######## wb_stage_flat ########
### Floorplan with the power grid, wb_stage_flat

Scale: 3 px per µm. Pins as bars on the die edge.
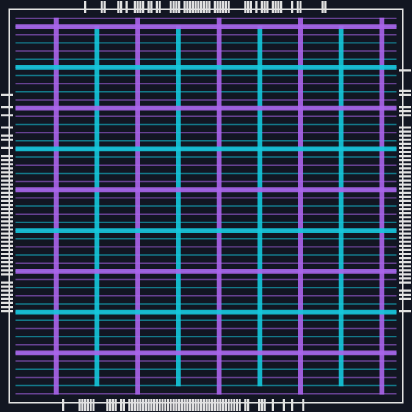
### Gate families picked out, wb_stage_flat

Scale: 2 px per µm.
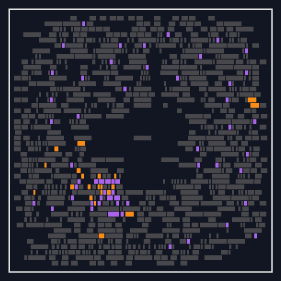
`config.mk`:
```
export PLATFORM = sky130hd
export DESIGN_NAME = wb_stage_flat
export DESIGN_NICKNAME = d
export VERILOG_FILES = /design/src/rtl/wb_stage_if.sv /design/src/rtl/wb_stage.sv /design/src/flat_wrapper.sv
export SDC_FILE = /design/constraint.sdc
export NUM_CORES = 1
export LEC_CHECK = 0
export ABC_CLOCK_PERIOD_IN_PS = 3600
export CAP_MARGIN = 40
export CORE_MARGIN = 1.5
export CORE_UTILIZATION = 36
export DETAILED_ROUTE_END_ITERATION = 16
export PLACE_DENSITY = 0.65
export SLEW_MARGIN = 25
export SYNTH_ARGS = -nofsm -noshare
export SYNTH_HDL_FRONTEND = slang
export SYNTH_SLANG_ARGS = --single-unit
export TNS_END_PERCENT = 5
```
`constraint.sdc`:
```
create_clock -name clk -period 3.6 [get_ports clk]
set_input_delay 0.36 -clock clk [delete_from_list [all_inputs] [get_ports clk]]
set_output_delay 0.36 -clock clk [all_outputs]
set_load 0.02 [all_outputs]
```
`src/rtl/wb_stage_if.sv`:
```
// wb_stage_if: stage-4/stage-5 handshake, data-cache return and register-file write port
interface wb_stage_if;
  logic [31:0] I3, alu3, link3, dmem_rdata, I4, rf_wdata;
  logic valid3, stall, dmem_ready, wb_busy, rf_we;
  logic [2:0] WBsel;
  logic [4:0] rf_waddr;
  modport master (output I3, valid3, stall, alu3, link3, dmem_rdata, dmem_ready, WBsel,
                  input I4, wb_busy, rf_we, rf_waddr, rf_wdata);
  modport slave (input I3, valid3, stall, alu3, link3, dmem_rdata, dmem_ready, WBsel,
                 output I4, wb_busy, rf_we, rf_waddr, rf_wdata);
endinterface

```
`src/rtl/wb_stage.sv`:
```
// wb_stage: minicpu write-back stage with load-wait FSM and single-shot register write
// WB_ALIGN_EN: when defined, big-endian sub-word load alignment and extension
module wb_stage (
  input logic clk,
  input logic reset_n,
  wb_stage_if.slave bus
);
  localparam logic [1:0] RUN = 2'd0, WAIT = 2'd1, COMMIT = 2'd2;
  localparam logic [2:0] select_wb_alu = 3'd0, select_wb_link = 3'd1, select_wb_load = 3'd2;
  logic [1:0] state;
  logic [31:0] alu4, link4, lmdr, ld;
  logic committed, adv, is_load3, is_link4, wr, we;
  logic [5:0] op4, fn4;
  logic [4:0] rt4, rd4;
  assign op4 = bus.I4[31:26];
  assign rt4 = bus.I4[20:16];
  assign rd4 = bus.I4[15:11];
  assign fn4 = bus.I4[5:0];
  assign is_load3 = bus.valid3 && (bus.I3[31:26] inside {6'h20, 6'h21, 6'h23, 6'h24, 6'h25});
  assign is_link4 = op4 == 6'h03 || (op4 == 6'h01 && rt4 inside {5'h10, 5'h11});
  assign wr = op4 == 6'h00 ? fn4 != 6'h08
            : is_link4 || (op4 inside {[6'h08:6'h0f], 6'h20, 6'h21, 6'h23, 6'h24, 6'h25});
  assign bus.rf_waddr = op4 == 6'h00 ? rd4 : is_link4 ? 5'd31 : rt4;
  assign we = bus.rf_waddr != 5'd0 && !committed && (state == RUN ? wr : state == COMMIT);
  assign bus.rf_we = we;
  assign bus.wb_busy = state == WAIT;
  assign adv = !bus.stall && state != WAIT;
`ifdef WB_ALIGN_EN
  logic [7:0] b;
  logic [15:0] h;
  logic sx;
  always_comb begin
    b = 8'(lmdr >> {~alu4[1:0], 3'b000});
    h = alu4[1] ? lmdr[15:0] : lmdr[31:16];
    sx = !op4[2];
    ld = op4[1:0] == 2'b11 ? lmdr : op4[0] ? {{16{sx & h[15]}}, h} : {{24{sx & b[7]}}, b};
  end
`else
  assign ld = lmdr;
`endif
  assign bus.rf_wdata = bus.WBsel == select_wb_link ? link4 : bus.WBsel == select_wb_load ? ld : alu4;
  always_ff @(posedge clk or negedge reset_n)
    if (!reset_n) begin
      bus.I4 <= '0;
      alu4 <= '0;
      link4 <= '0;
      lmdr <= '0;
      committed <= 1'b0;
      state <= RUN;
    end else if (adv) begin
      bus.I4 <= bus.valid3 ? bus.I3 : '0;
      alu4 <= bus.alu3;
      link4 <= bus.link3;
      committed <= 1'b0;
      state <= is_load3 ? WAIT : RUN;
    end else begin
      if (we) committed <= 1'b1;
      if (state == WAIT && bus.dmem_ready) begin
        lmdr <= bus.dmem_rdata;
        state <= COMMIT;
      end
    end
endmodule
```
`src/flat_wrapper.sv`:
```
// flat-port wrapper written by rule: the top's interface ports become plain ports
module wb_stage_flat 
  (clk, reset_n, bus_I3, bus_valid3, bus_stall, bus_alu3, bus_link3, bus_dmem_rdata, bus_dmem_ready, bus_WBsel, bus_I4, bus_wb_busy, bus_rf_we, bus_rf_waddr, bus_rf_wdata);
  wb_stage_if bus_i ();
  input logic clk;
  input logic reset_n;
  input wire logic [$bits(bus_i.I3)-1:0] bus_I3;
  input wire logic [$bits(bus_i.valid3)-1:0] bus_valid3;
  input wire logic [$bits(bus_i.stall)-1:0] bus_stall;
  input wire logic [$bits(bus_i.alu3)-1:0] bus_alu3;
  input wire logic [$bits(bus_i.link3)-1:0] bus_link3;
  input wire logic [$bits(bus_i.dmem_rdata)-1:0] bus_dmem_rdata;
  input wire logic [$bits(bus_i.dmem_ready)-1:0] bus_dmem_ready;
  input wire logic [$bits(bus_i.WBsel)-1:0] bus_WBsel;
  output wire logic [$bits(bus_i.I4)-1:0] bus_I4;
  output wire logic [$bits(bus_i.wb_busy)-1:0] bus_wb_busy;
  output wire logic [$bits(bus_i.rf_we)-1:0] bus_rf_we;
  output wire logic [$bits(bus_i.rf_waddr)-1:0] bus_rf_waddr;
  output wire logic [$bits(bus_i.rf_wdata)-1:0] bus_rf_wdata;
  assign bus_i.I3 = bus_I3;
  assign bus_i.valid3 = bus_valid3;
  assign bus_i.stall = bus_stall;
  assign bus_i.alu3 = bus_alu3;
  assign bus_i.link3 = bus_link3;
  assign bus_i.dmem_rdata = bus_dmem_rdata;
  assign bus_i.dmem_ready = bus_dmem_ready;
  assign bus_i.WBsel = bus_WBsel;
  assign bus_I4 = bus_i.I4;
  assign bus_wb_busy = bus_i.wb_busy;
  assign bus_rf_we = bus_i.rf_we;
  assign bus_rf_waddr = bus_i.rf_waddr;
  assign bus_rf_wdata = bus_i.rf_wdata;
  wb_stage u_core (.clk(clk), .reset_n(reset_n), .bus(bus_i));
endmodule
```
==> GITHUB_STEP_SUMMARY <==
### Yosys + OpenROAD results

| Metric | Value |
|---|---|
| Sinks on Clock Net | `roughly 130` |
| Top cell types by occurrence after synthesis | `283 x sky130_fd_sc_hd__nand2_1, 131 x sky130_fd_sc_hd__dfrtp_1, 39 x sky130_fd_sc_hd__o21ai_0` |
| Gr ovfl total | `0` |
| Total cell area reported by yosys after synthesis | `5860 µm²` |
| Via density per instance | `~4.8` |
| Post-synthesis net count | `781` |
| Post-Place Worst Slack | `~0.71 ns` |
| Share of layout cells above drive strength 1 | `a little under a tenth` |
| Most frequently used cell type in the post-synthesis netlist | `sky130_fd_sc_hd__nand2_1` |
| Slack of the critical path | `around 0.17 ns` |
| Total number of placement rows | `46` |
| # fillers | `approximately 1500` |
| H-tree depth | `4` |
| Tot GR Track Use | `slightly above 20%` |
| Clock Skews | `a little over 0.007 ns` |
| Run status | `completed` |
| Comb gates | `between 400 and 500` |
| CLK BUF | `22` |
| Count of inverters other than clock inverters in the layout | `6` |
| Wire length of the first global-routing pass | `between 20000 and 30000 µm` |
| DRT antenna net count | `0` |
| Synthesis-to-finish area growth | `50.0%` |
| Proportion of cell area occupied by multi-input gates | `between 20% and 30%` |
| # Taps | `approximately 220` |
| Clock transition at the registers of the reported paths | `0.05 ns` |
| Data required time at the worst endpoint | `3.24 ns` |
| Leading power group | `registers` |
| Layout Utilization | `between 50% and 60%` |
| Logic area | `around 2400 µm²` |
| Pins Over Slew Limit | `0` |
| Post-route minimum period | `between 3 and 4 ns` |
| Final-report hold violation count | `0` |
| Async SR Flop Fraction | `100%` |
| Sequential cell area share | `a little under two fifths` |
| Category of the worst setup path launch point | `flip-flop` |
| Vertical die dimension | `131 µm` |
| Flops & latches, synth | `131` |
| Fraction of the mapped netlist area in compound gates | `~5.2%` |
| Commonest non-fill, non-tap cells in the layout | `282 x sky130_fd_sc_hd__nand2_1, 205 x sky130_fd_sc_hd__clkdlybuf4s50_1, 131 x sky130_fd_sc_hd__dfrtp_1` |
| Antenna Diode Count | `0` |
| Main area contributors | `sky130_fd_sc_hd__dfrtp_1 56%, sky130_fd_sc_hd__nand2_1 18%, sky130_fd_sc_hd__mux2_2 6.1%` |
Notes on 'Floorplan with the power grid' of wb_stage_flat above:
Purple marks VSS. Cyan marks VDD.
9 straps on met4. 207 signal pins sit on the boundary. 47 met1 rails follow the rows. The core has 46 rows.

Notes on 'Gate families picked out' of wb_stage_flat above:
Orange marks NOR gates, cells 21, most used nor2_1. Purple marks inverting AOI/OAI gates, cells 55, most used o21ai_0, where spread over the die.

-- flip-flops by register name (all words and copies together) (netlist names) --
| signal | cells |
|---|---|
| u_core.alu4 | 32 |
| u_core.bus.I4 | 32 |
| u_core.committed | 1 |
| u_core.ld | 32 |
| u_core.link4 | 32 |
| u_core.state | 2 |
-- logic make-up (layout without fill, tap and decap cells) --
kind of cell	after synthesis	count (layout)
and+or+nand+nor	349	349
DFF	131	131
muxes	64	64
AOI/OAI and AO/OA	55	55
buffers and inverters	46	254
-- critical path, stage by stage, from the launching register on --
cell	delay [ns]
sky130_fd_sc_hd__dfrtp_1	0.42
sky130_fd_sc_hd__nor4_1	0.66
sky130_fd_sc_hd__nand2_1	0.17
sky130_fd_sc_hd__a311oi_1	0.45
sky130_fd_sc_hd__nor4_2	0.10
sky130_fd_sc_hd__nor3_1	0.20
sky130_fd_sc_hd__clkdlybuf4s50_1	0.67
-- routing by layer --
layer / wire (µm) / share of wire [%] / vias up / track usage, %
li1: - / - / 2495 / -
met1: 7180 / 44 / 2434 / 26.2
met2: 8040 / 49 / 155 / 32.9
met3: 939 / 5.7 / 14 / 4.93
met4: 231 / 1.4 / 0 / 8.34
met5: 0 / 0 / - / 0

######## pipe_stage_reg ########
### Clock distribution, pipe_stage_reg

Scale: 4 px per µm.
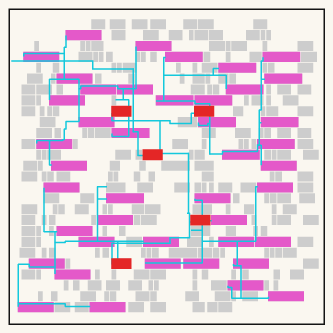
===== config.mk =====
export PLATFORM = sky130hd
export DESIGN_NAME = pipe_stage_reg
export DESIGN_NICKNAME = d
export VERILOG_FILES = /design/src/rtl/pipe_pkg.sv /design/src/rtl/pipe_stage_cell.sv /design/src/rtl/pipe_stage_reg.sv
export SDC_FILE = /design/constraint.sdc
export NUM_CORES = 1
export LEC_CHECK = 0
export ABC_AREA = 1
export CORE_UTILIZATION = 30
export CTS_CLUSTER_SIZE = 8
export DETAILED_ROUTE_END_ITERATION = 8
export GPL_TIMING_DRIVEN = 0
export PLACE_DENSITY_LB_ADDON = 0.1
export SETUP_SLACK_MARGIN = 0.5
export SLEW_MARGIN = 15
export SYNTH_ARGS = -nofsm -noshare
export SYNTH_HDL_FRONTEND = slang
export SYNTH_SLANG_ARGS = --single-unit

===== constraint.sdc =====
create_clock -name clk -period 1.22 [get_ports clk]
set_clock_uncertainty 0.05 [all_clocks]
set_input_delay 0.244 -clock clk [delete_from_list [all_inputs] [get_ports clk]]
set_output_delay 0.244 -clock clk [all_outputs]
set_load 0.03 [all_outputs]

===== src/rtl/pipe_pkg.sv =====
// Shared D/E control-word layout and payload type for the pipeline stage registers.
package pipe_pkg;

  localparam int unsigned CTRL_DE_W      = 10;
  localparam int unsigned ALU_SRC_BIT    = 0;
  localparam int unsigned ALU_CTRL_LSB   = 1;
  localparam int unsigned ALU_CTRL_MSB   = 3;
  localparam int unsigned BRANCH_BIT     = 4;
  localparam int unsigned JUMP_BIT       = 5;
  localparam int unsigned MEM_WRITE_BIT  = 6;
  localparam int unsigned RESULT_SRC_LSB = 7;
  localparam int unsigned RESULT_SRC_MSB = 8;
  localparam int unsigned REG_WRITE_BIT  = 9;

  // Side-effecting fields that must never fire from a bubble.
  localparam logic [CTRL_DE_W-1:0] KILL_MASK_DE =
      (CTRL_DE_W'(1) << REG_WRITE_BIT) | (CTRL_DE_W'(1) << MEM_WRITE_BIT) |
      (CTRL_DE_W'(1) << JUMP_BIT)      | (CTRL_DE_W'(1) << BRANCH_BIT);

  typedef struct packed {
    logic       reg_write;
    logic [1:0] result_src;
    logic       mem_write;
    logic       jump;
    logic       branch;
    logic [2:0] alu_control;
    logic       alu_src;
  } ctrl_de_t;

  typedef logic [31:0] word_t;

endpackage


===== src/rtl/pipe_stage_cell.sv =====
// One pipeline register slice: valid/ctrl/data flops with stall hold, flush bubble and kill masking.
module pipe_stage_cell #(
  parameter int unsigned          CTRL_W    = 10,
  parameter int unsigned          DATA_W    = 32,
  parameter logic [CTRL_W-1:0]    KILL_MASK = '0
) (
  input  logic              clk,
  input  logic              rst,
  input  logic              stall,
  input  logic              flush,
  input  logic              prev_valid,
  input  logic [CTRL_W-1:0] prev_ctrl,
  input  logic [DATA_W-1:0] prev_data,
  output logic              valid,
  output logic [CTRL_W-1:0] ctrl,
  output logic [DATA_W-1:0] data
);

  // Flush beats stall; a flushed slice keeps its payload but loses its side effects.
  always_ff @(posedge clk or posedge rst) begin
    if (rst) begin
      valid <= 1'b0;
      ctrl  <= '0;
      data  <= '0;
    end else if (flush) begin
      valid <= 1'b0;
      ctrl  <= ctrl & ~KILL_MASK;
    end else if (!stall) begin
      valid <= prev_valid;
      ctrl  <= prev_valid ? prev_ctrl : (prev_ctrl & ~KILL_MASK);
      data  <= prev_data;
    end
  end

endmodule


===== src/rtl/pipe_stage_reg.sv =====
// Parametrised inter-stage pipeline register of 1..4 slices with stall/flush.
// Optional stall/flush performance counters are built when PIPE_PERF_EN is defined.
module pipe_stage_reg
  import pipe_pkg::*;
#(
  parameter int unsigned       CTRL_W    = CTRL_DE_W,
  parameter int unsigned       DATA_W    = $bits(word_t),
  parameter int unsigned       STAGES    = 1,
  parameter logic [CTRL_W-1:0] KILL_MASK = '0
`ifdef PIPE_PERF_EN
  , parameter int unsigned     CNT_W     = 16
`endif
) (
  input  logic              clk,
  input  logic              rst,
  input  logic              stall_i,
  input  logic              flush_i,
  input  logic              valid_i,
  input  logic [CTRL_W-1:0] ctrl_i,
  input  logic [DATA_W-1:0] data_i,
`ifdef PIPE_PERF_EN
  output logic [CNT_W-1:0]  stall_cnt_o,
  output logic [CNT_W-1:0]  flush_cnt_o,
`endif
  output logic              valid_o,
  output logic [CTRL_W-1:0] ctrl_o,
  output logic [DATA_W-1:0] data_o
);

  if (STAGES < 1 || STAGES > 4) begin : g_bad_stages
    $error("pipe_stage_reg: STAGES=%0d outside legal range 1..4", STAGES);
  end

  logic [STAGES-1:0]             slice_valid;
  logic [STAGES-1:0][CTRL_W-1:0] slice_ctrl;
  logic [STAGES-1:0][DATA_W-1:0] slice_data;

  for (genvar k = 0; k < STAGES; k++) begin : g_slice
    logic              src_valid;
    logic [CTRL_W-1:0] src_ctrl;
    logic [DATA_W-1:0] src_data;

    if (k == 0) begin : g_head
      assign src_valid = valid_i;
      assign src_ctrl  = ctrl_i;
      assign src_data  = data_i;
    end else begin : g_body
      assign src_valid = slice_valid[k-1];
      assign src_ctrl  = slice_ctrl[k-1];
      assign src_data  = slice_data[k-1];
    end

    pipe_stage_cell #(
      .CTRL_W    (CTRL_W),
      .DATA_W    (DATA_W),
      .KILL_MASK (KILL_MASK)
    ) u_cell (
      .clk        (clk),
      .rst        (rst),
      .stall      (stall_i),
      .flush      (flush_i),
      .prev_valid (src_valid),
      .prev_ctrl  (src_ctrl),
      .prev_data  (src_data),
      .valid      (slice_valid[k]),
      .ctrl       (slice_ctrl[k]),
      .data       (slice_data[k])
    );
  end

  assign valid_o = slice_valid[STAGES-1];
  assign ctrl_o  = slice_ctrl[STAGES-1];
  assign data_o  = slice_data[STAGES-1];

`ifdef PIPE_PERF_EN
  // Saturating counters; a cycle with both stall and flush counts only as a flush.
  always_ff @(posedge clk or posedge rst) begin
    if (rst) begin
      stall_cnt_o <= '0;
      flush_cnt_o <= '0;
    end else begin
      if (flush_i && (flush_cnt_o != '1)) begin
        flush_cnt_o <= flush_cnt_o + CNT_W'(1);
      end
      if (stall_i && !flush_i && (stall_cnt_o != '1)) begin
        stall_cnt_o <= stall_cnt_o + CNT_W'(1);
      end
    end
  end
`endif

endmodule


==> GITHUB_STEP_SUMMARY <==
### Yosys + OpenROAD results

| Metric | Value |
|---|---|
| Run status | `completed` |
| Seq pwr share | `around 44%` |
| Wire length after detailed routing | `~4700 µm` |
| Combinational logic power | `roughly 1.3 mW` |
| Number of flip-flops and latches | `43` |
| Via total after detailed routing | `approximately 1600` |
| Final routed wire length divided by cell count | `about 13 µm` |
| Post-route minimum period | `around 1.1 ns` |
| Final instance area | `about 3000 µm²` |
| Total number of placement rows | `27` |
| Largest register by flop count | `g_slice.u_cell.data` |
| I/O pin total | `~90` |
| Slack of the critical path | `about 0.074 ns` |
| Maximum ir drop on the vdd rail | `about 600 µV` |
| Class of the worst hold path | `input pin to flip-flop` |
| Clock transition at the registers of the reported paths | `around 0.080 ns` |
| Comb gates | `130` |
| Total sequential power | `1.74 mW` |
| Sinks on Clock Net | `43` |
| Number of flip-flops under the largest register name | `32` |
| Source-to-sink clock delay at the later pin of the worst-skew pair | `0.29 ns` |
| Post-synth EDFFs | `0` |
| Vertical die dimension | `just under 80 µm` |
| # fillers | `~550` |
| Peak clock frequency supported by timing | `approximately 0.87 GHz` |
| Core region area | `about 5600 µm²` |
| Switching power share of the total | `31.7%` |
| # Taps | `about 72` |
| Final-report hold violation count | `0` |
| Antenna Diode Count | `0` |
| Critical Path AT | `between 0.8 and 0.9 ns` |
| Yosys top cell by area | `sky130_fd_sc_hd__dfrtp_1` |
| Most common flop cell mapped by yosys | `sky130_fd_sc_hd__dfrtp_1` |
| Clock network power share | `about a quarter` |
| Cell internal pwr | `approximately 2.7 mW` |
| Commonest non-fill, non-tap cells in the layout | `85 x sky130_fd_sc_hd__nand2_1, 49 x sky130_fd_sc_hd__buf_6, 43 x sky130_fd_sc_hd__clkdlybuf4s50_1` |
| Sum of negative setup slack | `0 ns` |
| Sequential cell area share | `36.3%` |
| Wire length of the first global-routing pass | `7820 µm` |
| Kind of capture point of the worst setup path | `primary output` |
| Clock group total power | `about 0.99 mW` |
| Non-Clock Buffer Count | `104` |
| Logic area | `slightly below 600 µm²` |
| Non-Clock Buffer Area Fraction | `between 30% and 40%` |
| Gp weighted congestion | `0.674` |
| Final clock-cell share | `3.33%` |
| Area of placed instances | `2770 µm²` |
| Maximum number of pins on one net before global-route repair | `22` |
| Post-Place Worst Slack | `-0.307 ns` |
| Net load switching power | `1.26 mW` |
| Count of endpoints failing setup in the final report | `0` |
| Share of power burned in combinational logic | `a little under a third` |
| Tool Warnings | `29` |
| Category of the worst setup path launch point | `flip-flop` |
| Cells on worst reg2reg path | `3` |
| Gr ovfl total | `0` |
| Yosys cell types | `10` |
| Total design power | `about 4 mW` |
| Main area contributors | `sky130_fd_sc_hd__dfrtp_1 62%, sky130_fd_sc_hd__nand2_1 18%, sky130_fd_sc_hd__o21ai_0 12%` |
| Area share of the largest cell type after synthesis | `61.5%` |
| Effective utilization at floorplan | `31.4%` |
| Leading power group | `registers` |
| Number of detailed-routing iterations run before antenna repair | `4` |
| Dpl hpwl | `~3100 µm` |
| Cell count after synthesis | `~190` |
| Part of the cycle the worst path needs | `between 90% and 100%` |
| Total clock buffers created by CTS | `5` |
| Total cell area reported by yosys after synthesis | `roughly 1700 µm²` |
| Post-CTS setup buffers | `2` |
About 'Clock distribution' of pipe_stage_reg:
Red marks cells driving clock nets, count 5. Magenta marks flip-flops, count 43. Cyan marks clock wires, length 574 µm.
Position of the flops: spread over the die. There are 6 routed clock nets.

-- logic make-up after synthesis --
logic type / Yosys count / synth area share [%]
AND-OR/OR-AND: 42 / 12.0
buffers and inverters: 16 / 6.37
flip-flops: 43 / 61.5
AND/OR/NAND/NOR: 88 / 20.1
-- final timing paths --
check	from	endpoint	slack [ns]
worst max-delay path	g_slice[0].u_cell.data[4]$_DFFE_PP0P_	data_o[4]	0.07
worst min-delay path	stall_i	g_slice[0].u_cell.data[0]$_DFFE_PP0P_	0.14
worst max register to register	g_slice[0].u_cell.data[4]$_DFFE_PP0P_	g_slice[0].u_cell.data[4]$_DFFE_PP0P_	0.41
worst min register to register	g_slice[0].u_cell.data[0]$_DFFE_PP0P_	g_slice[0].u_cell.data[0]$_DFFE_PP0P_	0.45
max in group asynchronous	rst	g_slice[0].u_cell.ctrl[9]$_DFFE_PP0P_	0.59
min in group asynchronous	rst	g_slice[0].u_cell.data[12]$_DFFE_PP0P_	0.17
-- per-layer routing --
metal	up-vias	GRT usage, %	routed length (µm)	share of wire (%)
met5	-	0	0	0
met1	770	20.7	2100	44
met4	0	4.44	30	0.63
met3	4	5.23	298	6.3
li1	804	-	-	-
met2	55	27.4	2310	49

######## memcpy_sequencer_flat ########
### Clock distribution, memcpy_sequencer_flat

Scale: 2 px per µm.
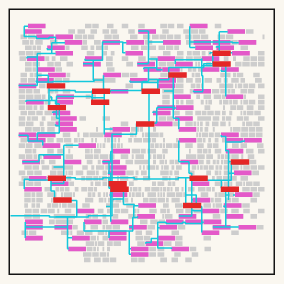
### Floorplan with the power grid, memcpy_sequencer_flat

Scale: 3 px per µm. Pins as bars on the die edge.
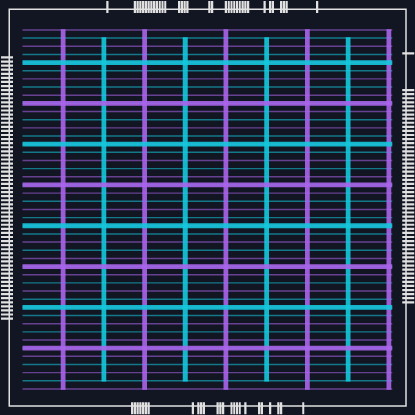
## src/rtl/memcpy_pkg.sv

```systemverilog
// Shared definitions for the memcpy sequencer.
// Contents:
//   memcpy_state_t     sequencer state encoding (IDLE, LOAD, STORE, DONE)
//   LS_BYTE/LS_WORD    data_memory load/store type encodings
//   STEP_BYTE/WORD     address increment per element
//   ls_type()          maps the element-size flag to a load/store type
package memcpy_pkg;

  typedef enum logic [1:0] {
    IDLE  = 2'd0,
    LOAD  = 2'd1,
    STORE = 2'd2,
    DONE  = 2'd3
  } memcpy_state_t;

  // Same encodings the main decoder drives into data_memory.
  localparam logic [1:0] LS_BYTE = 2'b00;
  localparam logic [1:0] LS_HALF = 2'b01;
  localparam logic [1:0] LS_WORD = 2'b10;

  localparam int unsigned STEP_BYTE = 1;
  localparam int unsigned STEP_WORD = 4;

  function automatic logic [1:0] ls_type(input logic words);
    return words ? LS_WORD : LS_BYTE;
  endfunction

endpackage

```

## src/rtl/memcpy_sequencer_if.sv

```systemverilog
// Bus between the pipeline/data_memory and the memcpy sequencer.
// Signals:
//   start, flush, words, src_base, dst_base, count_n  - command from EX
//   mem_read_data                                      - data_memory read data
//   mem_read, mem_write, mem_addr, mem_write_data,
//   load_store_type                                    - data_memory beat controls
//   stall, busy, done                                  - pipeline status
// Modports: master = pipeline/memory side, slave = sequencer.
interface memcpy_sequencer_if #(
  parameter int ADDR_WIDTH = 32,
  parameter int DATA_WIDTH = 32,
  parameter int N_WIDTH    = 7
) ();

  logic                  start;
  logic                  flush;
  logic                  words;
  logic [ADDR_WIDTH-1:0] src_base;
  logic [ADDR_WIDTH-1:0] dst_base;
  logic [N_WIDTH-1:0]    count_n;
  logic [DATA_WIDTH-1:0] mem_read_data;

  logic                  mem_read;
  logic                  mem_write;
  logic [ADDR_WIDTH-1:0] mem_addr;
  logic [DATA_WIDTH-1:0] mem_write_data;
  logic [1:0]            load_store_type;
  logic                  stall;
  logic                  busy;
  logic                  done;

  modport master (
    output start, flush, words, src_base, dst_base, count_n, mem_read_data,
    input  mem_read, mem_write, mem_addr, mem_write_data, load_store_type,
           stall, busy, done
  );

  modport slave (
    input  start, flush, words, src_base, dst_base, count_n, mem_read_data,
    output mem_read, mem_write, mem_addr, mem_write_data, load_store_type,
           stall, busy, done
  );

endinterface

```

## src/rtl/memcpy_index_counter.sv

```systemverilog
// Element index counter for the memcpy sequencer.
// Loads a start index and an end index, then steps up or down by one per
// advance. last_o flags that the current index is the final element.
// Ports:
//   clk, rstn      clock, asynchronous active-high reset
//   load_i         load start/end index and direction
//   load_index_i   first element index
//   load_last_i    final element index
//   load_down_i    1 = count down, 0 = count up
//   advance_i      move to the next element
//   index_o        current element index
//   last_o         current index equals the final index
module memcpy_index_counter #(
  parameter int N_WIDTH = 7
) (
  input  logic               clk,
  input  logic               rstn,
  input  logic               load_i,
  input  logic [N_WIDTH-1:0] load_index_i,
  input  logic [N_WIDTH-1:0] load_last_i,
  input  logic               load_down_i,
  input  logic               advance_i,
  output logic [N_WIDTH-1:0] index_o,
  output logic               last_o
);

  logic [N_WIDTH-1:0] index_q, index_d;
  logic [N_WIDTH-1:0] last_q, last_d;
  logic               down_q, down_d;

  always_comb begin
    index_d = index_q;
    last_d  = last_q;
    down_d  = down_q;
    if (load_i) begin
      index_d = load_index_i;
      last_d  = load_last_i;
      down_d  = load_down_i;
    end else if (advance_i) begin
      index_d = down_q ? index_q - 1'b1 : index_q + 1'b1;
    end
  end

  // NOTE: clocked state uses non-blocking assignments so every register
  // samples the pre-edge values, independent of statement order.
  always_ff @(posedge clk or posedge rstn) begin
    if (rstn) begin
      index_q <= '0;
      last_q  <= '0;
      down_q  <= 1'b0;
    end else begin
      index_q <= index_d;
      last_q  <= last_d;
      down_q  <= down_d;
    end
  end

  assign index_o = index_q;
  assign last_o  = (index_q == last_q);

endmodule

```

## src/rtl/memcpy_sequencer.sv

```systemverilog
// memcpy controller for the EX/MEM stages. On start it latches the operands
// and drives data_memory as alternating load/store beats, one element per
// LOAD/STORE pair, stalling the pipeline until the DONE cycle.
// Ports:
//   clk    clock
//   rstn   asynchronous reset, active-high despite the name
//   bus    memcpy_sequencer_if.slave (command, data_memory beats, status)
// Build option: define MEMCPY_OVERLAP_EN to copy overlapping regions with
// dst above src in descending order (memmove semantics).
module memcpy_sequencer
  import memcpy_pkg::*;
#(
  parameter int ADDR_WIDTH = 32,
  parameter int DATA_WIDTH = 32,
  parameter int N_WIDTH    = 7
) (
  input logic               clk,
  input logic               rstn,
  memcpy_sequencer_if.slave bus
);

  memcpy_state_t         state_q, state_d;
  logic [ADDR_WIDTH-1:0] src_q, dst_q;
  logic                  words_q;
  logic [DATA_WIDTH-1:0] buffer_q;

  logic                  accept;
  logic                  count_zero;
  logic                  descending;
  logic [N_WIDTH-1:0]    last_index;
  logic [N_WIDTH-1:0]    index;
  logic                  last;
  logic                  advance;
  logic [ADDR_WIDTH-1:0] offset;
  logic [DATA_WIDTH-1:0] store_data;

  // A start is taken only from IDLE and never in a flush cycle.
  assign accept     = (state_q == IDLE) && bus.start && !bus.flush;
  assign count_zero = (bus.count_n == '0);
  assign last_index = bus.count_n - 1'b1;

`ifdef MEMCPY_OVERLAP_EN
  logic [ADDR_WIDTH-1:0] step_in;
  logic [ADDR_WIDTH-1:0] span;

  assign step_in    = bus.words ? ADDR_WIDTH'(STEP_WORD) : ADDR_WIDTH'(STEP_BYTE);
  assign span       = ADDR_WIDTH'(bus.count_n) * step_in;
  // dst inside (src, src+span): an ascending copy would overwrite source
  // elements before they are read, so walk from the top element down.
  assign descending = (bus.src_base < bus.dst_base) &&
                      (bus.dst_base < bus.src_base + span);
`else
  assign descending = 1'b0;
`endif

  assign advance = (state_q == STORE) && !bus.flush && !last;

  memcpy_index_counter #(
    .N_WIDTH (N_WIDTH)
  ) u_index (
    .clk          (clk),
    .rstn         (rstn),
    .load_i       (accept && !count_zero),
    .load_index_i (descending ? last_index : '0),
    .load_last_i  (descending ? '0 : last_index),
    .load_down_i  (descending),
    .advance_i    (advance),
    .index_o      (index),
    .last_o       (last)
  );

  assign offset = ADDR_WIDTH'(index) *
                  (words_q ? ADDR_WIDTH'(STEP_WORD) : ADDR_WIDTH'(STEP_BYTE));

  // Byte elements store only the loaded byte; data_memory masks the lane.
  assign store_data = words_q ? buffer_q : DATA_WIDTH'(buffer_q[7:0]);

  always_ff @(posedge clk or posedge rstn) begin
    if (rstn) state_q <= IDLE;
    else      state_q <= state_d;
  end

  always_comb begin
    state_d = state_q;
    if (bus.flush) begin
      state_d = IDLE;
    end else begin
      case (state_q)
        IDLE:    if (bus.start) state_d = count_zero ? DONE : LOAD;
        LOAD:    state_d = STORE;
        STORE:   state_d = last ? DONE : LOAD;
        DONE:    state_d = IDLE;
        default: state_d = IDLE;
      endcase
    end
  end

  // NOTE: every output gets a default before the case so no path leaves a
  // signal unassigned, which would otherwise infer a latch.
  always_comb begin
    bus.mem_read        = 1'b0;
    bus.mem_write       = 1'b0;
    bus.mem_addr        = '0;
    bus.mem_write_data  = '0;
    bus.stall           = 1'b0;
    bus.done            = 1'b0;
    bus.busy            = (state_q != IDLE);
    bus.load_store_type = ls_type(words_q);
    case (state_q)
      // Stall already in the start cycle; held low while reset is applied.
      IDLE:  bus.stall = bus.start && !rstn;
      LOAD: begin
        bus.mem_read = 1'b1;
        bus.mem_addr = src_q + offset;
        bus.stall    = 1'b1;
      end
      STORE: begin
        bus.mem_write      = !bus.flush;
        bus.mem_addr       = dst_q + offset;
        bus.mem_write_data = store_data;
        bus.stall          = 1'b1;
      end
      DONE:    bus.done = 1'b1;
      default: ;
    endcase
  end

  always_ff @(posedge clk or posedge rstn) begin
    if (rstn) begin
      src_q    <= '0;
      dst_q    <= '0;
      words_q  <= 1'b0;
      buffer_q <= '0;
    end else begin
      if (accept) begin
        src_q   <= bus.src_base;
        dst_q   <= bus.dst_base;
        words_q <= bus.words;
      end
      if (state_q == LOAD) buffer_q <= bus.mem_read_data;
    end
  end

endmodule
```

## src/flat_wrapper.sv

```systemverilog
// flat-port wrapper written by rule: the top's interface ports become plain ports
module memcpy_sequencer_flat import memcpy_pkg::*;
#(
  parameter int ADDR_WIDTH = 32,
  parameter int DATA_WIDTH = 32,
  parameter int N_WIDTH    = 7
)
  (clk, rstn, bus_start, bus_flush, bus_words, bus_src_base, bus_dst_base, bus_count_n, bus_mem_read_data, bus_mem_read, bus_mem_write, bus_mem_addr, bus_mem_write_data, bus_load_store_type, bus_stall, bus_busy, bus_done);
  memcpy_sequencer_if #(.ADDR_WIDTH(ADDR_WIDTH), .DATA_WIDTH(DATA_WIDTH), .N_WIDTH(N_WIDTH)) bus_i ();
  input logic clk;
  input logic rstn;
  input wire logic [$bits(bus_i.start)-1:0] bus_start;
  input wire logic [$bits(bus_i.flush)-1:0] bus_flush;
  input wire logic [$bits(bus_i.words)-1:0] bus_words;
  input wire logic [$bits(bus_i.src_base)-1:0] bus_src_base;
  input wire logic [$bits(bus_i.dst_base)-1:0] bus_dst_base;
  input wire logic [$bits(bus_i.count_n)-1:0] bus_count_n;
  input wire logic [$bits(bus_i.mem_read_data)-1:0] bus_mem_read_data;
  output wire logic [$bits(bus_i.mem_read)-1:0] bus_mem_read;
  output wire logic [$bits(bus_i.mem_write)-1:0] bus_mem_write;
  output wire logic [$bits(bus_i.mem_addr)-1:0] bus_mem_addr;
  output wire logic [$bits(bus_i.mem_write_data)-1:0] bus_mem_write_data;
  output wire logic [$bits(bus_i.load_store_type)-1:0] bus_load_store_type;
  output wire logic [$bits(bus_i.stall)-1:0] bus_stall;
  output wire logic [$bits(bus_i.busy)-1:0] bus_busy;
  output wire logic [$bits(bus_i.done)-1:0] bus_done;
  assign bus_i.start = bus_start;
  assign bus_i.flush = bus_flush;
  assign bus_i.words = bus_words;
  assign bus_i.src_base = bus_src_base;
  assign bus_i.dst_base = bus_dst_base;
  assign bus_i.count_n = bus_count_n;
  assign bus_i.mem_read_data = bus_mem_read_data;
  assign bus_mem_read = bus_i.mem_read;
  assign bus_mem_write = bus_i.mem_write;
  assign bus_mem_addr = bus_i.mem_addr;
  assign bus_mem_write_data = bus_i.mem_write_data;
  assign bus_load_store_type = bus_i.load_store_type;
  assign bus_stall = bus_i.stall;
  assign bus_busy = bus_i.busy;
  assign bus_done = bus_i.done;
  memcpy_sequencer #(.ADDR_WIDTH(ADDR_WIDTH), .DATA_WIDTH(DATA_WIDTH), .N_WIDTH(N_WIDTH)) u_core (.clk(clk), .rstn(rstn), .bus(bus_i));
endmodule
```

## config.mk

```make
export PLATFORM = sky130hd
export DESIGN_NAME = memcpy_sequencer_flat
export DESIGN_NICKNAME = d
export VERILOG_FILES = /design/src/rtl/memcpy_pkg.sv /design/src/rtl/memcpy_sequencer_if.sv /design/src/rtl/memcpy_index_counter.sv /design/src/rtl/memcpy_sequencer.sv /design/src/flat_wrapper.sv
export SDC_FILE = /design/constraint.sdc
export NUM_CORES = 1
export LEC_CHECK = 0
export CORE_MARGIN = 4
export CORE_UTILIZATION = 45
export CTS_CLUSTER_DIAMETER = 40
export DETAILED_ROUTE_END_ITERATION = 10
export HOLD_SLACK_MARGIN = 0.06
export PLACE_DENSITY = 0.79
export SYNTH_ARGS = -nofsm -noshare
export SYNTH_HDL_FRONTEND = slang
export SYNTH_HIERARCHICAL = 1
export SYNTH_SLANG_ARGS = --single-unit
```

## constraint.sdc

```tcl
create_clock -name clk -period 5.6 [get_ports clk]
set_input_delay 0.56 -clock clk [delete_from_list [all_inputs] [get_ports clk]]
set_output_delay 0.56 -clock clk [all_outputs]
set_load 0.005 [all_outputs]
```

==> GITHUB_STEP_SUMMARY <==
### Yosys + OpenROAD results

| Metric | Value |
|---|---|
| Run status | `completed` |
| Fraction of the mapped netlist area in simple logic gates | `between 10% and 20%` |
| Effective utilization at floorplan | `46.7%` |
| Number of flip-flops and latches | `about 110` |
| Final net count | `951` |
| Sum of negative setup slack | `0 ns` |
| Hold buffer count at cts | `0` |
| Input/output buffers | `approximately 180` |
| Async SR Flop Fraction | `100%` |
| Clock transition at the registers of the reported paths | `0.06 ns` |
| Longest Clk Path Bufs | `2` |
| # fillers | `between 1000 and 1500` |
| Class of the worst hold path | `flip-flop to flip-flop` |
| Setup repair after global routing missed its margin | `false` |
| Routed length on met2 | `8750 µm` |
| Post-synth EDFFs | `0` |
| Most common flop cell mapped by yosys | `sky130_fd_sc_hd__dfrtp_1` |
| Via total after detailed routing | `roughly 5500` |
| Part of the cycle the worst path needs | `between 80% and 90%` |
| Share of power burned in combinational logic | `about 54%` |
| Dpl hpwl | `12800 µm` |
| Total cell area reported by yosys after synthesis | `~7000 µm²` |
| DRT antenna net count | `0` |
| Final-report hold violation count | `0` |
| Adder Share, Synth | `approximately 5.6%` |
| List of cells traversed by the critical path | `inv_1 > ha_4 > mux2_2 > ha_1 > and3_1 > and2_1 > a221o_1 > o211ai_1 > nor3_1 > nor3b_1 > clkdlybuf4s50_1` |
| Yosys top cell by area | `sky130_fd_sc_hd__dfrtp_1` |
| Total clock buffers created by CTS | `17` |
| Final instance area | `~9500 µm²` |
| Vertical die dimension | `132 µm` |
| Clock group total power | `approximately 1.1 mW` |
| Top cell types by occurrence after synthesis | `124 x sky130_fd_sc_hd__mux2_2, 114 x sky130_fd_sc_hd__dfrtp_1, 34 x sky130_fd_sc_hd__nor2_1` |
| Cell internal pwr | `about 3.7 mW` |
| Area enclosed by the die boundary | `17400 µm²` |
| Number of standard cells in the layout, taps in and fillers out | `between 1000 and 1500` |
| Fraction of the mapped netlist area in compound gates | `8.01%` |
| I/O pin total | `about 180` |
| Source-to-sink clock delay at the later pin of the worst-skew pair | `0.40 ns` |
| Post-synthesis sequential area ratio | `41.4%` |
| Gp weighted congestion | `between 0.8 and 0.9` |
| GR Layer Usage met2 | `between 30% and 40%` |
| Max-cap check violation count | `0` |
| Worst hold slack across all endpoints | `approximately 0.50 ns` |
## Picture notes: 'Clock distribution' of memcpy_sequencer_flat
Magenta marks flip-flops, count 114. Red marks cells driving clock nets, count 17. Cyan marks clock wires, length 1560 µm.
There are 18 routed clock nets.

## Picture notes: 'Floorplan with the power grid' of memcpy_sequencer_flat
Purple marks VSS. Cyan marks VDD.
179 signal pins sit on the boundary. 45 met1 rails follow the rows.

[final timing paths]
kind	start	to	slack, ns	cells after the start
worst max-delay path	u_core/state_q[0]$_DFFE_PP0P_	bus_mem_addr[28]	0.60	11
worst min-delay path	u_core/buffer_q[2]$_DFFE_PP0P_	u_core/buffer_q[2]$_DFFE_PP0P_	0.50	1
worst max register to register	u_core/state_q[0]$_DFFE_PP0P_	u_core/u_index/index_o[3]$_DFFE_PP0P_	2.84	6
worst min register to register	u_core/buffer_q[2]$_DFFE_PP0P_	u_core/buffer_q[2]$_DFFE_PP0P_	0.50	1
max in group asynchronous	rstn	u_core/words_q$_DFFE_PP0P_	3.84	3
min in group asynchronous	rstn	u_core/buffer_q[26]$_DFFE_PP0P_	0.62	2
[logic make-up (layout without fill, tap and decap cells)]
logic type / Yosys count / after routing
muxes: 146 / 146
adders and majority gates: 29 / 29
DFF: 114 / 114
AOI/OAI and AO/OA: 80 / 80
other: 1 / 15
and+or+nand+nor: 167 / 167
xor gates and xnor gates: 40 / 40
buffers and inverters: 54 / 236

######## keypad_scanner ########
### Wiring by layer, keypad_scanner

Scale: 6 px per µm.
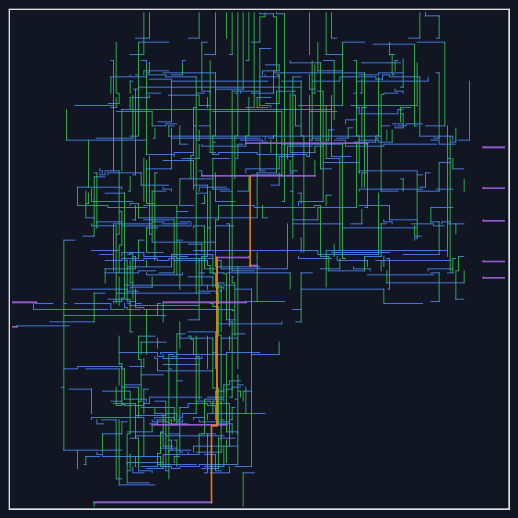
### Floorplan with the power grid, keypad_scanner

Scale: 4 px per µm. Pins as bars on the die edge.
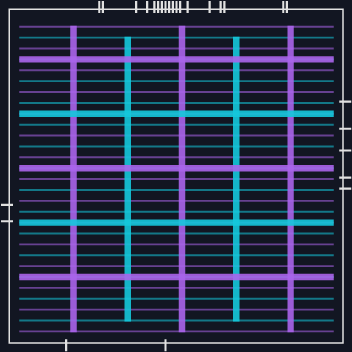
<file path="src/rtl/keypad_scanner.sv">
// Column-scanning controller for a 4x4 active-low matrix keypad; one full snapshot per 4-column sweep.
// Optional build macro KEYPAD_SYNC_EN adds a 2-flop synchronizer on the row inputs (needs SETTLE_CYCLES >= 3).
module keypad_scanner #(
    parameter int SETTLE_CYCLES = 1000
) (
    input  logic        clk,
    input  logic        reset,
    input  logic [3:0]  rows,
    output logic [3:0]  cols,
    output logic [15:0] keys_pressed,
    output logic        scan_done
);

    localparam int CNT_W = (SETTLE_CYCLES > 1) ? $clog2(SETTLE_CYCLES) : 1;
    localparam logic [CNT_W-1:0] CNT_LAST = CNT_W'(SETTLE_CYCLES - 1);

    typedef enum logic [1:0] {
        COL0 = 2'd0,
        COL1 = 2'd1,
        COL2 = 2'd2,
        COL3 = 2'd3
    } col_state_t;

    col_state_t       state, state_nxt;
    logic [CNT_W-1:0] cnt, cnt_nxt;
    logic [3:0]       cols_nxt;
    logic [15:0]      work, work_nxt;
    logic [15:0]      keys_nxt;
    logic             done_nxt;
    logic [3:0]       rows_s;
    logic [3:0]       nib;

`ifdef KEYPAD_SYNC_EN
    logic [3:0] rows_meta;
    logic [3:0] rows_sync;

    // Idle rows read as all-high, so the synchronizer resets to "no key".
    always_ff @(posedge clk) begin
        if (!reset) begin
            rows_meta <= 4'b1111;
            rows_sync <= 4'b1111;
        end else begin
            rows_meta <= rows;
            rows_sync <= rows_meta;
        end
    end

    assign rows_s = rows_sync;
`else
    assign rows_s = rows;
`endif

    assign nib = ~rows_s;

    always_comb begin
        // NOTE: every output of this block gets a default first so no path can infer a latch.
        state_nxt = state;
        cnt_nxt   = cnt + CNT_W'(1);
        cols_nxt  = cols;
        work_nxt  = work;
        keys_nxt  = keys_pressed;
        done_nxt  = 1'b0;

        if (cnt == CNT_LAST) begin
            cnt_nxt = '0;
            unique case (state)
                COL0: begin
                    work_nxt[3:0] = nib;
                    state_nxt     = COL1;
                    cols_nxt      = 4'b1101;
                end
                COL1: begin
                    work_nxt[7:4] = nib;
                    state_nxt     = COL2;
                    cols_nxt      = 4'b1011;
                end
                COL2: begin
                    work_nxt[11:8] = nib;
                    state_nxt      = COL3;
                    cols_nxt       = 4'b0111;
                end
                COL3: begin
                    // The COL3 nibble is sampled on this same edge, so bypass it into the snapshot.
                    work_nxt[15:12] = nib;
                    state_nxt       = COL0;
                    cols_nxt        = 4'b1110;
                    keys_nxt        = {nib, work[11:0]};
                    done_nxt        = 1'b1;
                end
            endcase
        end
    end

    always_ff @(posedge clk) begin
        if (!reset) begin
            state        <= COL0;
            cnt          <= '0;
            cols         <= 4'b1110;
            // NOTE: the working register is reset so a sweep interrupted by reset never leaks stale nibbles.
            work         <= '0;
            keys_pressed <= '0;
            scan_done    <= 1'b0;
        end else begin
            // NOTE: non-blocking assignments keep every register sampling pre-edge values.
            state        <= state_nxt;
            cnt          <= cnt_nxt;
            cols         <= cols_nxt;
            work         <= work_nxt;
            keys_pressed <= keys_nxt;
            scan_done    <= done_nxt;
        end
    end

endmodule

</file>
<file path="config.mk">
export PLATFORM = sky130hd
export DESIGN_NAME = keypad_scanner
export DESIGN_NICKNAME = d
export VERILOG_FILES = /design/src/rtl/keypad_scanner.sv
export SDC_FILE = /design/constraint.sdc
export NUM_CORES = 1
export LEC_CHECK = 0
export CAP_MARGIN = 10
export CORE_MARGIN = 2
export CORE_UTILIZATION = 31
export CTS_BUF_LIST = sky130_fd_sc_hd__clkbuf_4
export DETAILED_ROUTE_END_ITERATION = 16
export GPL_TIMING_DRIVEN = 0
export PLACE_DENSITY = 0.61
export SYNTH_ARGS = -nofsm -noshare
export SYNTH_HDL_FRONTEND = slang
export SYNTH_SLANG_ARGS = --single-unit
</file>
<file path="constraint.sdc">
create_clock -name clk -period 1.65 [get_ports clk]
set_clock_uncertainty 0.05 [all_clocks]
set_input_delay 0.165 -clock clk [delete_from_list [all_inputs] [get_ports clk]]
set_output_delay 0.165 -clock clk [all_outputs]
set_load 0.005 [all_outputs]
</file>
==> GITHUB_STEP_SUMMARY <==
### Yosys + OpenROAD results

| Metric | Value |
|---|---|
| Run status | `completed` |
| Combinational logic power | `roughly 0.077 mW` |
| Total sequential power | `approximately 1.1 mW` |
| Share of power burned in combinational logic | `between 4 and 5%` |
| Logic area | `between 900 and 1000 µm²` |
| Area share of the largest cell type after synthesis | `46.5%` |
| Largest family of logic cells by area | `simple AND/OR/NAND/NOR gates` |
| Tool Warnings | `33` |
| Total clock buffers created by CTS | `5` |
| Yosys cell types | `35` |
| Seq pwr share | `about 64%` |
| Post-CTS setup buffers | `2` |
| Vertical die dimension | `slightly above 80 µm` |
| Class of the worst hold path | `flip-flop to flip-flop` |
| Part of the cycle the worst path needs | `95.1%` |
| Wire length of the first global-routing pass | `6670 µm` |
| I/O pin total | `27` |
| Die span in x | `~83 µm` |
| Critical Path Slowest Stage Cell | `sky130_fd_sc_hd__dfxtp_2` |
| Most common flop cell mapped by yosys | `sky130_fd_sc_hd__dfxtp_1` |
| Worst path top cell family by delay | `simple AND/OR/NAND/NOR gates` |
| Per-instance average area after synthesis | `~10 µm²` |
| Top cell types by occurrence after synthesis | `45 x sky130_fd_sc_hd__dfxtp_1, 34 x sky130_fd_sc_hd__nand2_1, 30 x sky130_fd_sc_hd__mux2i_1` |
| Cell count after synthesis | `roughly 190` |
| Commonest non-fill, non-tap cells in the layout | `41 x sky130_fd_sc_hd__dfxtp_1, 34 x sky130_fd_sc_hd__nand2_1, 30 x sky130_fd_sc_hd__mux2i_1` |
| Clock network power share | `between 30% and 40%` |
| Largest stage delay on the critical path | `approximately 0.38 ns` |
| Post-synth EDFFs | `0` |
| Non-Clock Buffer Area Fraction | `roughly 18%` |
| Switching power share of the total | `approximately a quarter` |
| Source-to-sink clock delay at the later pin of the worst-skew pair | `0.36 ns` |
| Proportion of cell area occupied by multi-input gates | `roughly two fifths` |
| Effective utilization at floorplan | `~32%` |
| Synthesis-to-finish area growth | `26.7%` |
| Post-route minimum period | `between 1.5 and 2 ns` |
| Non-Clock Buffer Count | `roughly 46` |
| List of cells traversed by the critical path | `ha_4 > and3_4 > buf_6 > and4_4 > buf_12 > clkbuf_16 > mux2i_1` |
| Post-synthesis sequential area ratio | `between 40% and 50%` |
| Kind of capture point of the worst setup path | `flip-flop` |
| Start-to-end type of the worst setup path | `flip-flop to flip-flop` |
| CTS tree | `yes` |
| Data required time at the worst endpoint | `~1.9 ns` |
| Async SR Flop Fraction | `0%` |
| MUX share of area | `15.5%` |
| Final clock-cell share | `2.39%` |
| Count of endpoints failing setup in the final report | `0` |
| Sequential cell area | `between 900 and 1000 µm²` |
| Most congested layer reported by global routing | `met2` |
| Total number of placement rows | `28` |
| DRC violation total after the first TritonRoute iteration | `26` |
| Cells in synth_stat.txt | `between 150 and 200` |
| Setup repair after global routing missed its margin | `true` |
| # Taps | `between 70 and 80` |
| Final-report hold violation count | `0` |
| Category of the worst setup path launch point | `flip-flop` |
| Yosys top cell by area | `sky130_fd_sc_hd__dfxtp_1` |
| Post-Place Worst Slack | `-0.290 ns` |
| Via total after detailed routing | `around 1400` |
| Worst-Margin Slew | `0.467 ns` |
| Wire length after detailed routing | `about 4000 µm` |
| Remaining routing DRC violations | `0` |
| Power Dens Cells | `701 nW/µm²` |
| Leading power group | `registers` |
| Fraction of the mapped netlist area in simple logic gates | `a little under a fifth` |
| Leakage component of the power | `between 0.8 and 0.9 nW` |
| Cell Area, Synth | `roughly 1900 µm²` |
| CLK BUF | `5` |
| Worst rel slew slack | `between 60% and 70%` |
About 'Wiring by layer' of keypad_scanner:
Blue marks met1, wire length 1840 µm. Green marks met2, wire length 1970 µm. Orange marks met4, wire length 56.7 µm. Purple marks met3, wire length 113 µm.

About 'Floorplan with the power grid' of keypad_scanner:
Purple marks VSS. Cyan marks VDD.
5 straps on met4. 27 signal pins sit on the boundary. 5 straps on met5. The core has 28 rows. 29 met1 rails follow the rows.

worst max-delay path by stage:
stage	startpoint	cells past startpoint	end	slack (ns)
finish	cnt[1]$_SDFF_PP0_	7	keys_pressed[12]$_SDFFE_PN0P_	0.08
global route	reset	5	keys_pressed[11]$_SDFFE_PN0P_	-0.0009
CTS	cnt[6]$_SDFF_PP0_	6	keys_pressed[11]$_SDFFE_PN0P_	0.006
detailed placement	reset	5	keys_pressed[5]$_SDFFE_PN0P_	-0.29
global placement	reset	5	keys_pressed[5]$_SDFFE_PN0P_	-0.24
floorplan	cnt[0]$_SDFF_PP0_	7	keys_pressed[12]$_SDFFE_PN0P_	0.04
metrics by stage:
step | instances | instance area (µm²) | util [%] | setup TNS [ns]
floorplan | 187 | 1940 | - | 0
global placement | 288 | 2290 | 38.3 | -6.15
detailed placement | 288 | 2290 | 38.3 | -6.76
CTS | 298 | 2380 | 39.8 | 0
global route | 304 | 2460 | 41.0 | -0.000887
finish | 304 | 2460 | 41.0 | 0
registers in the layout, summed over array words and instances, names as in the netlist:
name / cells
scan_done: 1
cnt: 10
state: 2
cols: 4
keys_pressed: 16
work: 12

######## latency_interconnect_flat ########
==> src/rtl/latency_interconnect_if.sv <==
// Master-side bus of the latency interconnect: request/handshake, read response and fault status.
interface latency_interconnect_if #(
    parameter int DATA_WIDTH = 32,
    parameter int ADDR_WIDTH = 32
);
    logic                  req_m;
    logic                  we_m;
    logic [ADDR_WIDTH-1:0] addr_m;
    logic [DATA_WIDTH-1:0] wd_m;
    logic                  stall_m;
    logic                  rvalid_m;
    logic [DATA_WIDTH-1:0] rd_m;
    logic                  fault_m;
    logic [ADDR_WIDTH-1:0] fault_addr;
    logic [7:0]            fault_cnt;

    modport master (
        output req_m, we_m, addr_m, wd_m,
        input  stall_m, rvalid_m, rd_m, fault_m, fault_addr, fault_cnt
    );

    modport slave (
        input  req_m, we_m, addr_m, wd_m,
        output stall_m, rvalid_m, rd_m, fault_m, fault_addr, fault_cnt
    );
endinterface

==> src/rtl/latency_interconnect.sv <==
// Single-master, N-slave interconnect with per-region read latency, master stall
// and unmapped-access fault capture.
module latency_interconnect #(
    parameter int                          REGIONS     = 5,
    parameter int                          DATA_WIDTH  = 32,
    parameter int                          ADDR_WIDTH  = 32,
    parameter logic [REGIONS*ADDR_WIDTH-1:0] REGION_BASE = '0,
    parameter logic [REGIONS*ADDR_WIDTH-1:0] REGION_END  = '0,
    parameter logic [REGIONS*2-1:0]        REGION_LAT  = {REGIONS{2'd1}}
) (
    input  logic                          clk,
    input  logic                          reset,
    latency_interconnect_if.slave         bus,
    output logic [REGIONS-1:0]            we_s,
    output logic [REGIONS*ADDR_WIDTH-1:0] addr_s,
    output logic [REGIONS*DATA_WIDTH-1:0] wd_s,
    input  logic [REGIONS*DATA_WIDTH-1:0] rd_s
);
    localparam int SEL_W = (REGIONS > 1) ? $clog2(REGIONS) : 1;

    typedef enum logic [1:0] {
        IDLE  = 2'd0,
        WAIT  = 2'd1,
        FAULT = 2'd2
    } state_t;

    state_t                state;
    logic                  stall;
    logic                  rvalid;
    logic                  fault;
    logic [ADDR_WIDTH-1:0] fault_addr;
    logic [7:0]            fault_cnt;
    logic [1:0]            cnt;
    logic [SEL_W-1:0]      sel;
    logic [ADDR_WIDTH-1:0] addr_q;

    logic                  hit_any;
    logic [SEL_W-1:0]      hit_sel;
    logic [1:0]            lat_raw;
    logic [1:0]            lat_cnt;
    logic                  accept;
    logic [ADDR_WIDTH-1:0] live_addr;

    // Lowest matching index wins when regions overlap.
    always_comb begin
        hit_any = 1'b0;
        hit_sel = '0;
        for (int unsigned i = 0; i < REGIONS; i++) begin
            if (!hit_any &&
                bus.addr_m >= REGION_BASE[i*ADDR_WIDTH +: ADDR_WIDTH] &&
                bus.addr_m <  REGION_END[i*ADDR_WIDTH +: ADDR_WIDTH]) begin
                hit_any = 1'b1;
                hit_sel = SEL_W'(i);
            end
        end
    end

    always_comb begin
        lat_raw = REGION_LAT[hit_sel*2 +: 2];
        lat_cnt = (lat_raw == 2'd0) ? 2'd0 : lat_raw - 2'd1;
        accept  = bus.req_m && !stall && !reset;
    end

    always_comb begin
        we_s = '0;
        if (accept && bus.we_m && hit_any) begin
            we_s[hit_sel] = 1'b1;
        end
    end

    // Slaves see the captured address for the whole pipelined read.
    always_comb begin
        live_addr = (state == WAIT) ? addr_q : bus.addr_m;
        addr_s    = '0;
        for (int unsigned i = 0; i < REGIONS; i++) begin
            addr_s[i*ADDR_WIDTH +: ADDR_WIDTH] = live_addr - REGION_BASE[i*ADDR_WIDTH +: ADDR_WIDTH];
        end
    end

    always_comb begin
        wd_s = {REGIONS{bus.wd_m}};
    end

    always_comb begin
        bus.stall_m    = stall;
        bus.rvalid_m   = rvalid;
        bus.fault_m    = fault;
        bus.fault_addr = fault_addr;
        bus.fault_cnt  = fault_cnt;
        bus.rd_m       = (rvalid && !fault) ? rd_s[sel*DATA_WIDTH +: DATA_WIDTH] : '0;
    end

    always_ff @(posedge clk) begin
        if (reset) begin
            state      <= IDLE;
            stall      <= 1'b0;
            rvalid     <= 1'b0;
            fault      <= 1'b0;
            fault_addr <= '0;
            fault_cnt  <= '0;
            cnt        <= '0;
            sel        <= '0;
            addr_q     <= '0;
        end else begin
            rvalid <= 1'b0;
            fault  <= 1'b0;
            case (state)
                WAIT: begin
                    cnt <= cnt - 2'd1;
                    if (cnt == 2'd1) begin
                        state  <= IDLE;
                        stall  <= 1'b0;
                        rvalid <= 1'b1;
                    end
                end
                default: begin
                    // FAULT never stalls, so it accepts exactly like IDLE.
                    state <= IDLE;
                    if (accept) begin
                        if (!hit_any) begin
                            state      <= FAULT;
                            fault      <= 1'b1;
                            rvalid     <= !bus.we_m;
                            fault_addr <= bus.addr_m;
                            if (fault_cnt != 8'hFF) begin
                                fault_cnt <= fault_cnt + 8'd1;
                            end
                        end else if (!bus.we_m) begin
                            sel    <= hit_sel;
                            addr_q <= bus.addr_m;
                            cnt    <= lat_cnt;
                            if (lat_cnt == 2'd0) begin
                                rvalid <= 1'b1;
                            end else begin
                                state <= WAIT;
                                stall <= 1'b1;
                            end
                        end
                    end
                end
            endcase
        end
    end
endmodule

==> src/flat_wrapper.sv <==
// flat-port wrapper written by rule: the top's interface ports become plain ports
module latency_interconnect_flat 
#(
    parameter int                          REGIONS     = 5,
    parameter int                          DATA_WIDTH  = 32,
    parameter int                          ADDR_WIDTH  = 32,
    parameter logic [REGIONS*ADDR_WIDTH-1:0] REGION_BASE = '0,
    parameter logic [REGIONS*ADDR_WIDTH-1:0] REGION_END  = '0,
    parameter logic [REGIONS*2-1:0]        REGION_LAT  = {REGIONS{2'd1}}
)
  (clk, reset, we_s, addr_s, wd_s, rd_s, bus_req_m, bus_we_m, bus_addr_m, bus_wd_m, bus_stall_m, bus_rvalid_m, bus_rd_m, bus_fault_m, bus_fault_addr, bus_fault_cnt);
  latency_interconnect_if #(.DATA_WIDTH(DATA_WIDTH), .ADDR_WIDTH(ADDR_WIDTH)) bus_i ();
  input  logic clk;
  input  logic reset;
  output logic [REGIONS-1:0] we_s;
  output logic [REGIONS*ADDR_WIDTH-1:0] addr_s;
  output logic [REGIONS*DATA_WIDTH-1:0] wd_s;
  input  logic [REGIONS*DATA_WIDTH-1:0] rd_s;
  input wire logic [$bits(bus_i.req_m)-1:0] bus_req_m;
  input wire logic [$bits(bus_i.we_m)-1:0] bus_we_m;
  input wire logic [$bits(bus_i.addr_m)-1:0] bus_addr_m;
  input wire logic [$bits(bus_i.wd_m)-1:0] bus_wd_m;
  output wire logic [$bits(bus_i.stall_m)-1:0] bus_stall_m;
  output wire logic [$bits(bus_i.rvalid_m)-1:0] bus_rvalid_m;
  output wire logic [$bits(bus_i.rd_m)-1:0] bus_rd_m;
  output wire logic [$bits(bus_i.fault_m)-1:0] bus_fault_m;
  output wire logic [$bits(bus_i.fault_addr)-1:0] bus_fault_addr;
  output wire logic [$bits(bus_i.fault_cnt)-1:0] bus_fault_cnt;
  assign bus_i.req_m = bus_req_m;
  assign bus_i.we_m = bus_we_m;
  assign bus_i.addr_m = bus_addr_m;
  assign bus_i.wd_m = bus_wd_m;
  assign bus_stall_m = bus_i.stall_m;
  assign bus_rvalid_m = bus_i.rvalid_m;
  assign bus_rd_m = bus_i.rd_m;
  assign bus_fault_m = bus_i.fault_m;
  assign bus_fault_addr = bus_i.fault_addr;
  assign bus_fault_cnt = bus_i.fault_cnt;
  latency_interconnect #(.REGIONS(REGIONS), .DATA_WIDTH(DATA_WIDTH), .ADDR_WIDTH(ADDR_WIDTH), .REGION_BASE(REGION_BASE), .REGION_END(REGION_END), .REGION_LAT(REGION_LAT)) u_core (.clk(clk), .reset(reset), .bus(bus_i), .we_s(we_s), .addr_s(addr_s), .wd_s(wd_s), .rd_s(rd_s));
endmodule
==> config.mk <==
export PLATFORM = sky130hd
export DESIGN_NAME = latency_interconnect_flat
export DESIGN_NICKNAME = d
export VERILOG_FILES = /design/src/rtl/latency_interconnect_if.sv /design/src/rtl/latency_interconnect.sv /design/src/flat_wrapper.sv
export SDC_FILE = /design/constraint.sdc
export NUM_CORES = 1
export LEC_CHECK = 0
export CORE_AREA = 2 2 242 244
export DETAILED_ROUTE_END_ITERATION = 6
export DIE_AREA = 0 0 244 246
export GPL_ROUTABILITY_DRIVEN = 1
export PLACE_DENSITY = 0.4
export SLEW_MARGIN = 0
export SYNTH_ARGS = -nofsm -noshare
export SYNTH_HDL_FRONTEND = slang
export SYNTH_SLANG_ARGS = --single-unit
==> constraint.sdc <==
create_clock -name clk -period 2.4 [get_ports clk]
set_clock_uncertainty 0.15 [all_clocks]
set_input_delay 0.36 -clock clk [delete_from_list [all_inputs] [get_ports clk]]
set_output_delay 0.36 -clock clk [all_outputs]
set_load 0.03 [all_outputs]
### Wiring by layer, latency_interconnect_flat

Scale: 2 px per µm.
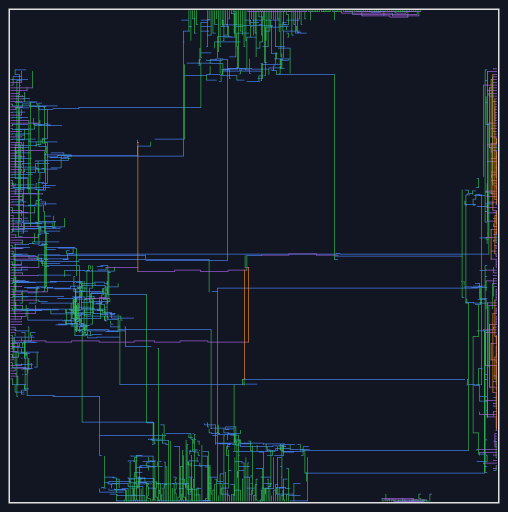
Blue marks met1, wire length 4510 µm. Orange marks met4, wire length 752 µm. Purple marks met3, wire length 1350 µm. Green marks met2, wire length 6030 µm.

### Floorplan with the power grid, latency_interconnect_flat

Scale: 1.5 px per µm. Pins as bars on the die edge.
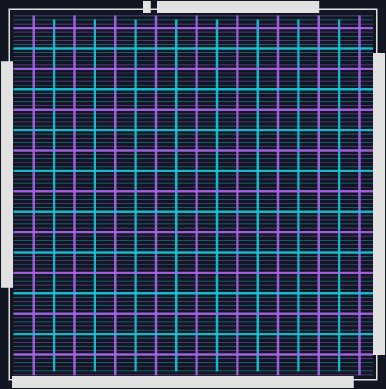
Purple marks VSS. Cyan marks VDD.
628 signal pins sit on the boundary. 17 straps on met5. The core has 88 rows.

==> GITHUB_STEP_SUMMARY <==
### Yosys + OpenROAD results

| Metric | Value |
|---|---|
| Power Dens Cells | `440 nW/µm²` |
| Most frequent logic cell in the layout | `sky130_fd_sc_hd__clkdlybuf4s50_1` |
| DRT antenna net count | `0` |
| Final-report hold violation count | `0` |
| Post-route minimum period | `between 2 and 2.5 ns` |
| Number of flip-flops under the largest register name | `32` |
| Sequential cell area | `roughly 840 µm²` |
| Run status | `completed` |
| CTS tree | `yes` |
| Input/output buffers | `between 300 and 400` |
| Antenna Diode Count | `0` |
| Via total after detailed routing | `around 2700` |
| Maximum number of pins on one net before global-route repair | `22` |
| Remaining routing DRC violations | `0` |
| Layout Utilization | `roughly a tenth` |
| Flops & latches, synth | `42` |
| H-tree depth | `2` |
| I/O pin total | `approximately 630` |
| Category of the worst setup path launch point | `input pin` |
| Via density per instance | `approximately 2.2` |
| Adder Share, Synth | `0.292%` |
| Most frequently used cell type in the post-synthesis netlist | `sky130_fd_sc_hd__buf_4` |
| Vias in the first global route | `around 2600` |
| Effective utilization at floorplan | `under 10%` |
| Commonest non-fill, non-tap cells in the layout | `262 x sky130_fd_sc_hd__clkdlybuf4s50_1, 45 x sky130_fd_sc_hd__buf_4, 42 x sky130_fd_sc_hd__dfxtp_1` |
| Met3 usage in global routing | `~1.9%` |
| Cells in synth_stat.txt | `517` |
| Critical Path Most Common Cell | `sky130_fd_sc_hd__clkdlybuf4s50_1` |
| Critical Path AT | `approximately 1.8 ns` |
| Most congested layer reported by global routing | `met2` |
| Source-to-sink clock delay at the later pin of the worst-skew pair | `around 0.32 ns` |
| Area enclosed by the die boundary | `between 60000 and 70000 µm²` |
| Main area contributors | `sky130_fd_sc_hd__buf_4 58%, sky130_fd_sc_hd__dfxtp_1 20%, sky130_fd_sc_hd__mux2i_1 7.7%` |
| Count of endpoints failing setup in the final report | `0` |
| GR Layer Usage met2 | `about 6.4%` |
| Class of the worst hold path | `input pin to flip-flop` |
| Gr ovfl total | `0` |
| Total clock buffers created by CTS | `5` |
| Area of placed instances | `approximately 5700 µm²` |
| Vertical die dimension | `~250 µm` |
| Tot GR Track Use | `3.95%` |
| Synthesis-to-finish area growth | `36.6%` |
| Total number of placement rows | `88` |
| List of cells traversed by the critical path | `clkdlybuf4s50_1 > clkdlybuf4s50_1` |
| Die span in x | `around 240 µm` |
| Largest family of logic cells by area | `buffers and inverters` |
| Worst hold slack across all endpoints | `~0.26 ns` |
| Post-Place Worst Slack | `roughly 0.075 ns` |
| Start-to-end type of the worst setup path | `input pin to primary output` |
| DRC violation total after the first TritonRoute iteration | `46` |
| Number of standard cells in the layout, taps in and fillers out | `1265` |
| Cell internal pwr | `around 1.6 mW` |
| Leakage component of the power | `~2.1 nW` |
| Final net count | `about 730` |
| Sum of negative setup slack | `0 ns` |
| Cell Area, Synth | `approximately 4300 µm²` |
| XOR/XNOR Fraction of Synth Area | `0%` |
| Hold buffer count at cts | `0` |
| Critical-path maximum fanout | `6` |
| Dpl hpwl | `approximately 10000 µm` |
| Part of the cycle the worst path needs | `94.8%` |
| Number of detailed-routing iterations run before antenna repair | `4` |
| Worst path top cell family by delay | `buffers and inverters` |
| Area share of the largest cell type after synthesis | `between 50% and 60%` |
| Largest register by flop count | `u_core.bus.fault_addr` |
| Kind of capture point of the worst setup path | `primary output` |
| Per-instance average area after synthesis | `8.29 µm²` |
| Fraction of the mapped netlist area in simple logic gates | `between 10 and 15%` |
| Most common flop cell mapped by yosys | `sky130_fd_sc_hd__dfxtp_1` |
[power groups by stage]
stage / Clock (mW) / Combinational, mW / Sequential [mW]
final: 0.789 / 1.03 / 0.756
after floorplan: 0 / 1.14 / 0.842
after global placement: 0 / 1.05 / 0.771
after detailed placement: 0 / 1.05 / 0.772
after CTS: 0.884 / 1.05 / 0.757
after global routing: 0.890 / 1.08 / 0.762
[routing by layer]
metal	vias to the layer above	wire length [µm]
met5	-	0
met4	0	751
met3	65	1350
met2	215	6030
met1	1197	4510
li1	1265	-
[final timing paths]
kind,from,slack [ns],cells past startpoint,end
worst min register to register,u_core.bus.fault_addr[23]$_SDFFE_PP0P_,0.35,2,u_core.bus.fault_addr[23]$_SDFFE_PP0P_
worst max register to register,u_core.bus.fault_cnt[0]$_SDFFE_PP0P_,0.71,4,u_core.bus.fault_cnt[0]$_SDFFE_PP0P_
worst max-delay path,bus_addr_m[14],0.13,2,addr_s[46]
worst min-delay path,reset,0.26,2,u_core.bus.fault_m$_SDFF_PP0_
[final cells by class]
cell class,instances,share of cell area (%)
clock buffer,5,2.14
clock inverter,3,0.320
inverter,3,0.192
multi-input combinational,138,15.9
sequential,42,14.4
tap,765,16.3
timing repair buffer,309,50.7

######## float_to_int ########
===== config.mk =====
export PLATFORM = sky130hd
export DESIGN_NAME = float_to_int
export DESIGN_NICKNAME = d
export VERILOG_FILES = /design/src/rtl/float_pkg.sv /design/src/rtl/float_pipe_ctrl.sv /design/src/rtl/float_to_int.sv
export SDC_FILE = /design/constraint.sdc
export NUM_CORES = 1
export LEC_CHECK = 0
export ABC_AREA = 0
export CORE_ASPECT_RATIO = 1.1
export CORE_MARGIN = 5
export CORE_UTILIZATION = 62
export DETAILED_ROUTE_END_ITERATION = 16
export GPL_ROUTABILITY_DRIVEN = 0
export PLACE_DENSITY = 0.95
export SLEW_MARGIN = 5
export SYNTH_ARGS = -nofsm -noshare
export SYNTH_HDL_FRONTEND = slang
export SYNTH_HIERARCHICAL = 1
export SYNTH_SLANG_ARGS = --single-unit

===== constraint.sdc =====
create_clock -name clk -period 8.5 [get_ports clk]
set_input_delay 1.7 -clock clk [delete_from_list [all_inputs] [get_ports clk]]
set_output_delay 1.7 -clock clk [all_outputs]
set_load 0.03 [all_outputs]

===== src/rtl/float_pkg.sv =====
// Shared floating-point helpers: operand class, decoded-operand struct,
// exponent bias and signed-integer saturation constants. Fields are sized
// for the widest format the float blocks support; users slice to their width.
package float_pkg;

  localparam int FP_EXP_W   = 16;   // unbiased exponent, two's complement
  localparam int FP_MANT_W  = 64;   // mantissa incl. hidden bit, zero-extended
  localparam int FP_CONST_W = 128;  // container for integer saturation values

  typedef enum logic [1:0] {
    FP_ZERO,   // exponent field zero: zero or denormal
    FP_NORM,
    FP_INF,
    FP_NAN
  } fp_class_e;

  typedef struct packed {
    logic                 sign;
    logic [FP_EXP_W-1:0]  uexp;
    logic [FP_MANT_W-1:0] mant;
    fp_class_e            cls;
  } fp_dec_t;

  // Exponent bias for an e_bit-wide exponent field: {(e_bit-1){1'b1}}
  function automatic int fp_bias(input int e_bit);
    return (1 << (e_bit - 1)) - 1;
  endfunction

  // Largest positive two's-complement value of an i_bit-wide integer
  function automatic logic [FP_CONST_W-1:0] int_pos_max(input int i_bit);
    return (FP_CONST_W'(1) << (i_bit - 1)) - FP_CONST_W'(1);
  endfunction

  // Most negative two's-complement value of an i_bit-wide integer
  function automatic logic [FP_CONST_W-1:0] int_neg_min(input int i_bit);
    return FP_CONST_W'(1) << (i_bit - 1);
  endfunction

endpackage


===== src/rtl/float_pipe_ctrl.sv =====
// Generic valid/ready control for a linear pipeline of STAGES registers.
// A stage may load when it is empty or the stage after it can take its
// contents this cycle; the last stage drains through out_ready.
module float_pipe_ctrl #(
  parameter int STAGES = 3
) (
  input  logic              clk,
  input  logic              rst,
  input  logic              in_valid,
  output logic              in_ready,
  input  logic              out_ready,
  output logic [STAGES-1:0] valid,
  output logic [STAGES-1:0] load
);

  logic [STAGES-1:0] rdy;
  logic [STAGES-1:0] vin;

  // Per-stage readiness, resolved from the output end backwards
  always_comb begin
    rdy = '0;
    vin = {valid[STAGES-2:0], in_valid};
    rdy[STAGES-1] = !valid[STAGES-1] || out_ready;
    for (int i = STAGES - 2; i >= 0; i--) begin
      rdy[i] = !valid[i] || rdy[i+1];
    end
    load     = rdy & vin;
    in_ready = rdy[0] && !rst;
  end

  // Stage valid bits; reset drops everything in flight
  always_ff @(posedge clk) begin
    if (rst) begin
      valid <= '0;
    end else begin
      for (int i = 0; i < STAGES; i++) begin
        if (rdy[i]) valid[i] <= vin[i];
      end
    end
  end

endmodule


===== src/rtl/float_to_int.sv =====
// Float to signed integer converter, 3-stage valid/ready pipeline:
//   S0 decode/unbias, S1 align shift and range check,
//   S2 round, negate and saturate.
// Build option: define FLOAT_TO_INT_ROUND_EN for round-to-nearest-even;
// without it the result truncates toward zero and no guard/sticky exists.
module float_to_int
  import float_pkg::*;
#(
  parameter int E_bit = 8,
  parameter int F_bit = 23,
  parameter int I_bit = 32
) (
  input  logic                 clk,
  input  logic                 rst,
  input  logic                 in_valid,
  output logic                 in_ready,
  input  logic [E_bit+F_bit:0] float_in,
  output logic                 out_valid,
  input  logic                 out_ready,
  output logic [I_bit-1:0]     int_out,
  output logic                 ovf
);

  localparam int BIAS = fp_bias(E_bit);
  localparam int MW   = F_bit + 1;      // mantissa with hidden bit
  localparam int FB   = F_bit + 2;      // fraction bits kept after alignment
  localparam int XW   = I_bit + FB;     // aligned fixed-point width
  localparam int SHW  = $clog2(XW) + 1;
  localparam logic [I_bit-1:0] POS_MAX = I_bit'(int_pos_max(I_bit));
  localparam logic [I_bit-1:0] NEG_MIN = I_bit'(int_neg_min(I_bit));
  localparam logic signed [FP_EXP_W-1:0] U_BIG = FP_EXP_W'(I_bit);
  localparam logic signed [FP_EXP_W-1:0] U_MIN = FP_EXP_W'(-1);

  logic [2:0] stg_valid;
  logic [2:0] stg_load;

  float_pipe_ctrl #(.STAGES(3)) u_ctrl (
    .clk       (clk),
    .rst       (rst),
    .in_valid  (in_valid),
    .in_ready  (in_ready),
    .out_ready (out_ready),
    .valid     (stg_valid),
    .load      (stg_load)
  );

  assign out_valid = stg_valid[2];

  // ---------------- S0: decode ----------------
  logic [E_bit-1:0] in_exp;
  logic [F_bit-1:0] in_frac;
  fp_dec_t          dec_in;
  fp_dec_t          s0_dec;

  // Split the operand, remove the bias and classify it
  always_comb begin
    in_exp      = float_in[E_bit+F_bit-1:F_bit];
    in_frac     = float_in[F_bit-1:0];
    dec_in      = '0;
    dec_in.sign = float_in[E_bit+F_bit];
    dec_in.uexp = FP_EXP_W'(in_exp) - FP_EXP_W'(BIAS);
    dec_in.mant = FP_MANT_W'({1'b1, in_frac});
    if (in_exp == '0)   dec_in.cls = FP_ZERO;
    else if (&in_exp)   dec_in.cls = (in_frac == '0) ? FP_INF : FP_NAN;
    else                dec_in.cls = FP_NORM;
  end

  // S0 register
  always_ff @(posedge clk) begin
    if (rst)              s0_dec <= '0;
    else if (stg_load[0]) s0_dec <= dec_in;
  end

  // ---------------- S1: align ----------------
  // The mantissa is placed in a fixed-point word with I_bit integer bits and
  // F_bit+2 fraction bits, so u = -1 still lands fully inside the word and
  // the first fraction bit is the guard. Below that only sticky survives;
  // at or above I_bit the value is out of range regardless of rounding.
  logic signed [FP_EXP_W-1:0] s1_u;
  logic [MW-1:0]              s1_m;
  logic [SHW-1:0]             s1_sh;
  logic [XW-1:0]              s1_x;
  logic                       big_n;
  logic                       tiny_n;
  logic [I_bit-1:0]           mag_n;
`ifdef FLOAT_TO_INT_ROUND_EN
  logic                       guard_n;
  logic                       sticky_n;
`endif

  // Shift the mantissa into integer position and flag out-of-range exponents
  always_comb begin
    s1_u   = $signed(s0_dec.uexp);
    s1_m   = MW'(s0_dec.mant);
    big_n  = s1_u >= U_BIG;
    tiny_n = s1_u < U_MIN;
    s1_sh  = SHW'(s1_u + FP_EXP_W'(2));
    s1_x   = (big_n || tiny_n) ? '0 : (XW'(s1_m) << s1_sh);
    mag_n  = I_bit'(s1_x >> FB);
`ifdef FLOAT_TO_INT_ROUND_EN
    guard_n  = s1_x[FB-1];
    sticky_n = tiny_n || (|s1_x[FB-2:0]);
`endif
  end

  logic             s1_sign;
  fp_class_e        s1_cls;
  logic             s1_big;
  logic [I_bit-1:0] s1_mag;
`ifdef FLOAT_TO_INT_ROUND_EN
  logic             s1_guard;
  logic             s1_sticky;
`endif

  // S1 register
  always_ff @(posedge clk) begin
    if (rst) begin
      s1_sign   <= 1'b0;
      s1_cls    <= FP_ZERO;
      s1_big    <= 1'b0;
      s1_mag    <= '0;
`ifdef FLOAT_TO_INT_ROUND_EN
      s1_guard  <= 1'b0;
      s1_sticky <= 1'b0;
`endif
    end else if (stg_load[1]) begin
      s1_sign   <= s0_dec.sign;
      s1_cls    <= s0_dec.cls;
      s1_big    <= big_n;
      s1_mag    <= mag_n;
`ifdef FLOAT_TO_INT_ROUND_EN
      s1_guard  <= guard_n;
      s1_sticky <= sticky_n;
`endif
    end
  end

  // ---------------- S2: round, negate, saturate ----------------
  // The magnitude keeps one extra bit so a round-up carry is seen by the
  // range check. -2^(I_bit-1) is representable, hence the asymmetric limits.
  logic [I_bit:0]   mag_r;
  logic [I_bit-1:0] int_n;
  logic             ovf_n;

  // Final rounding, special-value handling and two's-complement conversion
  always_comb begin
`ifdef FLOAT_TO_INT_ROUND_EN
    mag_r = {1'b0, s1_mag} + (I_bit+1)'(s1_guard && (s1_sticky || s1_mag[0]));
`else
    mag_r = {1'b0, s1_mag};
`endif
    int_n = '0;
    ovf_n = 1'b0;
    case (s1_cls)
      FP_ZERO: begin
        int_n = '0;
        ovf_n = 1'b0;
      end
      FP_NAN: begin
        int_n = POS_MAX;
        ovf_n = 1'b1;
      end
      FP_INF: begin
        int_n = s1_sign ? NEG_MIN : POS_MAX;
        ovf_n = 1'b1;
      end
      default: begin
        if (s1_big) begin
          int_n = s1_sign ? NEG_MIN : POS_MAX;
          ovf_n = 1'b1;
        end else if (s1_sign) begin
          if (mag_r > {1'b0, NEG_MIN}) begin
            int_n = NEG_MIN;
            ovf_n = 1'b1;
          end else begin
            int_n = -mag_r[I_bit-1:0];
          end
        end else begin
          if (mag_r > {1'b0, POS_MAX}) begin
            int_n = POS_MAX;
            ovf_n = 1'b1;
          end else begin
            int_n = mag_r[I_bit-1:0];
          end
        end
      end
    endcase
  end

  // S2 / output register; held while the consumer stalls
  always_ff @(posedge clk) begin
    if (rst) begin
      int_out <= '0;
      ovf     <= 1'b0;
    end else if (stg_load[2]) begin
      int_out <= int_n;
      ovf     <= ovf_n;
    end
  end

endmodule

### Gate families picked out, float_to_int

Scale: 2 px per µm.
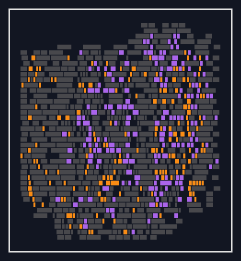
Purple marks inverting AOI/OAI gates, cells 182, most used o21ai_0. Orange marks NOR gates, cells 171, most used nor2_1.

### Floorplan with the power grid, float_to_int

Scale: 3 px per µm. Pins as bars on the die edge.
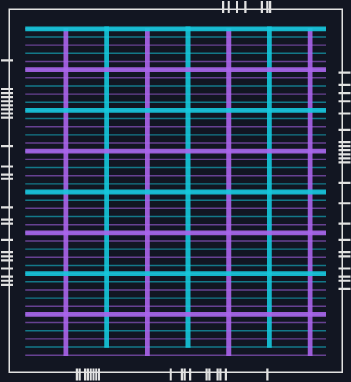
Cyan marks VDD. Purple marks VSS.
8 straps on met5. The core has 40 rows. 7 straps on met4. 71 signal pins sit on the boundary. 41 met1 rails follow the rows.

### Clock distribution, float_to_int

Scale: 2 px per µm.
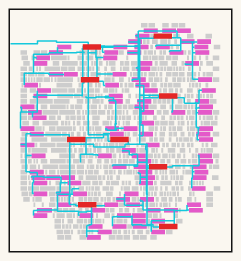
Red marks cells driving clock nets, count 9. Magenta marks flip-flops, count 108. Cyan marks clock wires, length 1290 µm.
There are 10 routed clock nets. Position of the flops: spread over the die.

==> GITHUB_STEP_SUMMARY <==
### Yosys + OpenROAD results

| Metric | Value |
|---|---|
| Dpl hpwl | `between 10000 and 15000 µm` |
| Largest stage delay on the critical path | `0.68 ns` |
| Capturing point of the worst reg2reg path | `int_out[10]$_SDFFE_PP0P_` |
| M1 WL | `between 7000 and 8000 µm` |
| Yosys top cell by area | `sky130_fd_sc_hd__dfxtp_1` |
| Number of antenna violations at the first check in global routing | `0` |
| Post-route minimum period | `between 4 and 5 ns` |
| Input/output buffers | `about 70` |
| Worst-Margin Slew | `around 1.2 ns` |
| Yosys cell types | `a little over 60` |
| Critical Path Most Common Cell | `sky130_fd_sc_hd__clkdlybuf4s50_1` |
| Run status | `completed` |
| Gr ovfl total | `0` |
| Worst hold slack across all endpoints | `~0.48 ns` |
| Met3 wire len | `between 1500 and 2000 µm` |
| Via density per instance | `roughly 6.7` |
| Hold buffer count at cts | `0` |
| Source-to-sink clock delay at the later pin of the worst-skew pair | `approximately 0.36 ns` |
| Layout Utilization | `between 70% and 80%` |
| GR Layer Usage met2 | `about 48%` |
| Part of the cycle the worst path needs | `roughly 57%` |
| Main area contributors | `sky130_fd_sc_hd__dfxtp_1 31%, sky130_fd_sc_hd__mux4_2 9.2%, sky130_fd_sc_hd__mux2i_1 6.7%` |
| Cells on worst reg2reg path | `8` |
| Kind of capture point of the worst setup path | `primary output` |
| Flops & latches, synth | `108` |
| Setup repair after global routing missed its margin | `false` |
| Depth of the worst hold-timing path | `2` |
| H-tree depth | `3` |
| Sum of negative setup slack | `0 ns` |
| List of cells traversed by the critical path | `clkdlybuf4s50_1 > nand4b_1 > nor2b_1 > clkdlybuf4s50_1` |
| Tot GR Track Use | `between 20% and 30%` |
| Most congested layer reported by global routing | `met2` |
| Worst path depth | `4` |
| Post-Place Worst Slack | `~3.6 ns` |
| Total cell area reported by yosys after synthesis | `about 6900 µm²` |
| Antenna Diode Count | `0` |
| Maximum ir drop on the vdd rail | `99.8 µV` |
| Slack of the critical path | `between 3 and 4 ns` |
| Effective utilization at floorplan | `roughly 63%` |
| Area of placed instances | `7600 µm²` |
| Slack of the worst reg-to-reg path | `between 5 and 6 ns` |
| Die span in x | `110 µm` |
| Worst path bufs/invs | `2` |
| Most common flop cell mapped by yosys | `sky130_fd_sc_hd__dfxtp_1` |
| Clock Skews | `0.00867 ns` |
| Start-to-end type of the worst setup path | `input pin to primary output` |
| Sinks on Clock Net | `108` |
| Vias in the first global route | `~6400` |
| Maximum number of pins on one net before global-route repair | `61` |
[cell families after synthesis]
family	after synthesis	share of synthesized area (%)
buf+inv	76	4.42
flops	108	31.4
xor+xnor	36	4.58
mux	84	17.5
simple gates	321	22.4
fa+ha+maj	4	0.727
compound gates	201	19.0
[flip-flops by register name (all words and copies together) (netlist names)]
| name | cells |
|---|---|
| int_out | 32 |
| s1_mag | 32 |
| s0_dec | 27 |
| s1_u | 9 |
| u_ctrl/valid | 3 |
| s1_cls | 2 |
| ovf | 1 |
| s1_big | 1 |
| s1_sign | 1 |
[through the flow]
| step | instances | power (mW) |
|---|---|---|
| floorplan | 830 | 0.796 |
| global placement | 996 | 0.876 |
| detailed placement | 996 | 0.886 |
| CTS | 1012 | 1.28 |
| global route | 1012 | 1.33 |
| finish | 1012 | 1.28 |
[cell type report]
cell class	instances	area, µm²
clock buffer	9	225
clock inverter	7	48.8
fill	808	3040
multi-input combinational	646	4430
tap	147	184
sequential	108	2160
inverter	15	56.3
timing repair buffer	80	771
[power by group]
group	total, mW	internal, mW	switching [mW]
registers	0.555	0.528	0.0271
clock network	0.400	0.200	0.200
logic	0.329	0.139	0.189
total	1.28	0.867	0.416

######## uart_byte_tx_flat ########
<file path="src/rtl/uart_byte_tx_if.sv">
// Byte-level handshake and serial line of the UART transmitter.
// The master drives data/valid and the slave (the transmitter) drives tx/busy.
interface uart_byte_tx_if;
    logic [7:0] data;
    logic       valid;
    logic       tx;
    logic       busy;

    modport master (output data, output valid, input tx, input busy);
    modport slave  (input data, input valid, output tx, output busy);
endinterface

</file>
<file path="src/rtl/uart_byte_tx.sv">
// 8N1 single-byte UART transmitter with a valid/busy handshake.
// tx and busy are registered; each bit lasts CLKS_PER_BIT clocks.
module uart_byte_tx #(
    parameter int CLKS_PER_BIT = 104
) (
    input  logic           clk,
    input  logic           rst,
    uart_byte_tx_if.slave  bus
);
    localparam int            CW       = $clog2(CLKS_PER_BIT);
    localparam logic [CW-1:0] LAST_CNT = CW'(CLKS_PER_BIT - 1);

    typedef enum logic [1:0] {
        ST_IDLE  = 2'd0,
        ST_START = 2'd1,
        ST_DATA  = 2'd2,
        ST_STOP  = 2'd3
    } state_t;

    state_t        r_state;
    state_t        w_state_nxt;
    logic [CW-1:0] r_cnt;
    logic [CW-1:0] w_cnt_nxt;
    logic [2:0]    r_bit_idx;
    logic [2:0]    w_bit_idx_nxt;
    logic [7:0]    r_shift;
    logic [7:0]    w_shift_nxt;
    logic          r_tx;
    logic          w_tx_nxt;
    logic          r_busy;
    logic          w_busy_nxt;
    logic          w_bit_done;

    assign w_bit_done = (r_cnt == LAST_CNT);
    assign bus.tx     = r_tx;
    assign bus.busy   = r_busy;

    // State, counters, shift register and registered outputs.
    always_ff @(posedge clk) begin
        if (!rst) begin
            r_state   <= ST_IDLE;
            r_cnt     <= '0;
            r_bit_idx <= 3'd0;
            r_shift   <= 8'h00;
            r_tx      <= 1'b1;
            r_busy    <= 1'b0;
        end else begin
            r_state   <= w_state_nxt;
            r_cnt     <= w_cnt_nxt;
            r_bit_idx <= w_bit_idx_nxt;
            r_shift   <= w_shift_nxt;
            r_tx      <= w_tx_nxt;
            r_busy    <= w_busy_nxt;
        end
    end

    // Next-state logic; outputs are computed one edge ahead so they change with the state.
    always_comb begin
        w_state_nxt   = r_state;
        w_cnt_nxt     = r_cnt;
        w_bit_idx_nxt = r_bit_idx;
        w_shift_nxt   = r_shift;
        w_tx_nxt      = r_tx;
        w_busy_nxt    = r_busy;
        case (r_state)
            ST_IDLE: begin
                w_cnt_nxt     = '0;
                w_bit_idx_nxt = 3'd0;
                if (bus.valid) begin
                    w_state_nxt = ST_START;
                    w_shift_nxt = bus.data;
                    w_tx_nxt    = 1'b0;
                    w_busy_nxt  = 1'b1;
                end else begin
                    w_state_nxt = ST_IDLE;
                    w_tx_nxt    = 1'b1;
                    w_busy_nxt  = 1'b0;
                end
            end
            ST_START: begin
                if (w_bit_done) begin
                    w_state_nxt   = ST_DATA;
                    w_cnt_nxt     = '0;
                    w_bit_idx_nxt = 3'd0;
                    w_tx_nxt      = r_shift[0];
                end else begin
                    w_cnt_nxt = r_cnt + CW'(1);
                end
            end
            ST_DATA: begin
                if (w_bit_done) begin
                    w_cnt_nxt = '0;
                    if (r_bit_idx == 3'd7) begin
                        w_state_nxt = ST_STOP;
                        w_tx_nxt    = 1'b1;
                    end else begin
                        // The next bit sits in position 1 until the shift lands.
                        w_bit_idx_nxt = r_bit_idx + 3'd1;
                        w_shift_nxt   = {1'b0, r_shift[7:1]};
                        w_tx_nxt      = r_shift[1];
                    end
                end else begin
                    w_cnt_nxt = r_cnt + CW'(1);
                end
            end
            ST_STOP: begin
                if (w_bit_done) begin
                    w_state_nxt = ST_IDLE;
                    w_cnt_nxt   = '0;
                    w_tx_nxt    = 1'b1;
                    w_busy_nxt  = 1'b0;
                end else begin
                    w_cnt_nxt = r_cnt + CW'(1);
                end
            end
            default: begin
                w_state_nxt   = ST_IDLE;
                w_cnt_nxt     = '0;
                w_bit_idx_nxt = 3'd0;
                w_tx_nxt      = 1'b1;
                w_busy_nxt    = 1'b0;
            end
        endcase
    end
endmodule

</file>
<file path="src/flat_wrapper.sv">
// flat-port wrapper written by rule: the top's interface ports become plain ports
module uart_byte_tx_flat 
#(
    parameter int CLKS_PER_BIT = 104
)
  (clk, rst, bus_data, bus_valid, bus_tx, bus_busy);
  uart_byte_tx_if bus_i ();
  input  logic clk;
  input  logic rst;
  input wire logic [$bits(bus_i.data)-1:0] bus_data;
  input wire logic [$bits(bus_i.valid)-1:0] bus_valid;
  output wire logic [$bits(bus_i.tx)-1:0] bus_tx;
  output wire logic [$bits(bus_i.busy)-1:0] bus_busy;
  assign bus_i.data = bus_data;
  assign bus_i.valid = bus_valid;
  assign bus_tx = bus_i.tx;
  assign bus_busy = bus_i.busy;
  uart_byte_tx #(.CLKS_PER_BIT(CLKS_PER_BIT)) u_core (.clk(clk), .rst(rst), .bus(bus_i));
endmodule
</file>
<file path="config.mk">
export PLATFORM = sky130hd
export DESIGN_NAME = uart_byte_tx_flat
export DESIGN_NICKNAME = d
export VERILOG_FILES = /design/src/rtl/uart_byte_tx_if.sv /design/src/rtl/uart_byte_tx.sv /design/src/flat_wrapper.sv
export SDC_FILE = /design/constraint.sdc
export NUM_CORES = 1
export LEC_CHECK = 0
export CAP_MARGIN = 15
export CORE_ASPECT_RATIO = 1.2
export CORE_MARGIN = 1.5
export CORE_UTILIZATION = 50
export CTS_CLUSTER_DIAMETER = 200
export CTS_CLUSTER_SIZE = 25
export DETAILED_ROUTE_END_ITERATION = 10
export PLACE_DENSITY = 0.73
export SYNTH_ARGS = -nofsm -noshare
export SYNTH_HDL_FRONTEND = slang
export SYNTH_SLANG_ARGS = --single-unit
</file>
<file path="constraint.sdc">
create_clock -name clk -period 3.1 [get_ports clk]
set_input_delay 0.62 -clock clk [delete_from_list [all_inputs] [get_ports clk]]
set_output_delay 0.62 -clock clk [all_outputs]
set_load 0.01 [all_outputs]
</file>
==> GITHUB_STEP_SUMMARY <==
### Yosys + OpenROAD results

| Metric | Value |
|---|---|
| Commonest non-fill, non-tap cells in the layout | `22 x sky130_fd_sc_hd__dfxtp_1, 12 x sky130_fd_sc_hd__clkdlybuf4s50_1, 10 x sky130_fd_sc_hd__o21ai_0` |
| Final net count | `145` |
| Logic area | `627 µm²` |
| Yosys top cell by area | `sky130_fd_sc_hd__dfxtp_1` |
| M1 WL | `978 µm` |
| Share of layout cells above drive strength 1 | `under 10%` |
| Comb gates | `just over 80` |
| XOR/XNOR Fraction of Synth Area | `3.95%` |
| Via density per instance | `5.69` |
| Cell count after synthesis | `115` |
| Worst path bufs/invs | `0` |
| Net load switching power | `around 0.29 mW` |
| Pins Over Slew Limit | `0` |
| Run status | `completed` |
| Count of endpoints failing setup in the final report | `0` |
| Sequential cell area | `around 440 µm²` |
| Post-synthesis net count | `roughly 130` |
| Via total after detailed routing | `887` |
| Cells in synth_stat.txt | `about 120` |
| Start-to-end type of the worst setup path | `flip-flop to flip-flop` |
| Vertical die dimension | `approximately 55 µm` |
| Adder Share, Synth | `under 10%` |
| Count of inverters other than clock inverters in the layout | `5` |
| Launch instance of the worst register-to-register path | `u_core.r_bit_idx[0]$_SDFFE_PN0P_` |
| Critical Path AT | `around 2.1 ns` |
| Critical Path Most Common Cell | `sky130_fd_sc_hd__ha_1` |
| Worst path top cell family by delay | `AND-OR/OR-AND gates` |
| Remaining routing DRC violations | `0` |
| Share of power burned in combinational logic | `a little over a third` |
| Setup repair after global routing missed its margin | `false` |
| CLK BUF | `4` |
| Source-to-sink clock delay at the later pin of the worst-skew pair | `~0.31 ns` |
| Placed Cells incl. Taps | `between 150 and 200` |
| Largest family of logic cells by area | `AND-OR/OR-AND gates` |
| Input/output buffers | `12` |
| Clock group total power | `between 0.15 and 0.2 mW` |
| Max-cap check violation count | `0` |
| M1 GR Usage | `between 20 and 25%` |
| Final instance area | `between 1000 and 1500 µm²` |
| Wire length after detailed routing | `between 2000 and 2500 µm` |
| Root buffer selected by CTS | `sky130_fd_sc_hd__clkbuf_4` |
| Clock transition at the registers of the reported paths | `0.12 ns` |
| GR Layer Usage met2 | `between 30 and 40%` |
| # Taps | `30` |
| Worst-Margin Slew | `about 0.56 ns` |
| Capturing point of the worst reg2reg path | `u_core.r_bit_idx[2]$_SDFFE_PN0P_` |
| Fraction of the mapped netlist area in simple logic gates | `~17%` |
-- flip-flops by register name, indices dropped and copies added, names as in the netlist --
register / count
u_core.r_shift: 8
u_core.r_cnt: 7
u_core.r_bit_idx: 3
u_core.bus.busy: 1
u_core.r_state: 2
u_core.bus.tx: 1
-- worst max path at each step --
stage                                     start                               end  slack [ns]  depth (start not counted)
2_1_floorplan  u_core.r_bit_idx[0]$_SDFFE_PN0P_  u_core.r_bit_idx[1]$_SDFFE_PN0P_        1.33                          5
3_3_place_gp                                rst        u_core.r_cnt[6]$_SDFF_PP0_        0.94                          3
3_5_place_dp                                rst        u_core.r_cnt[4]$_SDFF_PP0_        0.90                          3
4_1_cts        u_core.r_bit_idx[0]$_SDFFE_PN0P_  u_core.r_bit_idx[2]$_SDFFE_PN0P_        1.21                          5
5_1_grt        u_core.r_bit_idx[0]$_SDFFE_PN0P_    u_core.r_shift[6]$_SDFFE_PN0P_        1.12                          6
6_report       u_core.r_bit_idx[0]$_SDFFE_PN0P_  u_core.r_bit_idx[2]$_SDFFE_PN0P_        1.22                          5
### Clock distribution, uart_byte_tx_flat

Scale: 4 px per µm.
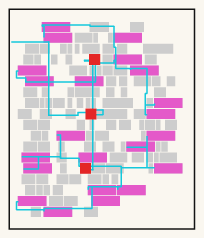
Magenta marks flip-flops, count 22. Cyan marks clock wires, length 272 µm. Red marks cells driving clock nets, count 3.
Position of the flops: spread over the die. There are 4 routed clock nets.

### Clock wiring as the flow saved it, uart_byte_tx_flat

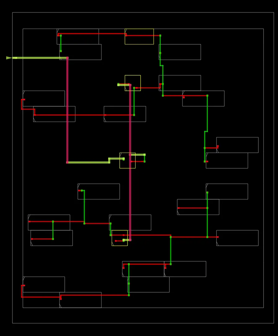
Clock Skews: 0.00616 ns
number of flip-flops and latches: 22


######## imem_boot_loader ########
### Clock distribution, imem_boot_loader

Scale: 2 px per µm.
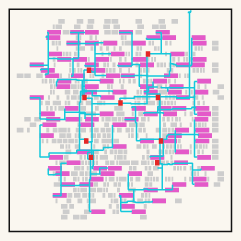
### Wiring by layer, imem_boot_loader

Scale: 4 px per µm.
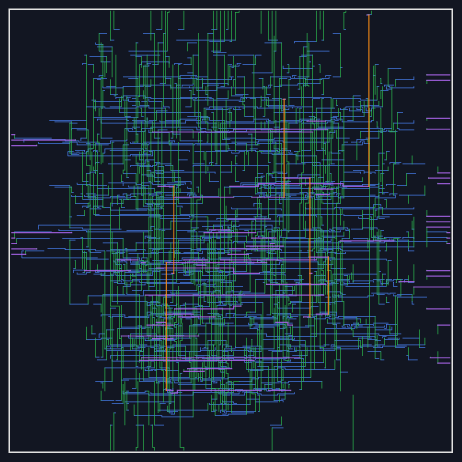
## config.mk

```make
export PLATFORM = sky130hd
export DESIGN_NAME = imem_boot_loader
export DESIGN_NICKNAME = d
export VERILOG_FILES = /design/src/rtl/imem_boot_loader.sv
export SDC_FILE = /design/constraint.sdc
export NUM_CORES = 1
export LEC_CHECK = 0
export CORE_MARGIN = 3
export CORE_UTILIZATION = 40
export CTS_BUF_LIST = sky130_fd_sc_hd__clkbuf_2
export CTS_CLUSTER_DIAMETER = 120
export DETAILED_ROUTE_END_ITERATION = 10
export PLACE_DENSITY = 0.68
export SLEW_MARGIN = 15
export SYNTH_ARGS = -nofsm -noshare
export SYNTH_HDL_FRONTEND = slang
export SYNTH_SLANG_ARGS = --single-unit
```

## constraint.sdc

```tcl
create_clock -name clk -period 3.19 [get_ports clk]
set_clock_uncertainty 0.2 [all_clocks]
set_input_delay 0.4785 -clock clk [delete_from_list [all_inputs] [get_ports clk]]
set_output_delay 0.4785 -clock clk [all_outputs]
set_load 0.05 [all_outputs]
```

## src/rtl/imem_boot_loader.sv

```systemverilog
// imem_boot_loader: receives a length-prefixed program as a byte stream, assembles
// little-endian 32-bit words, writes them to instruction memory from word 0 and
// holds the core in reset until the whole frame has been taken.
//
// Frame: LEN_LO, LEN_HI (N = word count), then 4*N data bytes.
// Optional build macro BOOT_CHECKSUM_EN adds one trailing byte: the XOR of
// LEN_LO, LEN_HI and every data byte. On a match the core is released; on a
// mismatch the core stays in reset. Without the macro there is no CHK state.
//
// Handshake: a byte moves when rx_valid & rx_ready are both high on a rising
// clk edge. rx_ready is a registered decode of the FSM state; it is high in
// LEN_LO/LEN_HI/DATA/CHK and low in DONE/ERR. rx_valid may stay high while
// rx_ready is low, and then nothing is consumed.
//
// dbg_state exposes the FSM state encoding for checkers.
module imem_boot_loader #(
    parameter int ADDR_W = 8
) (
    input  logic              clk,
    input  logic              rst,
    input  logic [7:0]        rx_data,
    input  logic              rx_valid,
    output logic              rx_ready,
    output logic              imem_we,
    output logic [ADDR_W-1:0] imem_addr,
    output logic [31:0]       imem_wdata,
    output logic              core_rst,
    output logic              boot_done,
    output logic              boot_err,
    output logic [2:0]        dbg_state
);

`ifdef BOOT_CHECKSUM_EN
    typedef enum logic [2:0] {
        S_LEN_LO = 3'd0,
        S_LEN_HI = 3'd1,
        S_DATA   = 3'd2,
        S_CHK    = 3'd3,
        S_DONE   = 3'd4,
        S_ERR    = 3'd5
    } state_t;
`else
    typedef enum logic [2:0] {
        S_LEN_LO = 3'd0,
        S_LEN_HI = 3'd1,
        S_DATA   = 3'd2,
        S_DONE   = 3'd4,
        S_ERR    = 3'd5
    } state_t;
`endif

    // Largest accepted word count: the full imem.
    localparam int unsigned CAP = 1 << ADDR_W;

    state_t            state_q;
    state_t            state_next;
    logic              transfer;
    logic [15:0]       n_new;
    logic              last_byte;
    logic              len_too_big;

    logic [7:0]        len_lo_q;
    logic [15:0]       words_left_q;
    logic [1:0]        byte_cnt_q;
    logic [ADDR_W-1:0] word_addr_q;
    logic [23:0]       word_buf_q;
`ifdef BOOT_CHECKSUM_EN
    logic [7:0]        chk_q;
`endif

    assign dbg_state = state_q;

    // Next-state decode; the terminal states only leave on rst.
    always_comb begin
        state_next  = state_q;
        transfer    = rx_valid & rx_ready;
        n_new       = {rx_data, len_lo_q};
        len_too_big = 32'(n_new) > CAP;
        last_byte   = (byte_cnt_q == 2'd3) && (words_left_q == 16'd1);
        case (state_q)
            S_LEN_LO: begin
                if (transfer) state_next = S_LEN_HI;
            end
            S_LEN_HI: begin
                if (transfer) begin
                    if (n_new == 16'd0) begin
`ifdef BOOT_CHECKSUM_EN
                        state_next = S_CHK;
`else
                        state_next = S_DONE;
`endif
                    end else if (len_too_big) begin
                        state_next = S_ERR;
                    end else begin
                        state_next = S_DATA;
                    end
                end
            end
            S_DATA: begin
                if (transfer && last_byte) begin
`ifdef BOOT_CHECKSUM_EN
                    state_next = S_CHK;
`else
                    state_next = S_DONE;
`endif
                end
            end
`ifdef BOOT_CHECKSUM_EN
            S_CHK: begin
                if (transfer) state_next = (rx_data == chk_q) ? S_DONE : S_ERR;
            end
`endif
            S_DONE:  state_next = S_DONE;
            S_ERR:   state_next = S_ERR;
            default: state_next = S_ERR;
        endcase
    end

    // State register.
    always_ff @(posedge clk) begin
        if (rst) state_q <= S_LEN_LO;
        else     state_q <= state_next;
    end

    // Status outputs registered from the next state so they change with the state.
    always_ff @(posedge clk) begin
        if (rst) begin
            rx_ready  <= 1'b0;
            core_rst  <= 1'b1;
            boot_done <= 1'b0;
            boot_err  <= 1'b0;
        end else begin
            rx_ready  <= (state_next != S_DONE) && (state_next != S_ERR);
            core_rst  <= (state_next != S_DONE);
            boot_done <= (state_next == S_DONE);
            boot_err  <= (state_next == S_ERR);
        end
    end

    // Length capture, word assembly and the one-cycle imem write strobe.
    always_ff @(posedge clk) begin
        if (rst) begin
            imem_we      <= 1'b0;
            imem_addr    <= '0;
            imem_wdata   <= 32'd0;
            len_lo_q     <= 8'd0;
            words_left_q <= 16'd0;
            byte_cnt_q   <= 2'd0;
            word_addr_q  <= '0;
            word_buf_q   <= 24'd0;
        end else begin
            imem_we <= 1'b0;
            if (transfer) begin
                case (state_q)
                    S_LEN_LO: len_lo_q <= rx_data;
                    S_LEN_HI: begin
                        words_left_q <= n_new;
                        byte_cnt_q   <= 2'd0;
                        word_addr_q  <= '0;
                    end
                    S_DATA: begin
                        byte_cnt_q <= byte_cnt_q + 2'd1;
                        case (byte_cnt_q)
                            2'd0: word_buf_q[7:0]   <= rx_data;
                            2'd1: word_buf_q[15:8]  <= rx_data;
                            2'd2: word_buf_q[23:16] <= rx_data;
                            default: begin
                                imem_we      <= 1'b1;
                                imem_addr    <= word_addr_q;
                                imem_wdata   <= {rx_data, word_buf_q};
                                word_addr_q  <= word_addr_q + 1'b1;
                                words_left_q <= words_left_q - 16'd1;
                            end
                        endcase
                    end
                    default: ;
                endcase
            end
        end
    end

`ifdef BOOT_CHECKSUM_EN
    // Running XOR over the length bytes and every data byte.
    always_ff @(posedge clk) begin
        if (rst) begin
            chk_q <= 8'd0;
        end else if (transfer) begin
            if (state_q == S_LEN_LO)                         chk_q <= rx_data;
            else if (state_q == S_LEN_HI || state_q == S_DATA) chk_q <= chk_q ^ rx_data;
        end
    end
`endif

endmodule

```

==> GITHUB_STEP_SUMMARY <==
### Yosys + OpenROAD results

| Metric | Value |
|---|---|
| GR Layer Usage met2 | `between 30% and 40%` |
| Start-to-end type of the worst setup path | `flip-flop to primary output` |
| Per-instance average area after synthesis | `between 8 and 9 µm²` |
| Via total after detailed routing | `3929` |
| Gp weighted congestion | `roughly 0.85` |
| Run status | `completed` |
| CLK BUF | `9` |
| Clock transition at the registers of the reported paths | `a little under 0.3 ns` |
| Total clock buffers created by CTS | `9` |
| Max-cap check violation count | `0` |
| Final instance area | `around 5200 µm²` |
| Dpl hpwl | `around 7600 µm` |
| Tool Warnings | `31` |
| Final routed wire length divided by cell count | `roughly 15 µm` |
| Cells in synth_stat.txt | `between 500 and 600` |
| Yosys top cell by area | `sky130_fd_sc_hd__dfxtp_1` |
| Sum of negative setup slack | `0 ns` |
| List of cells traversed by the critical path | `clkdlybuf4s50_1` |
| Fraction of the mapped netlist area in compound gates | `between 10% and 20%` |
| Non-Clock Buffer Area Fraction | `a little over an eighth` |
| Comb gates | `~390` |
| Synthesis-to-finish area growth | `19.8%` |
| M1 WL | `5070 µm` |
| Proportion of cell area occupied by multi-input gates | `around 40%` |
| Largest cell class by area | `flip-flops and latches` |
| Final-report hold violation count | `0` |
| Share of layout cells above drive strength 1 | `~8%` |
| Worst-Margin Slew | `about 0.56 ns` |
| Met3 wire len | `between 700 and 800 µm` |
| Adder Share, Synth | `about 2.3%` |
| Effective utilization at floorplan | `roughly two fifths` |
| Maximum number of pins on one net before global-route repair | `47` |
| Post-synthesis sequential area ratio | `between 40% and 50%` |
| Class of the worst hold path | `input pin to flip-flop` |
About 'Clock distribution' of imem_boot_loader:
Cyan marks clock wires, length 1170 µm. Red marks cells driving clock nets, count 9. Magenta marks flip-flops, count 106.
There are 10 routed clock nets.

About 'Wiring by layer' of imem_boot_loader:
Green marks met2, wire length 5140 µm. Purple marks met3, wire length 722 µm. Orange marks met4, wire length 170 µm. Blue marks met1, wire length 5070 µm.

==> power breakdown <==
group,leakage [nW],internal (mW),switching (mW)
clock network,0.0648,0.120,0.478
registers,0.855,1.35,0.0176
logic,0.812,0.0664,0.116
==> worst paths after layout <==
| check | startpoint | to | slack [ns] | depth (start not counted) |
|---|---|---|---|---|
| max | dbg_state[0]$_SDFF_PP0_ | dbg_state[0] | 0.45 | 1 |
| min | rst | len_lo_q[2]$_SDFFE_PP0P_ | 0.12 | 2 |
| min reg2reg | word_buf_q[12]$_SDFFE_PP0P_ | imem_wdata[12]$_SDFFE_PP0P_ | 0.25 | 2 |
| max reg2reg | dbg_state[0]$_SDFF_PP0_ | words_left_q[12]$_SDFFE_PP0P_ | 0.79 | 6 |
==> metrics by stage <==
step | util, % | hold slack [ns] | worst slack [ns] | std cells
2_1_floorplan | - | 0.232 | 0.737 | 542
3_3_place_gp | 48.9 | 0.244 | 0.414 | 718
3_5_place_dp | 48.9 | 0.247 | 0.353 | 718
4_1_cts | 49.9 | 0.0961 | 0.422 | 734
5_1_grt | 49.9 | 0.139 | 0.408 | 734
6_report | 49.9 | 0.123 | 0.446 | 734

######## mips_debug_ctrl_flat ########
### Gate families picked out, mips_debug_ctrl_flat

Scale: 1.5 px per µm.
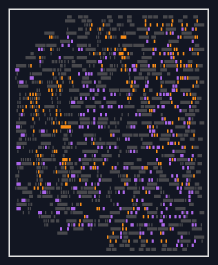
### Wiring by layer, mips_debug_ctrl_flat

Scale: 3 px per µm.
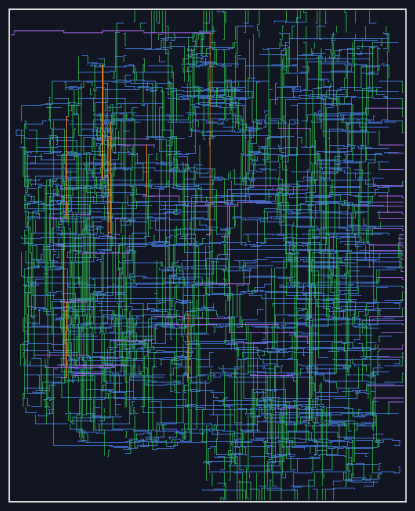
File: src/rtl/mips_debug_ctrl_if.sv
`default_nettype none
// ============================================================================
// Module      : mips_debug_ctrl_if
// Description : UART command/response and pipeline control bundle between
//               the debug controller (master) and its environment (slave).
// Revision    : 1.0 - initial release
// ============================================================================
interface mips_debug_ctrl_if #(
    parameter int NB_BITS = 32,
    parameter int NB_BYTE = 8
);
    logic [NB_BYTE-1:0] i_rx_data;
    logic               i_rx_valid;
    logic               i_tx_busy;
    logic [NB_BITS-1:0] i_pc;
    logic [NB_BITS-1:0] i_wb_data;
    logic               i_halt;
    logic [NB_BYTE-1:0] o_tx_data;
    logic               o_tx_start;
    logic               o_mips_en;
    logic               o_mips_rst;
    logic               o_running;

    modport master (
        input  i_rx_data, i_rx_valid, i_tx_busy, i_pc, i_wb_data, i_halt,
        output o_tx_data, o_tx_start, o_mips_en, o_mips_rst, o_running
    );

    modport slave (
        output i_rx_data, i_rx_valid, i_tx_busy, i_pc, i_wb_data, i_halt,
        input  o_tx_data, o_tx_start, o_mips_en, o_mips_rst, o_running
    );
endinterface
`default_nettype wire

File: src/rtl/mips_debug_ctrl.sv
`default_nettype none
// ============================================================================
// Module      : mips_debug_ctrl
// Description : UART-driven run/step/reset/halt controller for the MIPS
//               pipeline; dumps {PC, WB data, cycle count} as 12 bytes.
// Revision    : 1.0 - initial release
// ============================================================================
module mips_debug_ctrl #(
    parameter int NB_BITS = 32,
    parameter int NB_BYTE = 8
) (
    input  logic              i_clk,
    input  logic              i_rst,
    mips_debug_ctrl_if.master bus
);

    localparam int c_NUM_BYTES = (3 * NB_BITS) / NB_BYTE;
    localparam int c_IDX_W     = $clog2(c_NUM_BYTES);

    localparam logic [NB_BYTE-1:0] c_CMD_RUN  = NB_BYTE'(8'h63);
    localparam logic [NB_BYTE-1:0] c_CMD_STEP = NB_BYTE'(8'h73);
    localparam logic [NB_BYTE-1:0] c_CMD_DUMP = NB_BYTE'(8'h64);
    localparam logic [NB_BYTE-1:0] c_CMD_RSTP = NB_BYTE'(8'h72);

    localparam logic [c_IDX_W-1:0] c_LAST_IDX = c_IDX_W'(c_NUM_BYTES - 1);

    typedef enum logic [2:0] {
        ST_IDLE = 3'd0,
        ST_RUN  = 3'd1,
        ST_STEP = 3'd2,
        ST_RSTP = 3'd3,
        ST_LOAD = 3'd4,
        ST_SEND = 3'd5,
        ST_WAIT = 3'd6
    } state_t;

    state_t                                   state_q, state_d;
    logic [NB_BITS-1:0]                       cnt_q, cnt_d;
    logic [0:c_NUM_BYTES-1][NB_BYTE-1:0]      snap_q, snap_d;
    logic [c_IDX_W-1:0]                       idx_q, idx_d;
    logic                                     wait_first_q, wait_first_d;
    logic [NB_BYTE-1:0]                       tx_data_q, tx_data_d;
    logic                                     tx_start_q, tx_start_d;
    logic                                     mips_en_q, mips_en_d;
    logic                                     mips_rst_q, mips_rst_d;
    logic                                     running_q, running_d;

    always_comb begin
        state_d      = state_q;
        cnt_d        = cnt_q;
        snap_d       = snap_q;
        idx_d        = idx_q;
        wait_first_d = 1'b0;
        tx_data_d    = tx_data_q;
        tx_start_d   = 1'b0;

        // Count every cycle the pipeline actually advanced, sticking at all-ones.
        if (mips_en_q && (cnt_q != '1)) begin
            cnt_d = cnt_q + NB_BITS'(1);
        end

        case (state_q)
            ST_IDLE: begin
                if (bus.i_rx_valid) begin
                    case (bus.i_rx_data)
                        c_CMD_RUN:  state_d = ST_RUN;
                        c_CMD_STEP: state_d = ST_STEP;
                        c_CMD_DUMP: state_d = ST_LOAD;
                        c_CMD_RSTP: state_d = ST_RSTP;
                        default:    state_d = ST_IDLE;
                    endcase
                end
            end
            ST_RUN: begin
                if (bus.i_halt) begin
                    state_d = ST_LOAD;
                end
            end
            ST_STEP: begin
                state_d = ST_LOAD;
            end
            ST_RSTP: begin
                cnt_d   = '0;
                state_d = ST_IDLE;
            end
            ST_LOAD: begin
                snap_d  = {bus.i_pc, bus.i_wb_data, cnt_q};
                idx_d   = '0;
                state_d = ST_SEND;
            end
            ST_SEND: begin
                if (!bus.i_tx_busy) begin
                    tx_data_d    = snap_q[idx_q];
                    tx_start_d   = 1'b1;
                    wait_first_d = 1'b1;
                    state_d      = ST_WAIT;
                end
            end
            ST_WAIT: begin
                // Busy only rises the cycle after the start pulse, so the
                // first WAIT cycle cannot trust it.
                if (!wait_first_q && !bus.i_tx_busy) begin
                    idx_d   = idx_q + c_IDX_W'(1);
                    state_d = (idx_q == c_LAST_IDX) ? ST_IDLE : ST_SEND;
                end
            end
            default: begin
                state_d = ST_IDLE;
            end
        endcase

        mips_en_d  = (state_d == ST_RUN) || (state_d == ST_STEP);
        mips_rst_d = (state_d == ST_RSTP);
        running_d  = (state_d == ST_RUN);
    end

    always_ff @(posedge i_clk) begin
        if (i_rst) begin
            state_q      <= ST_IDLE;
            cnt_q        <= '0;
            snap_q       <= '0;
            idx_q        <= '0;
            wait_first_q <= 1'b0;
            tx_data_q    <= '0;
            tx_start_q   <= 1'b0;
            mips_en_q    <= 1'b0;
            mips_rst_q   <= 1'b0;
            running_q    <= 1'b0;
        end else begin
            state_q      <= state_d;
            cnt_q        <= cnt_d;
            snap_q       <= snap_d;
            idx_q        <= idx_d;
            wait_first_q <= wait_first_d;
            tx_data_q    <= tx_data_d;
            tx_start_q   <= tx_start_d;
            mips_en_q    <= mips_en_d;
            mips_rst_q   <= mips_rst_d;
            running_q    <= running_d;
        end
    end

    assign bus.o_tx_data  = tx_data_q;
    assign bus.o_tx_start = tx_start_q;
    assign bus.o_mips_en  = mips_en_q;
    assign bus.o_mips_rst = mips_rst_q;
    assign bus.o_running  = running_q;

endmodule
`default_nettype wire

File: src/flat_wrapper.sv
// flat-port wrapper written by rule: the top's interface ports become plain ports
module mips_debug_ctrl_flat 
#(
    parameter int NB_BITS = 32,
    parameter int NB_BYTE = 8
)
  (i_clk, i_rst, bus_i_rx_data, bus_i_rx_valid, bus_i_tx_busy, bus_i_pc, bus_i_wb_data, bus_i_halt, bus_o_tx_data, bus_o_tx_start, bus_o_mips_en, bus_o_mips_rst, bus_o_running);
  mips_debug_ctrl_if #(.NB_BITS(NB_BITS), .NB_BYTE(NB_BYTE)) bus_i ();
  input  logic i_clk;
  input  logic i_rst;
  input wire logic [$bits(bus_i.i_rx_data)-1:0] bus_i_rx_data;
  input wire logic [$bits(bus_i.i_rx_valid)-1:0] bus_i_rx_valid;
  input wire logic [$bits(bus_i.i_tx_busy)-1:0] bus_i_tx_busy;
  input wire logic [$bits(bus_i.i_pc)-1:0] bus_i_pc;
  input wire logic [$bits(bus_i.i_wb_data)-1:0] bus_i_wb_data;
  input wire logic [$bits(bus_i.i_halt)-1:0] bus_i_halt;
  output wire logic [$bits(bus_i.o_tx_data)-1:0] bus_o_tx_data;
  output wire logic [$bits(bus_i.o_tx_start)-1:0] bus_o_tx_start;
  output wire logic [$bits(bus_i.o_mips_en)-1:0] bus_o_mips_en;
  output wire logic [$bits(bus_i.o_mips_rst)-1:0] bus_o_mips_rst;
  output wire logic [$bits(bus_i.o_running)-1:0] bus_o_running;
  assign bus_i.i_rx_data = bus_i_rx_data;
  assign bus_i.i_rx_valid = bus_i_rx_valid;
  assign bus_i.i_tx_busy = bus_i_tx_busy;
  assign bus_i.i_pc = bus_i_pc;
  assign bus_i.i_wb_data = bus_i_wb_data;
  assign bus_i.i_halt = bus_i_halt;
  assign bus_o_tx_data = bus_i.o_tx_data;
  assign bus_o_tx_start = bus_i.o_tx_start;
  assign bus_o_mips_en = bus_i.o_mips_en;
  assign bus_o_mips_rst = bus_i.o_mips_rst;
  assign bus_o_running = bus_i.o_running;
  mips_debug_ctrl #(.NB_BITS(NB_BITS), .NB_BYTE(NB_BYTE)) u_core (.i_clk(i_clk), .i_rst(i_rst), .bus(bus_i));
endmodule
File: config.mk
export PLATFORM = sky130hd
export DESIGN_NAME = mips_debug_ctrl_flat
export DESIGN_NICKNAME = d
export VERILOG_FILES = /design/src/rtl/mips_debug_ctrl_if.sv /design/src/rtl/mips_debug_ctrl.sv /design/src/flat_wrapper.sv
export SDC_FILE = /design/constraint.sdc
export NUM_CORES = 1
export LEC_CHECK = 0
export ABC_AREA = 1
export CORE_ASPECT_RATIO = 1.25
export CORE_MARGIN = 2
export CORE_UTILIZATION = 35
export CTS_BUF_LIST = sky130_fd_sc_hd__clkbuf_8
export DETAILED_ROUTE_END_ITERATION = 12
export PLACE_DENSITY_LB_ADDON = 0.05
export SYNTH_ARGS = -nofsm -noshare
export SYNTH_HDL_FRONTEND = slang
export SYNTH_SLANG_ARGS = --single-unit
File: constraint.sdc
create_clock -name i_clk -period 2.2 [get_ports i_clk]
set_clock_uncertainty 0.05 [all_clocks]
set_input_delay 0.33 -clock i_clk [delete_from_list [all_inputs] [get_ports i_clk]]
set_output_delay 0.33 -clock i_clk [all_outputs]
set_load 0.01 [all_outputs]
==> GITHUB_STEP_SUMMARY <==
### Yosys + OpenROAD results

| Metric | Value |
|---|---|
| Largest stage delay on the critical path | `0.56 ns` |
| Most frequent logic cell in the layout | `sky130_fd_sc_hd__nor2_1` |
| DRT antenna net count | `0` |
| Sequential cell area | `between 2000 and 3000 µm²` |
| Commonest non-fill, non-tap cells in the layout | `210 x sky130_fd_sc_hd__nor2_1, 203 x sky130_fd_sc_hd__nand2_1, 146 x sky130_fd_sc_hd__dfxtp_1` |
| Met3 usage in global routing | `between 3 and 4%` |
| Count of inverters other than clock inverters in the layout | `roughly 90` |
| Share of power burned in combinational logic | `under 10%` |
| Longest Clk Path Bufs | `2` |
| Depth of the worst hold-timing path | `2` |
| Most common flop cell mapped by yosys | `sky130_fd_sc_hd__dfxtp_1` |
| Leakage component of the power | `3.39 nW` |
| End point of the most critical hold path | `u_core.snap_q[28]$_SDFFE_PP0P_` |
| Wire length of the first global-routing pass | `34400 µm` |
| Total clock buffers created by CTS | `17` |
| Net load switching power | `about 1.2 mW` |
| # fillers | `approximately 2200` |
| Cell count after synthesis | `around 1100` |
| Launch instance of the worst register-to-register path | `u_core.cnt_q[1]$_SDFFE_PP0P_` |
| Cell internal pwr | `3.89 mW` |
| Placed Cells incl. Taps | `1396` |
| Cells on worst reg2reg path | `10` |
| Cell Area, Synth | `7140 µm²` |
| Tool Warnings | `28` |
| Sequential cell area share | `between 30% and 40%` |
| Max-cap check violation count | `0` |
| Sinks on Clock Net | `between 100 and 150` |
| H-tree depth | `4` |
| Most frequently used cell type in the post-synthesis netlist | `sky130_fd_sc_hd__nor2_1` |
| Antenna Diode Count | `0` |
| Pins Over Slew Limit | `0` |
| Hold buffer count at cts | `0` |
| Number of antenna violations at the first check in global routing | `0` |
| Synthesis-to-finish area growth | `23.2%` |
| Critical-path maximum fanout | `10` |
| Post-CTS setup buffers | `0` |
| Final-report hold violation count | `0` |
| Largest family of logic cells by area | `simple AND/OR/NAND/NOR gates` |
| Yosys cell types | `34` |
| Capturing point of the worst reg2reg path | `u_core.cnt_q[1]$_SDFFE_PP0P_` |
| Maximum ir drop on the vdd rail | `roughly 400 µV` |
| Post-synthesis sequential area ratio | `approximately two fifths` |
| Post-synth EDFFs | `0` |
| Maximum number of pins on one net before global-route repair | `~100` |
| Final net count | `approximately 1200` |
| Start-to-end type of the worst setup path | `flip-flop to primary output` |
| Part of the cycle the worst path needs | `~86%` |
| Per-instance average area after synthesis | `~6.7 µm²` |
| MUX share of area | `0%` |
| Final routed wire length divided by cell count | `approximately 15 µm` |
| Count of endpoints failing setup in the final report | `0` |
| Total number of placement rows | `between 50 and 60` |
| Slack of the critical path | `0.309 ns` |
| Tot GR Track Use | `20.1%` |
| Slack of the worst reg-to-reg path | `0.39 ns` |
| Dpl hpwl | `~15000 µm` |
| Run status | `completed` |
| Yosys top cell by area | `sky130_fd_sc_hd__dfxtp_1` |
| Logic area | `3600 µm²` |
| Number of standard cells in the layout, taps in and fillers out | `1428` |
| Top routing layer used | `met4` |
| Remaining routing DRC violations | `0` |
| Top cell types by occurrence after synthesis | `211 x sky130_fd_sc_hd__nor2_1, 203 x sky130_fd_sc_hd__nand2_1, 147 x sky130_fd_sc_hd__dfxtp_1` |
| Vertical die dimension | `164 µm` |
| Source-to-sink clock delay at the later pin of the worst-skew pair | `0.45 ns` |
| Routed length on met2 | `10400 µm` |
About 'Gate families picked out' of mips_debug_ctrl_flat:
Purple marks inverting AOI/OAI gates, cells 257, most used o21ai_0. Orange marks NOR gates, cells 224, most used nor2_1, where spread over the die.

About 'Wiring by layer' of mips_debug_ctrl_flat:
Purple marks met3, wire length 709 µm. Orange marks met4, wire length 411 µm. Green marks met2, wire length 10400 µm. Blue marks met1, wire length 9860 µm.

==> worst max path at each step <==
stage | startpoint | endpoint | slack (ns) | cells past startpoint
floorplan | u_core.cnt_q[1]$_SDFFE_PP0P_ | u_core.cnt_q[29]$_SDFFE_PP0P_ | 0.52 | 11
global placement | bus_i_rx_data[1] | u_core.bus.o_mips_rst$_SDFF_PP0_ | 0.41 | 8
detailed placement | u_core.cnt_q[1]$_SDFFE_PP0P_ | u_core.cnt_q[21]$_SDFFE_PP0P_ | 0.41 | 11
CTS | u_core.bus.o_mips_en$_SDFF_PP0_ | bus_o_mips_en | 0.28 | 2
global route | u_core.cnt_q[25]$_SDFFE_PP0P_ | u_core.cnt_q[8]$_SDFFE_PP0P_ | 0.14 | 9
finish | u_core.bus.o_mips_en$_SDFF_PP0_ | bus_o_mips_en | 0.31 | 2
==> stage by stage <==
stage | instance area, µm² | power, mW | hold WS (ns)
after detailed placement | 8410 | 3.10 | 0.391
final | 8790 | 5.13 | 0.402
after floorplan | 7140 | 2.90 | 0.358
after global placement | 8410 | 3.10 | 0.383
after CTS | 8790 | 5.21 | 0.383
after global routing | 8790 | 5.34 | 0.395

######## memory_arbiter ########
`src/rtl/memory_arbiter.sv`:
```
// Single-port RAM arbiter: serialises instruction fetches and data accesses
// onto one RAM port, data first, and returns registered one-cycle hit pulses.
//
//   state | meaning
//   ------+-------------------------------------------------------------
//   IDLE  | no access in flight; grants data before fetch
//   IACC  | fetch strobe active; aborts if the fetch request is redirected
//   DACC  | data read/write strobe active; never aborts
//   IRSP  | ihit pulse cycle
//   DRSP  | dhit pulse cycle
//   ERR   | RAM timed out; everything ignored until reset
module memory_arbiter #(
   parameter int ADDR_W  = 32,
   parameter int DATA_W  = 32,
   parameter int TIMEOUT = 255,
   parameter int CNT_W   = 8
) (
   input  logic              CLK,
   input  logic              nRST,
   input  logic              iREN,
   input  logic [ADDR_W-1:0] iaddr,
   output logic              ihit,
   output logic [DATA_W-1:0] iload,
   input  logic              dREN,
   input  logic              dWEN,
   input  logic [ADDR_W-1:0] daddr,
   input  logic [DATA_W-1:0] dstore,
   output logic              dhit,
   output logic [DATA_W-1:0] dload,
   output logic              ramREN,
   output logic              ramWEN,
   output logic [ADDR_W-1:0] ramaddr,
   output logic [DATA_W-1:0] ramstore,
   input  logic [DATA_W-1:0] ramload,
   input  logic              ram_ready,
   output logic              mem_err
);

   typedef enum logic [2:0] {IDLE, IACC, DACC, IRSP, DRSP, ERR} state_t;

   localparam logic [CNT_W-1:0] TMO = CNT_W'(TIMEOUT);

   state_t            state;
   logic [ADDR_W-1:0] addr_q;
   logic [DATA_W-1:0] store_q;
   logic              wr_q;
   logic [CNT_W-1:0]  cnt;
   logic              i_abort;

   // A fetch is abandoned as soon as the requester drops or redirects it.
   assign i_abort = !iREN || (iaddr != addr_q);

   // Strobes are decoded combinationally so an aborted fetch drops ramREN in
   // the same cycle; address/data are forced to 0 whenever no strobe is up.
   assign ramREN   = ((state == IACC) && !i_abort) || ((state == DACC) && !wr_q);
   assign ramWEN   = (state == DACC) && wr_q;
   assign ramaddr  = (ramREN || ramWEN) ? addr_q : '0;
   assign ramstore = ramWEN ? store_q : '0;

   // Arbitration FSM with registered hit pulses, load data and error flag.
   always_ff @(posedge CLK or negedge nRST) begin
      if (!nRST) begin
         state   <= IDLE;
         addr_q  <= '0;
         store_q <= '0;
         wr_q    <= 1'b0;
         cnt     <= '0;
         ihit    <= 1'b0;
         dhit    <= 1'b0;
         iload   <= '0;
         dload   <= '0;
         mem_err <= 1'b0;
      end else begin
         ihit <= 1'b0;
         dhit <= 1'b0;
         case (state)
            IDLE: begin
               cnt <= '0;
               if (dREN || dWEN) begin
                  state   <= DACC;
                  addr_q  <= daddr;
                  store_q <= dstore;
                  wr_q    <= dWEN;
               end else if (iREN) begin
                  state  <= IACC;
                  addr_q <= iaddr;
                  wr_q   <= 1'b0;
               end
            end
            IACC: begin
               if (i_abort) begin
                  state <= IDLE;
               end else if (ram_ready) begin
                  iload <= ramload;
                  ihit  <= 1'b1;
                  state <= IRSP;
               end else if (cnt == TMO) begin
                  mem_err <= 1'b1;
                  state   <= ERR;
               end else begin
                  cnt <= cnt + CNT_W'(1);
               end
            end
            DACC: begin
               if (ram_ready) begin
                  if (!wr_q) dload <= ramload;
                  dhit  <= 1'b1;
                  state <= DRSP;
               end else if (cnt == TMO) begin
                  mem_err <= 1'b1;
                  state   <= ERR;
               end else begin
                  cnt <= cnt + CNT_W'(1);
               end
            end
            IRSP:    state <= IDLE;
            DRSP:    state <= IDLE;
            ERR:     state <= ERR;
            default: state <= IDLE;
         endcase
      end
   end

endmodule

```
`config.mk`:
```
export PLATFORM = sky130hd
export DESIGN_NAME = memory_arbiter
export DESIGN_NICKNAME = d
export VERILOG_FILES = /design/src/rtl/memory_arbiter.sv
export SDC_FILE = /design/constraint.sdc
export NUM_CORES = 1
export LEC_CHECK = 0
export CELL_PAD_IN_SITES_DETAIL_PLACEMENT = 1
export CELL_PAD_IN_SITES_GLOBAL_PLACEMENT = 2
export CORE_MARGIN = 2
export CORE_UTILIZATION = 29
export DETAILED_ROUTE_END_ITERATION = 6
export PLACE_DENSITY = 0.95
export SYNTH_ARGS = -nofsm -noshare
export SYNTH_HDL_FRONTEND = slang
export SYNTH_SLANG_ARGS = --single-unit
```
`constraint.sdc`:
```
create_clock -name CLK -period 7.1 [get_ports CLK]
set_input_delay 1.42 -clock CLK [delete_from_list [all_inputs] [get_ports CLK]]
set_output_delay 1.42 -clock CLK [all_outputs]
set_load 0.005 [all_outputs]
```
### Clock distribution, memory_arbiter

Scale: 2 px per µm.
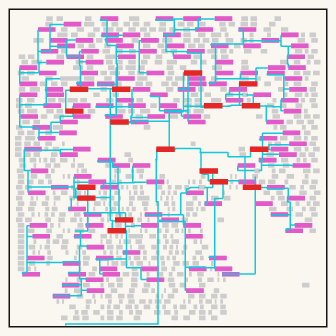
Cyan marks clock wires, length 2120 µm. Red marks cells driving clock nets, count 17. Magenta marks flip-flops, count 143.
Position of the flops: spread over the die. There are 18 routed clock nets.

==> GITHUB_STEP_SUMMARY <==
### Yosys + OpenROAD results

| Metric | Value |
|---|---|
| Post-synthesis sequential area ratio | `between 50 and 60%` |
| Total cell area reported by yosys after synthesis | `around 6900 µm²` |
| Critical-path maximum fanout | `20` |
| Sinks on Clock Net | `around 140` |
| Slack of the worst reg-to-reg path | `between 4 and 5 ns` |
| Sum of negative setup slack | `0 ns` |
| Critical Path AT | `between 4 and 5 ns` |
| M1 GR Usage | `about a fifth` |
| Worst hold slack across all endpoints | `between 0.4 and 0.5 ns` |
| Critical path startpoint | `iaddr[20]` |
| Cell count after synthesis | `approximately 580` |
| Maximum number of pins on one net before global-route repair | `~75` |
| Area share of the largest cell type after synthesis | `about 52%` |
| Longest Clk Path Bufs | `2` |
| Hold buffer count at cts | `0` |
| Worst path bufs/invs | `4` |
| Tot GR Track Use | `between 15 and 20%` |
| Worst rel slew slack | `roughly 39%` |
| Depth of the worst hold-timing path | `1` |
| Most frequently used cell type in the post-synthesis netlist | `sky130_fd_sc_hd__dfrtp_1` |
| Largest cell class by area | `flip-flops and latches` |
| Proportion of cell area occupied by multi-input gates | `30.2%` |
| Synthesis Warnings | `0` |
| Top cell types by occurrence after synthesis | `143 x sky130_fd_sc_hd__dfrtp_1, 68 x sky130_fd_sc_hd__mux2_2, 46 x sky130_fd_sc_hd__nor2_1` |
| Vias in the first global route | `about 6000` |
| Wire length after detailed routing | `between 20000 and 25000 µm` |
| Layout Utilization | `between 40% and 50%` |
| Via total after detailed routing | `approximately 5400` |
| Class of the worst hold path | `flip-flop to flip-flop` |
| Leakage component of the power | `~4.5 nW` |
| H-tree depth | `4` |
| Clock transition at the registers of the reported paths | `~0.060 ns` |
| Slack of the critical path | `roughly 1.1 ns` |
| Total number of placement rows | `56` |
| Commonest non-fill, non-tap cells in the layout | `265 x sky130_fd_sc_hd__clkdlybuf4s50_1, 143 x sky130_fd_sc_hd__dfrtp_1, 68 x sky130_fd_sc_hd__mux2_2` |
| Count of inverters other than clock inverters in the layout | `3` |
| Gp weighted congestion | `about 0.78` |
| Placed Cells incl. Taps | `1140` |
| Post-CTS setup buffers | `0` |
| Capturing point of the worst reg2reg path | `iload[12]$_DFFE_PN0P_` |
| Run status | `completed` |
| DRT antenna net count | `0` |
| Launch instance of the worst register-to-register path | `addr_q[1]$_DFFE_PN0P_` |
| Wire length of the first global-routing pass | `32400 µm` |
| Sequential cell area | `3580 µm²` |
| Die span in x | `158 µm` |
### Clock wiring as the flow saved it, memory_arbiter

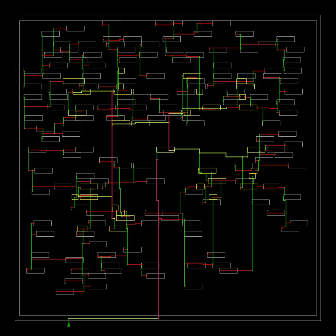
Clock Skews: 0.0126 ns
source-to-sink clock delay at the later pin of the worst-skew pair: 0.42 ns

## sequential cells by signal (all words and copies together), names as in the netlist
name and count:
addr_q 32, cnt 8, dhit 1, dload 32, ihit 1, iload 32
mem_err 1, state 3, store_q 32, wr_q 1
## kinds of logic after synthesis
| kind of cell | after synthesis | synth area share, % |
|---|---|---|
| muxes | 135 | 23.0 |
| adders and majority gates | 1 | 0.182 |
| AOI/OAI and AO/OA | 54 | 4.40 |
| DFF | 143 | 52.0 |
| and+or+nand+nor | 186 | 15.0 |
| xor gates and xnor gates | 25 | 3.18 |
| buffers and inverters | 34 | 2.24 |
## power breakdown
group | switching, mW | internal (mW)
clock network | 0.390 | 0.517
registers | 0.213 | 1.11
logic | 0.645 | 0.923
total | 1.25 | 2.55
## worst min path at each step
stage,endpoint,slack [ns]
after floorplan,mem_err$_DFFE_PN0P_,0.45
after global placement,mem_err$_DFFE_PN0P_,0.47
after detailed placement,mem_err$_DFFE_PN0P_,0.45
after CTS,mem_err$_DFFE_PN0P_,0.47
after global routing,mem_err$_DFFE_PN0P_,0.48
final,mem_err$_DFFE_PN0P_,0.47


## Gallery

Floorplan with the power grid.
shot_01.png
Scale: 2 px per µm. Pins as bars on the die edge.
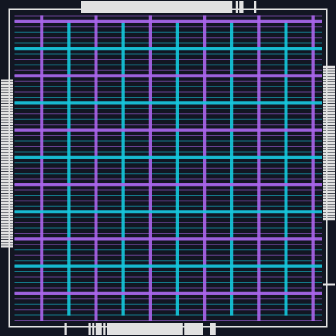
shot_02.png
Scale: 4 px per µm. Pins as bars on the die edge.
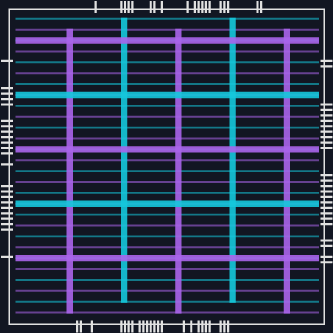
shot_03.png
Scale: 2 px per µm. Pins as bars on the die edge.
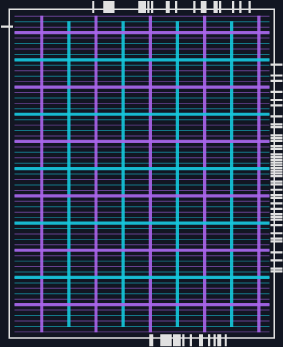
shot_04.png
Scale: 3 px per µm. Pins as bars on the die edge.
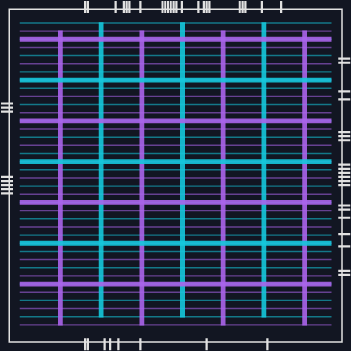
shot_05.png
Scale: 6 px per µm. Pins as bars on the die edge.
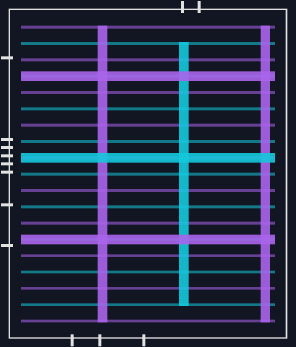
- most pins: shot_01.png
- smallest die: shot_05.png
shot_01.png is memory_arbiter.
shot_05.png is uart_byte_tx_flat.
shot_02.png is pipe_stage_reg.
shot_04.png is imem_boot_loader.
shot_03.png is mips_debug_ctrl_flat.

Key to shot_05.png:
Cyan marks VDD. Purple marks VSS.
The core has 18 rows. 19 met1 rails follow the rows. 3 straps on met4.


==> screenshots <==
Gate families picked out.
Plate I
Scale: 2 px per µm.
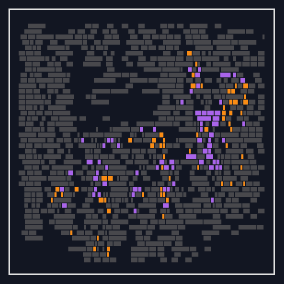
Plate II
Scale: 4 px per µm.
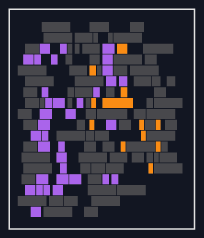
Plate III
Scale: 4 px per µm.
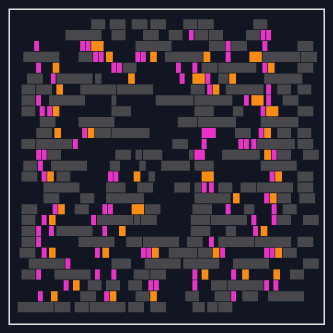
Plate IV
Scale: 2 px per µm.
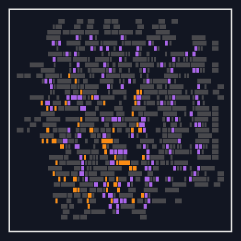
Plate V
Scale: 3 px per µm.
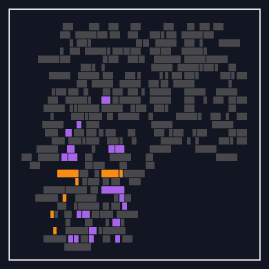
Plate VI
Scale: 2 px per µm.
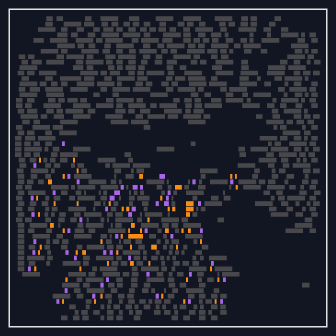
pipe_stage_reg -> Plate III
keypad_scanner -> Plate V
memcpy_sequencer_flat -> Plate I
imem_boot_loader -> Plate IV
uart_byte_tx_flat -> Plate II
memory_arbiter -> Plate VI
Of these, largest die: Plate VI

No activity file was given, so power comes from the tool's default toggle rates.
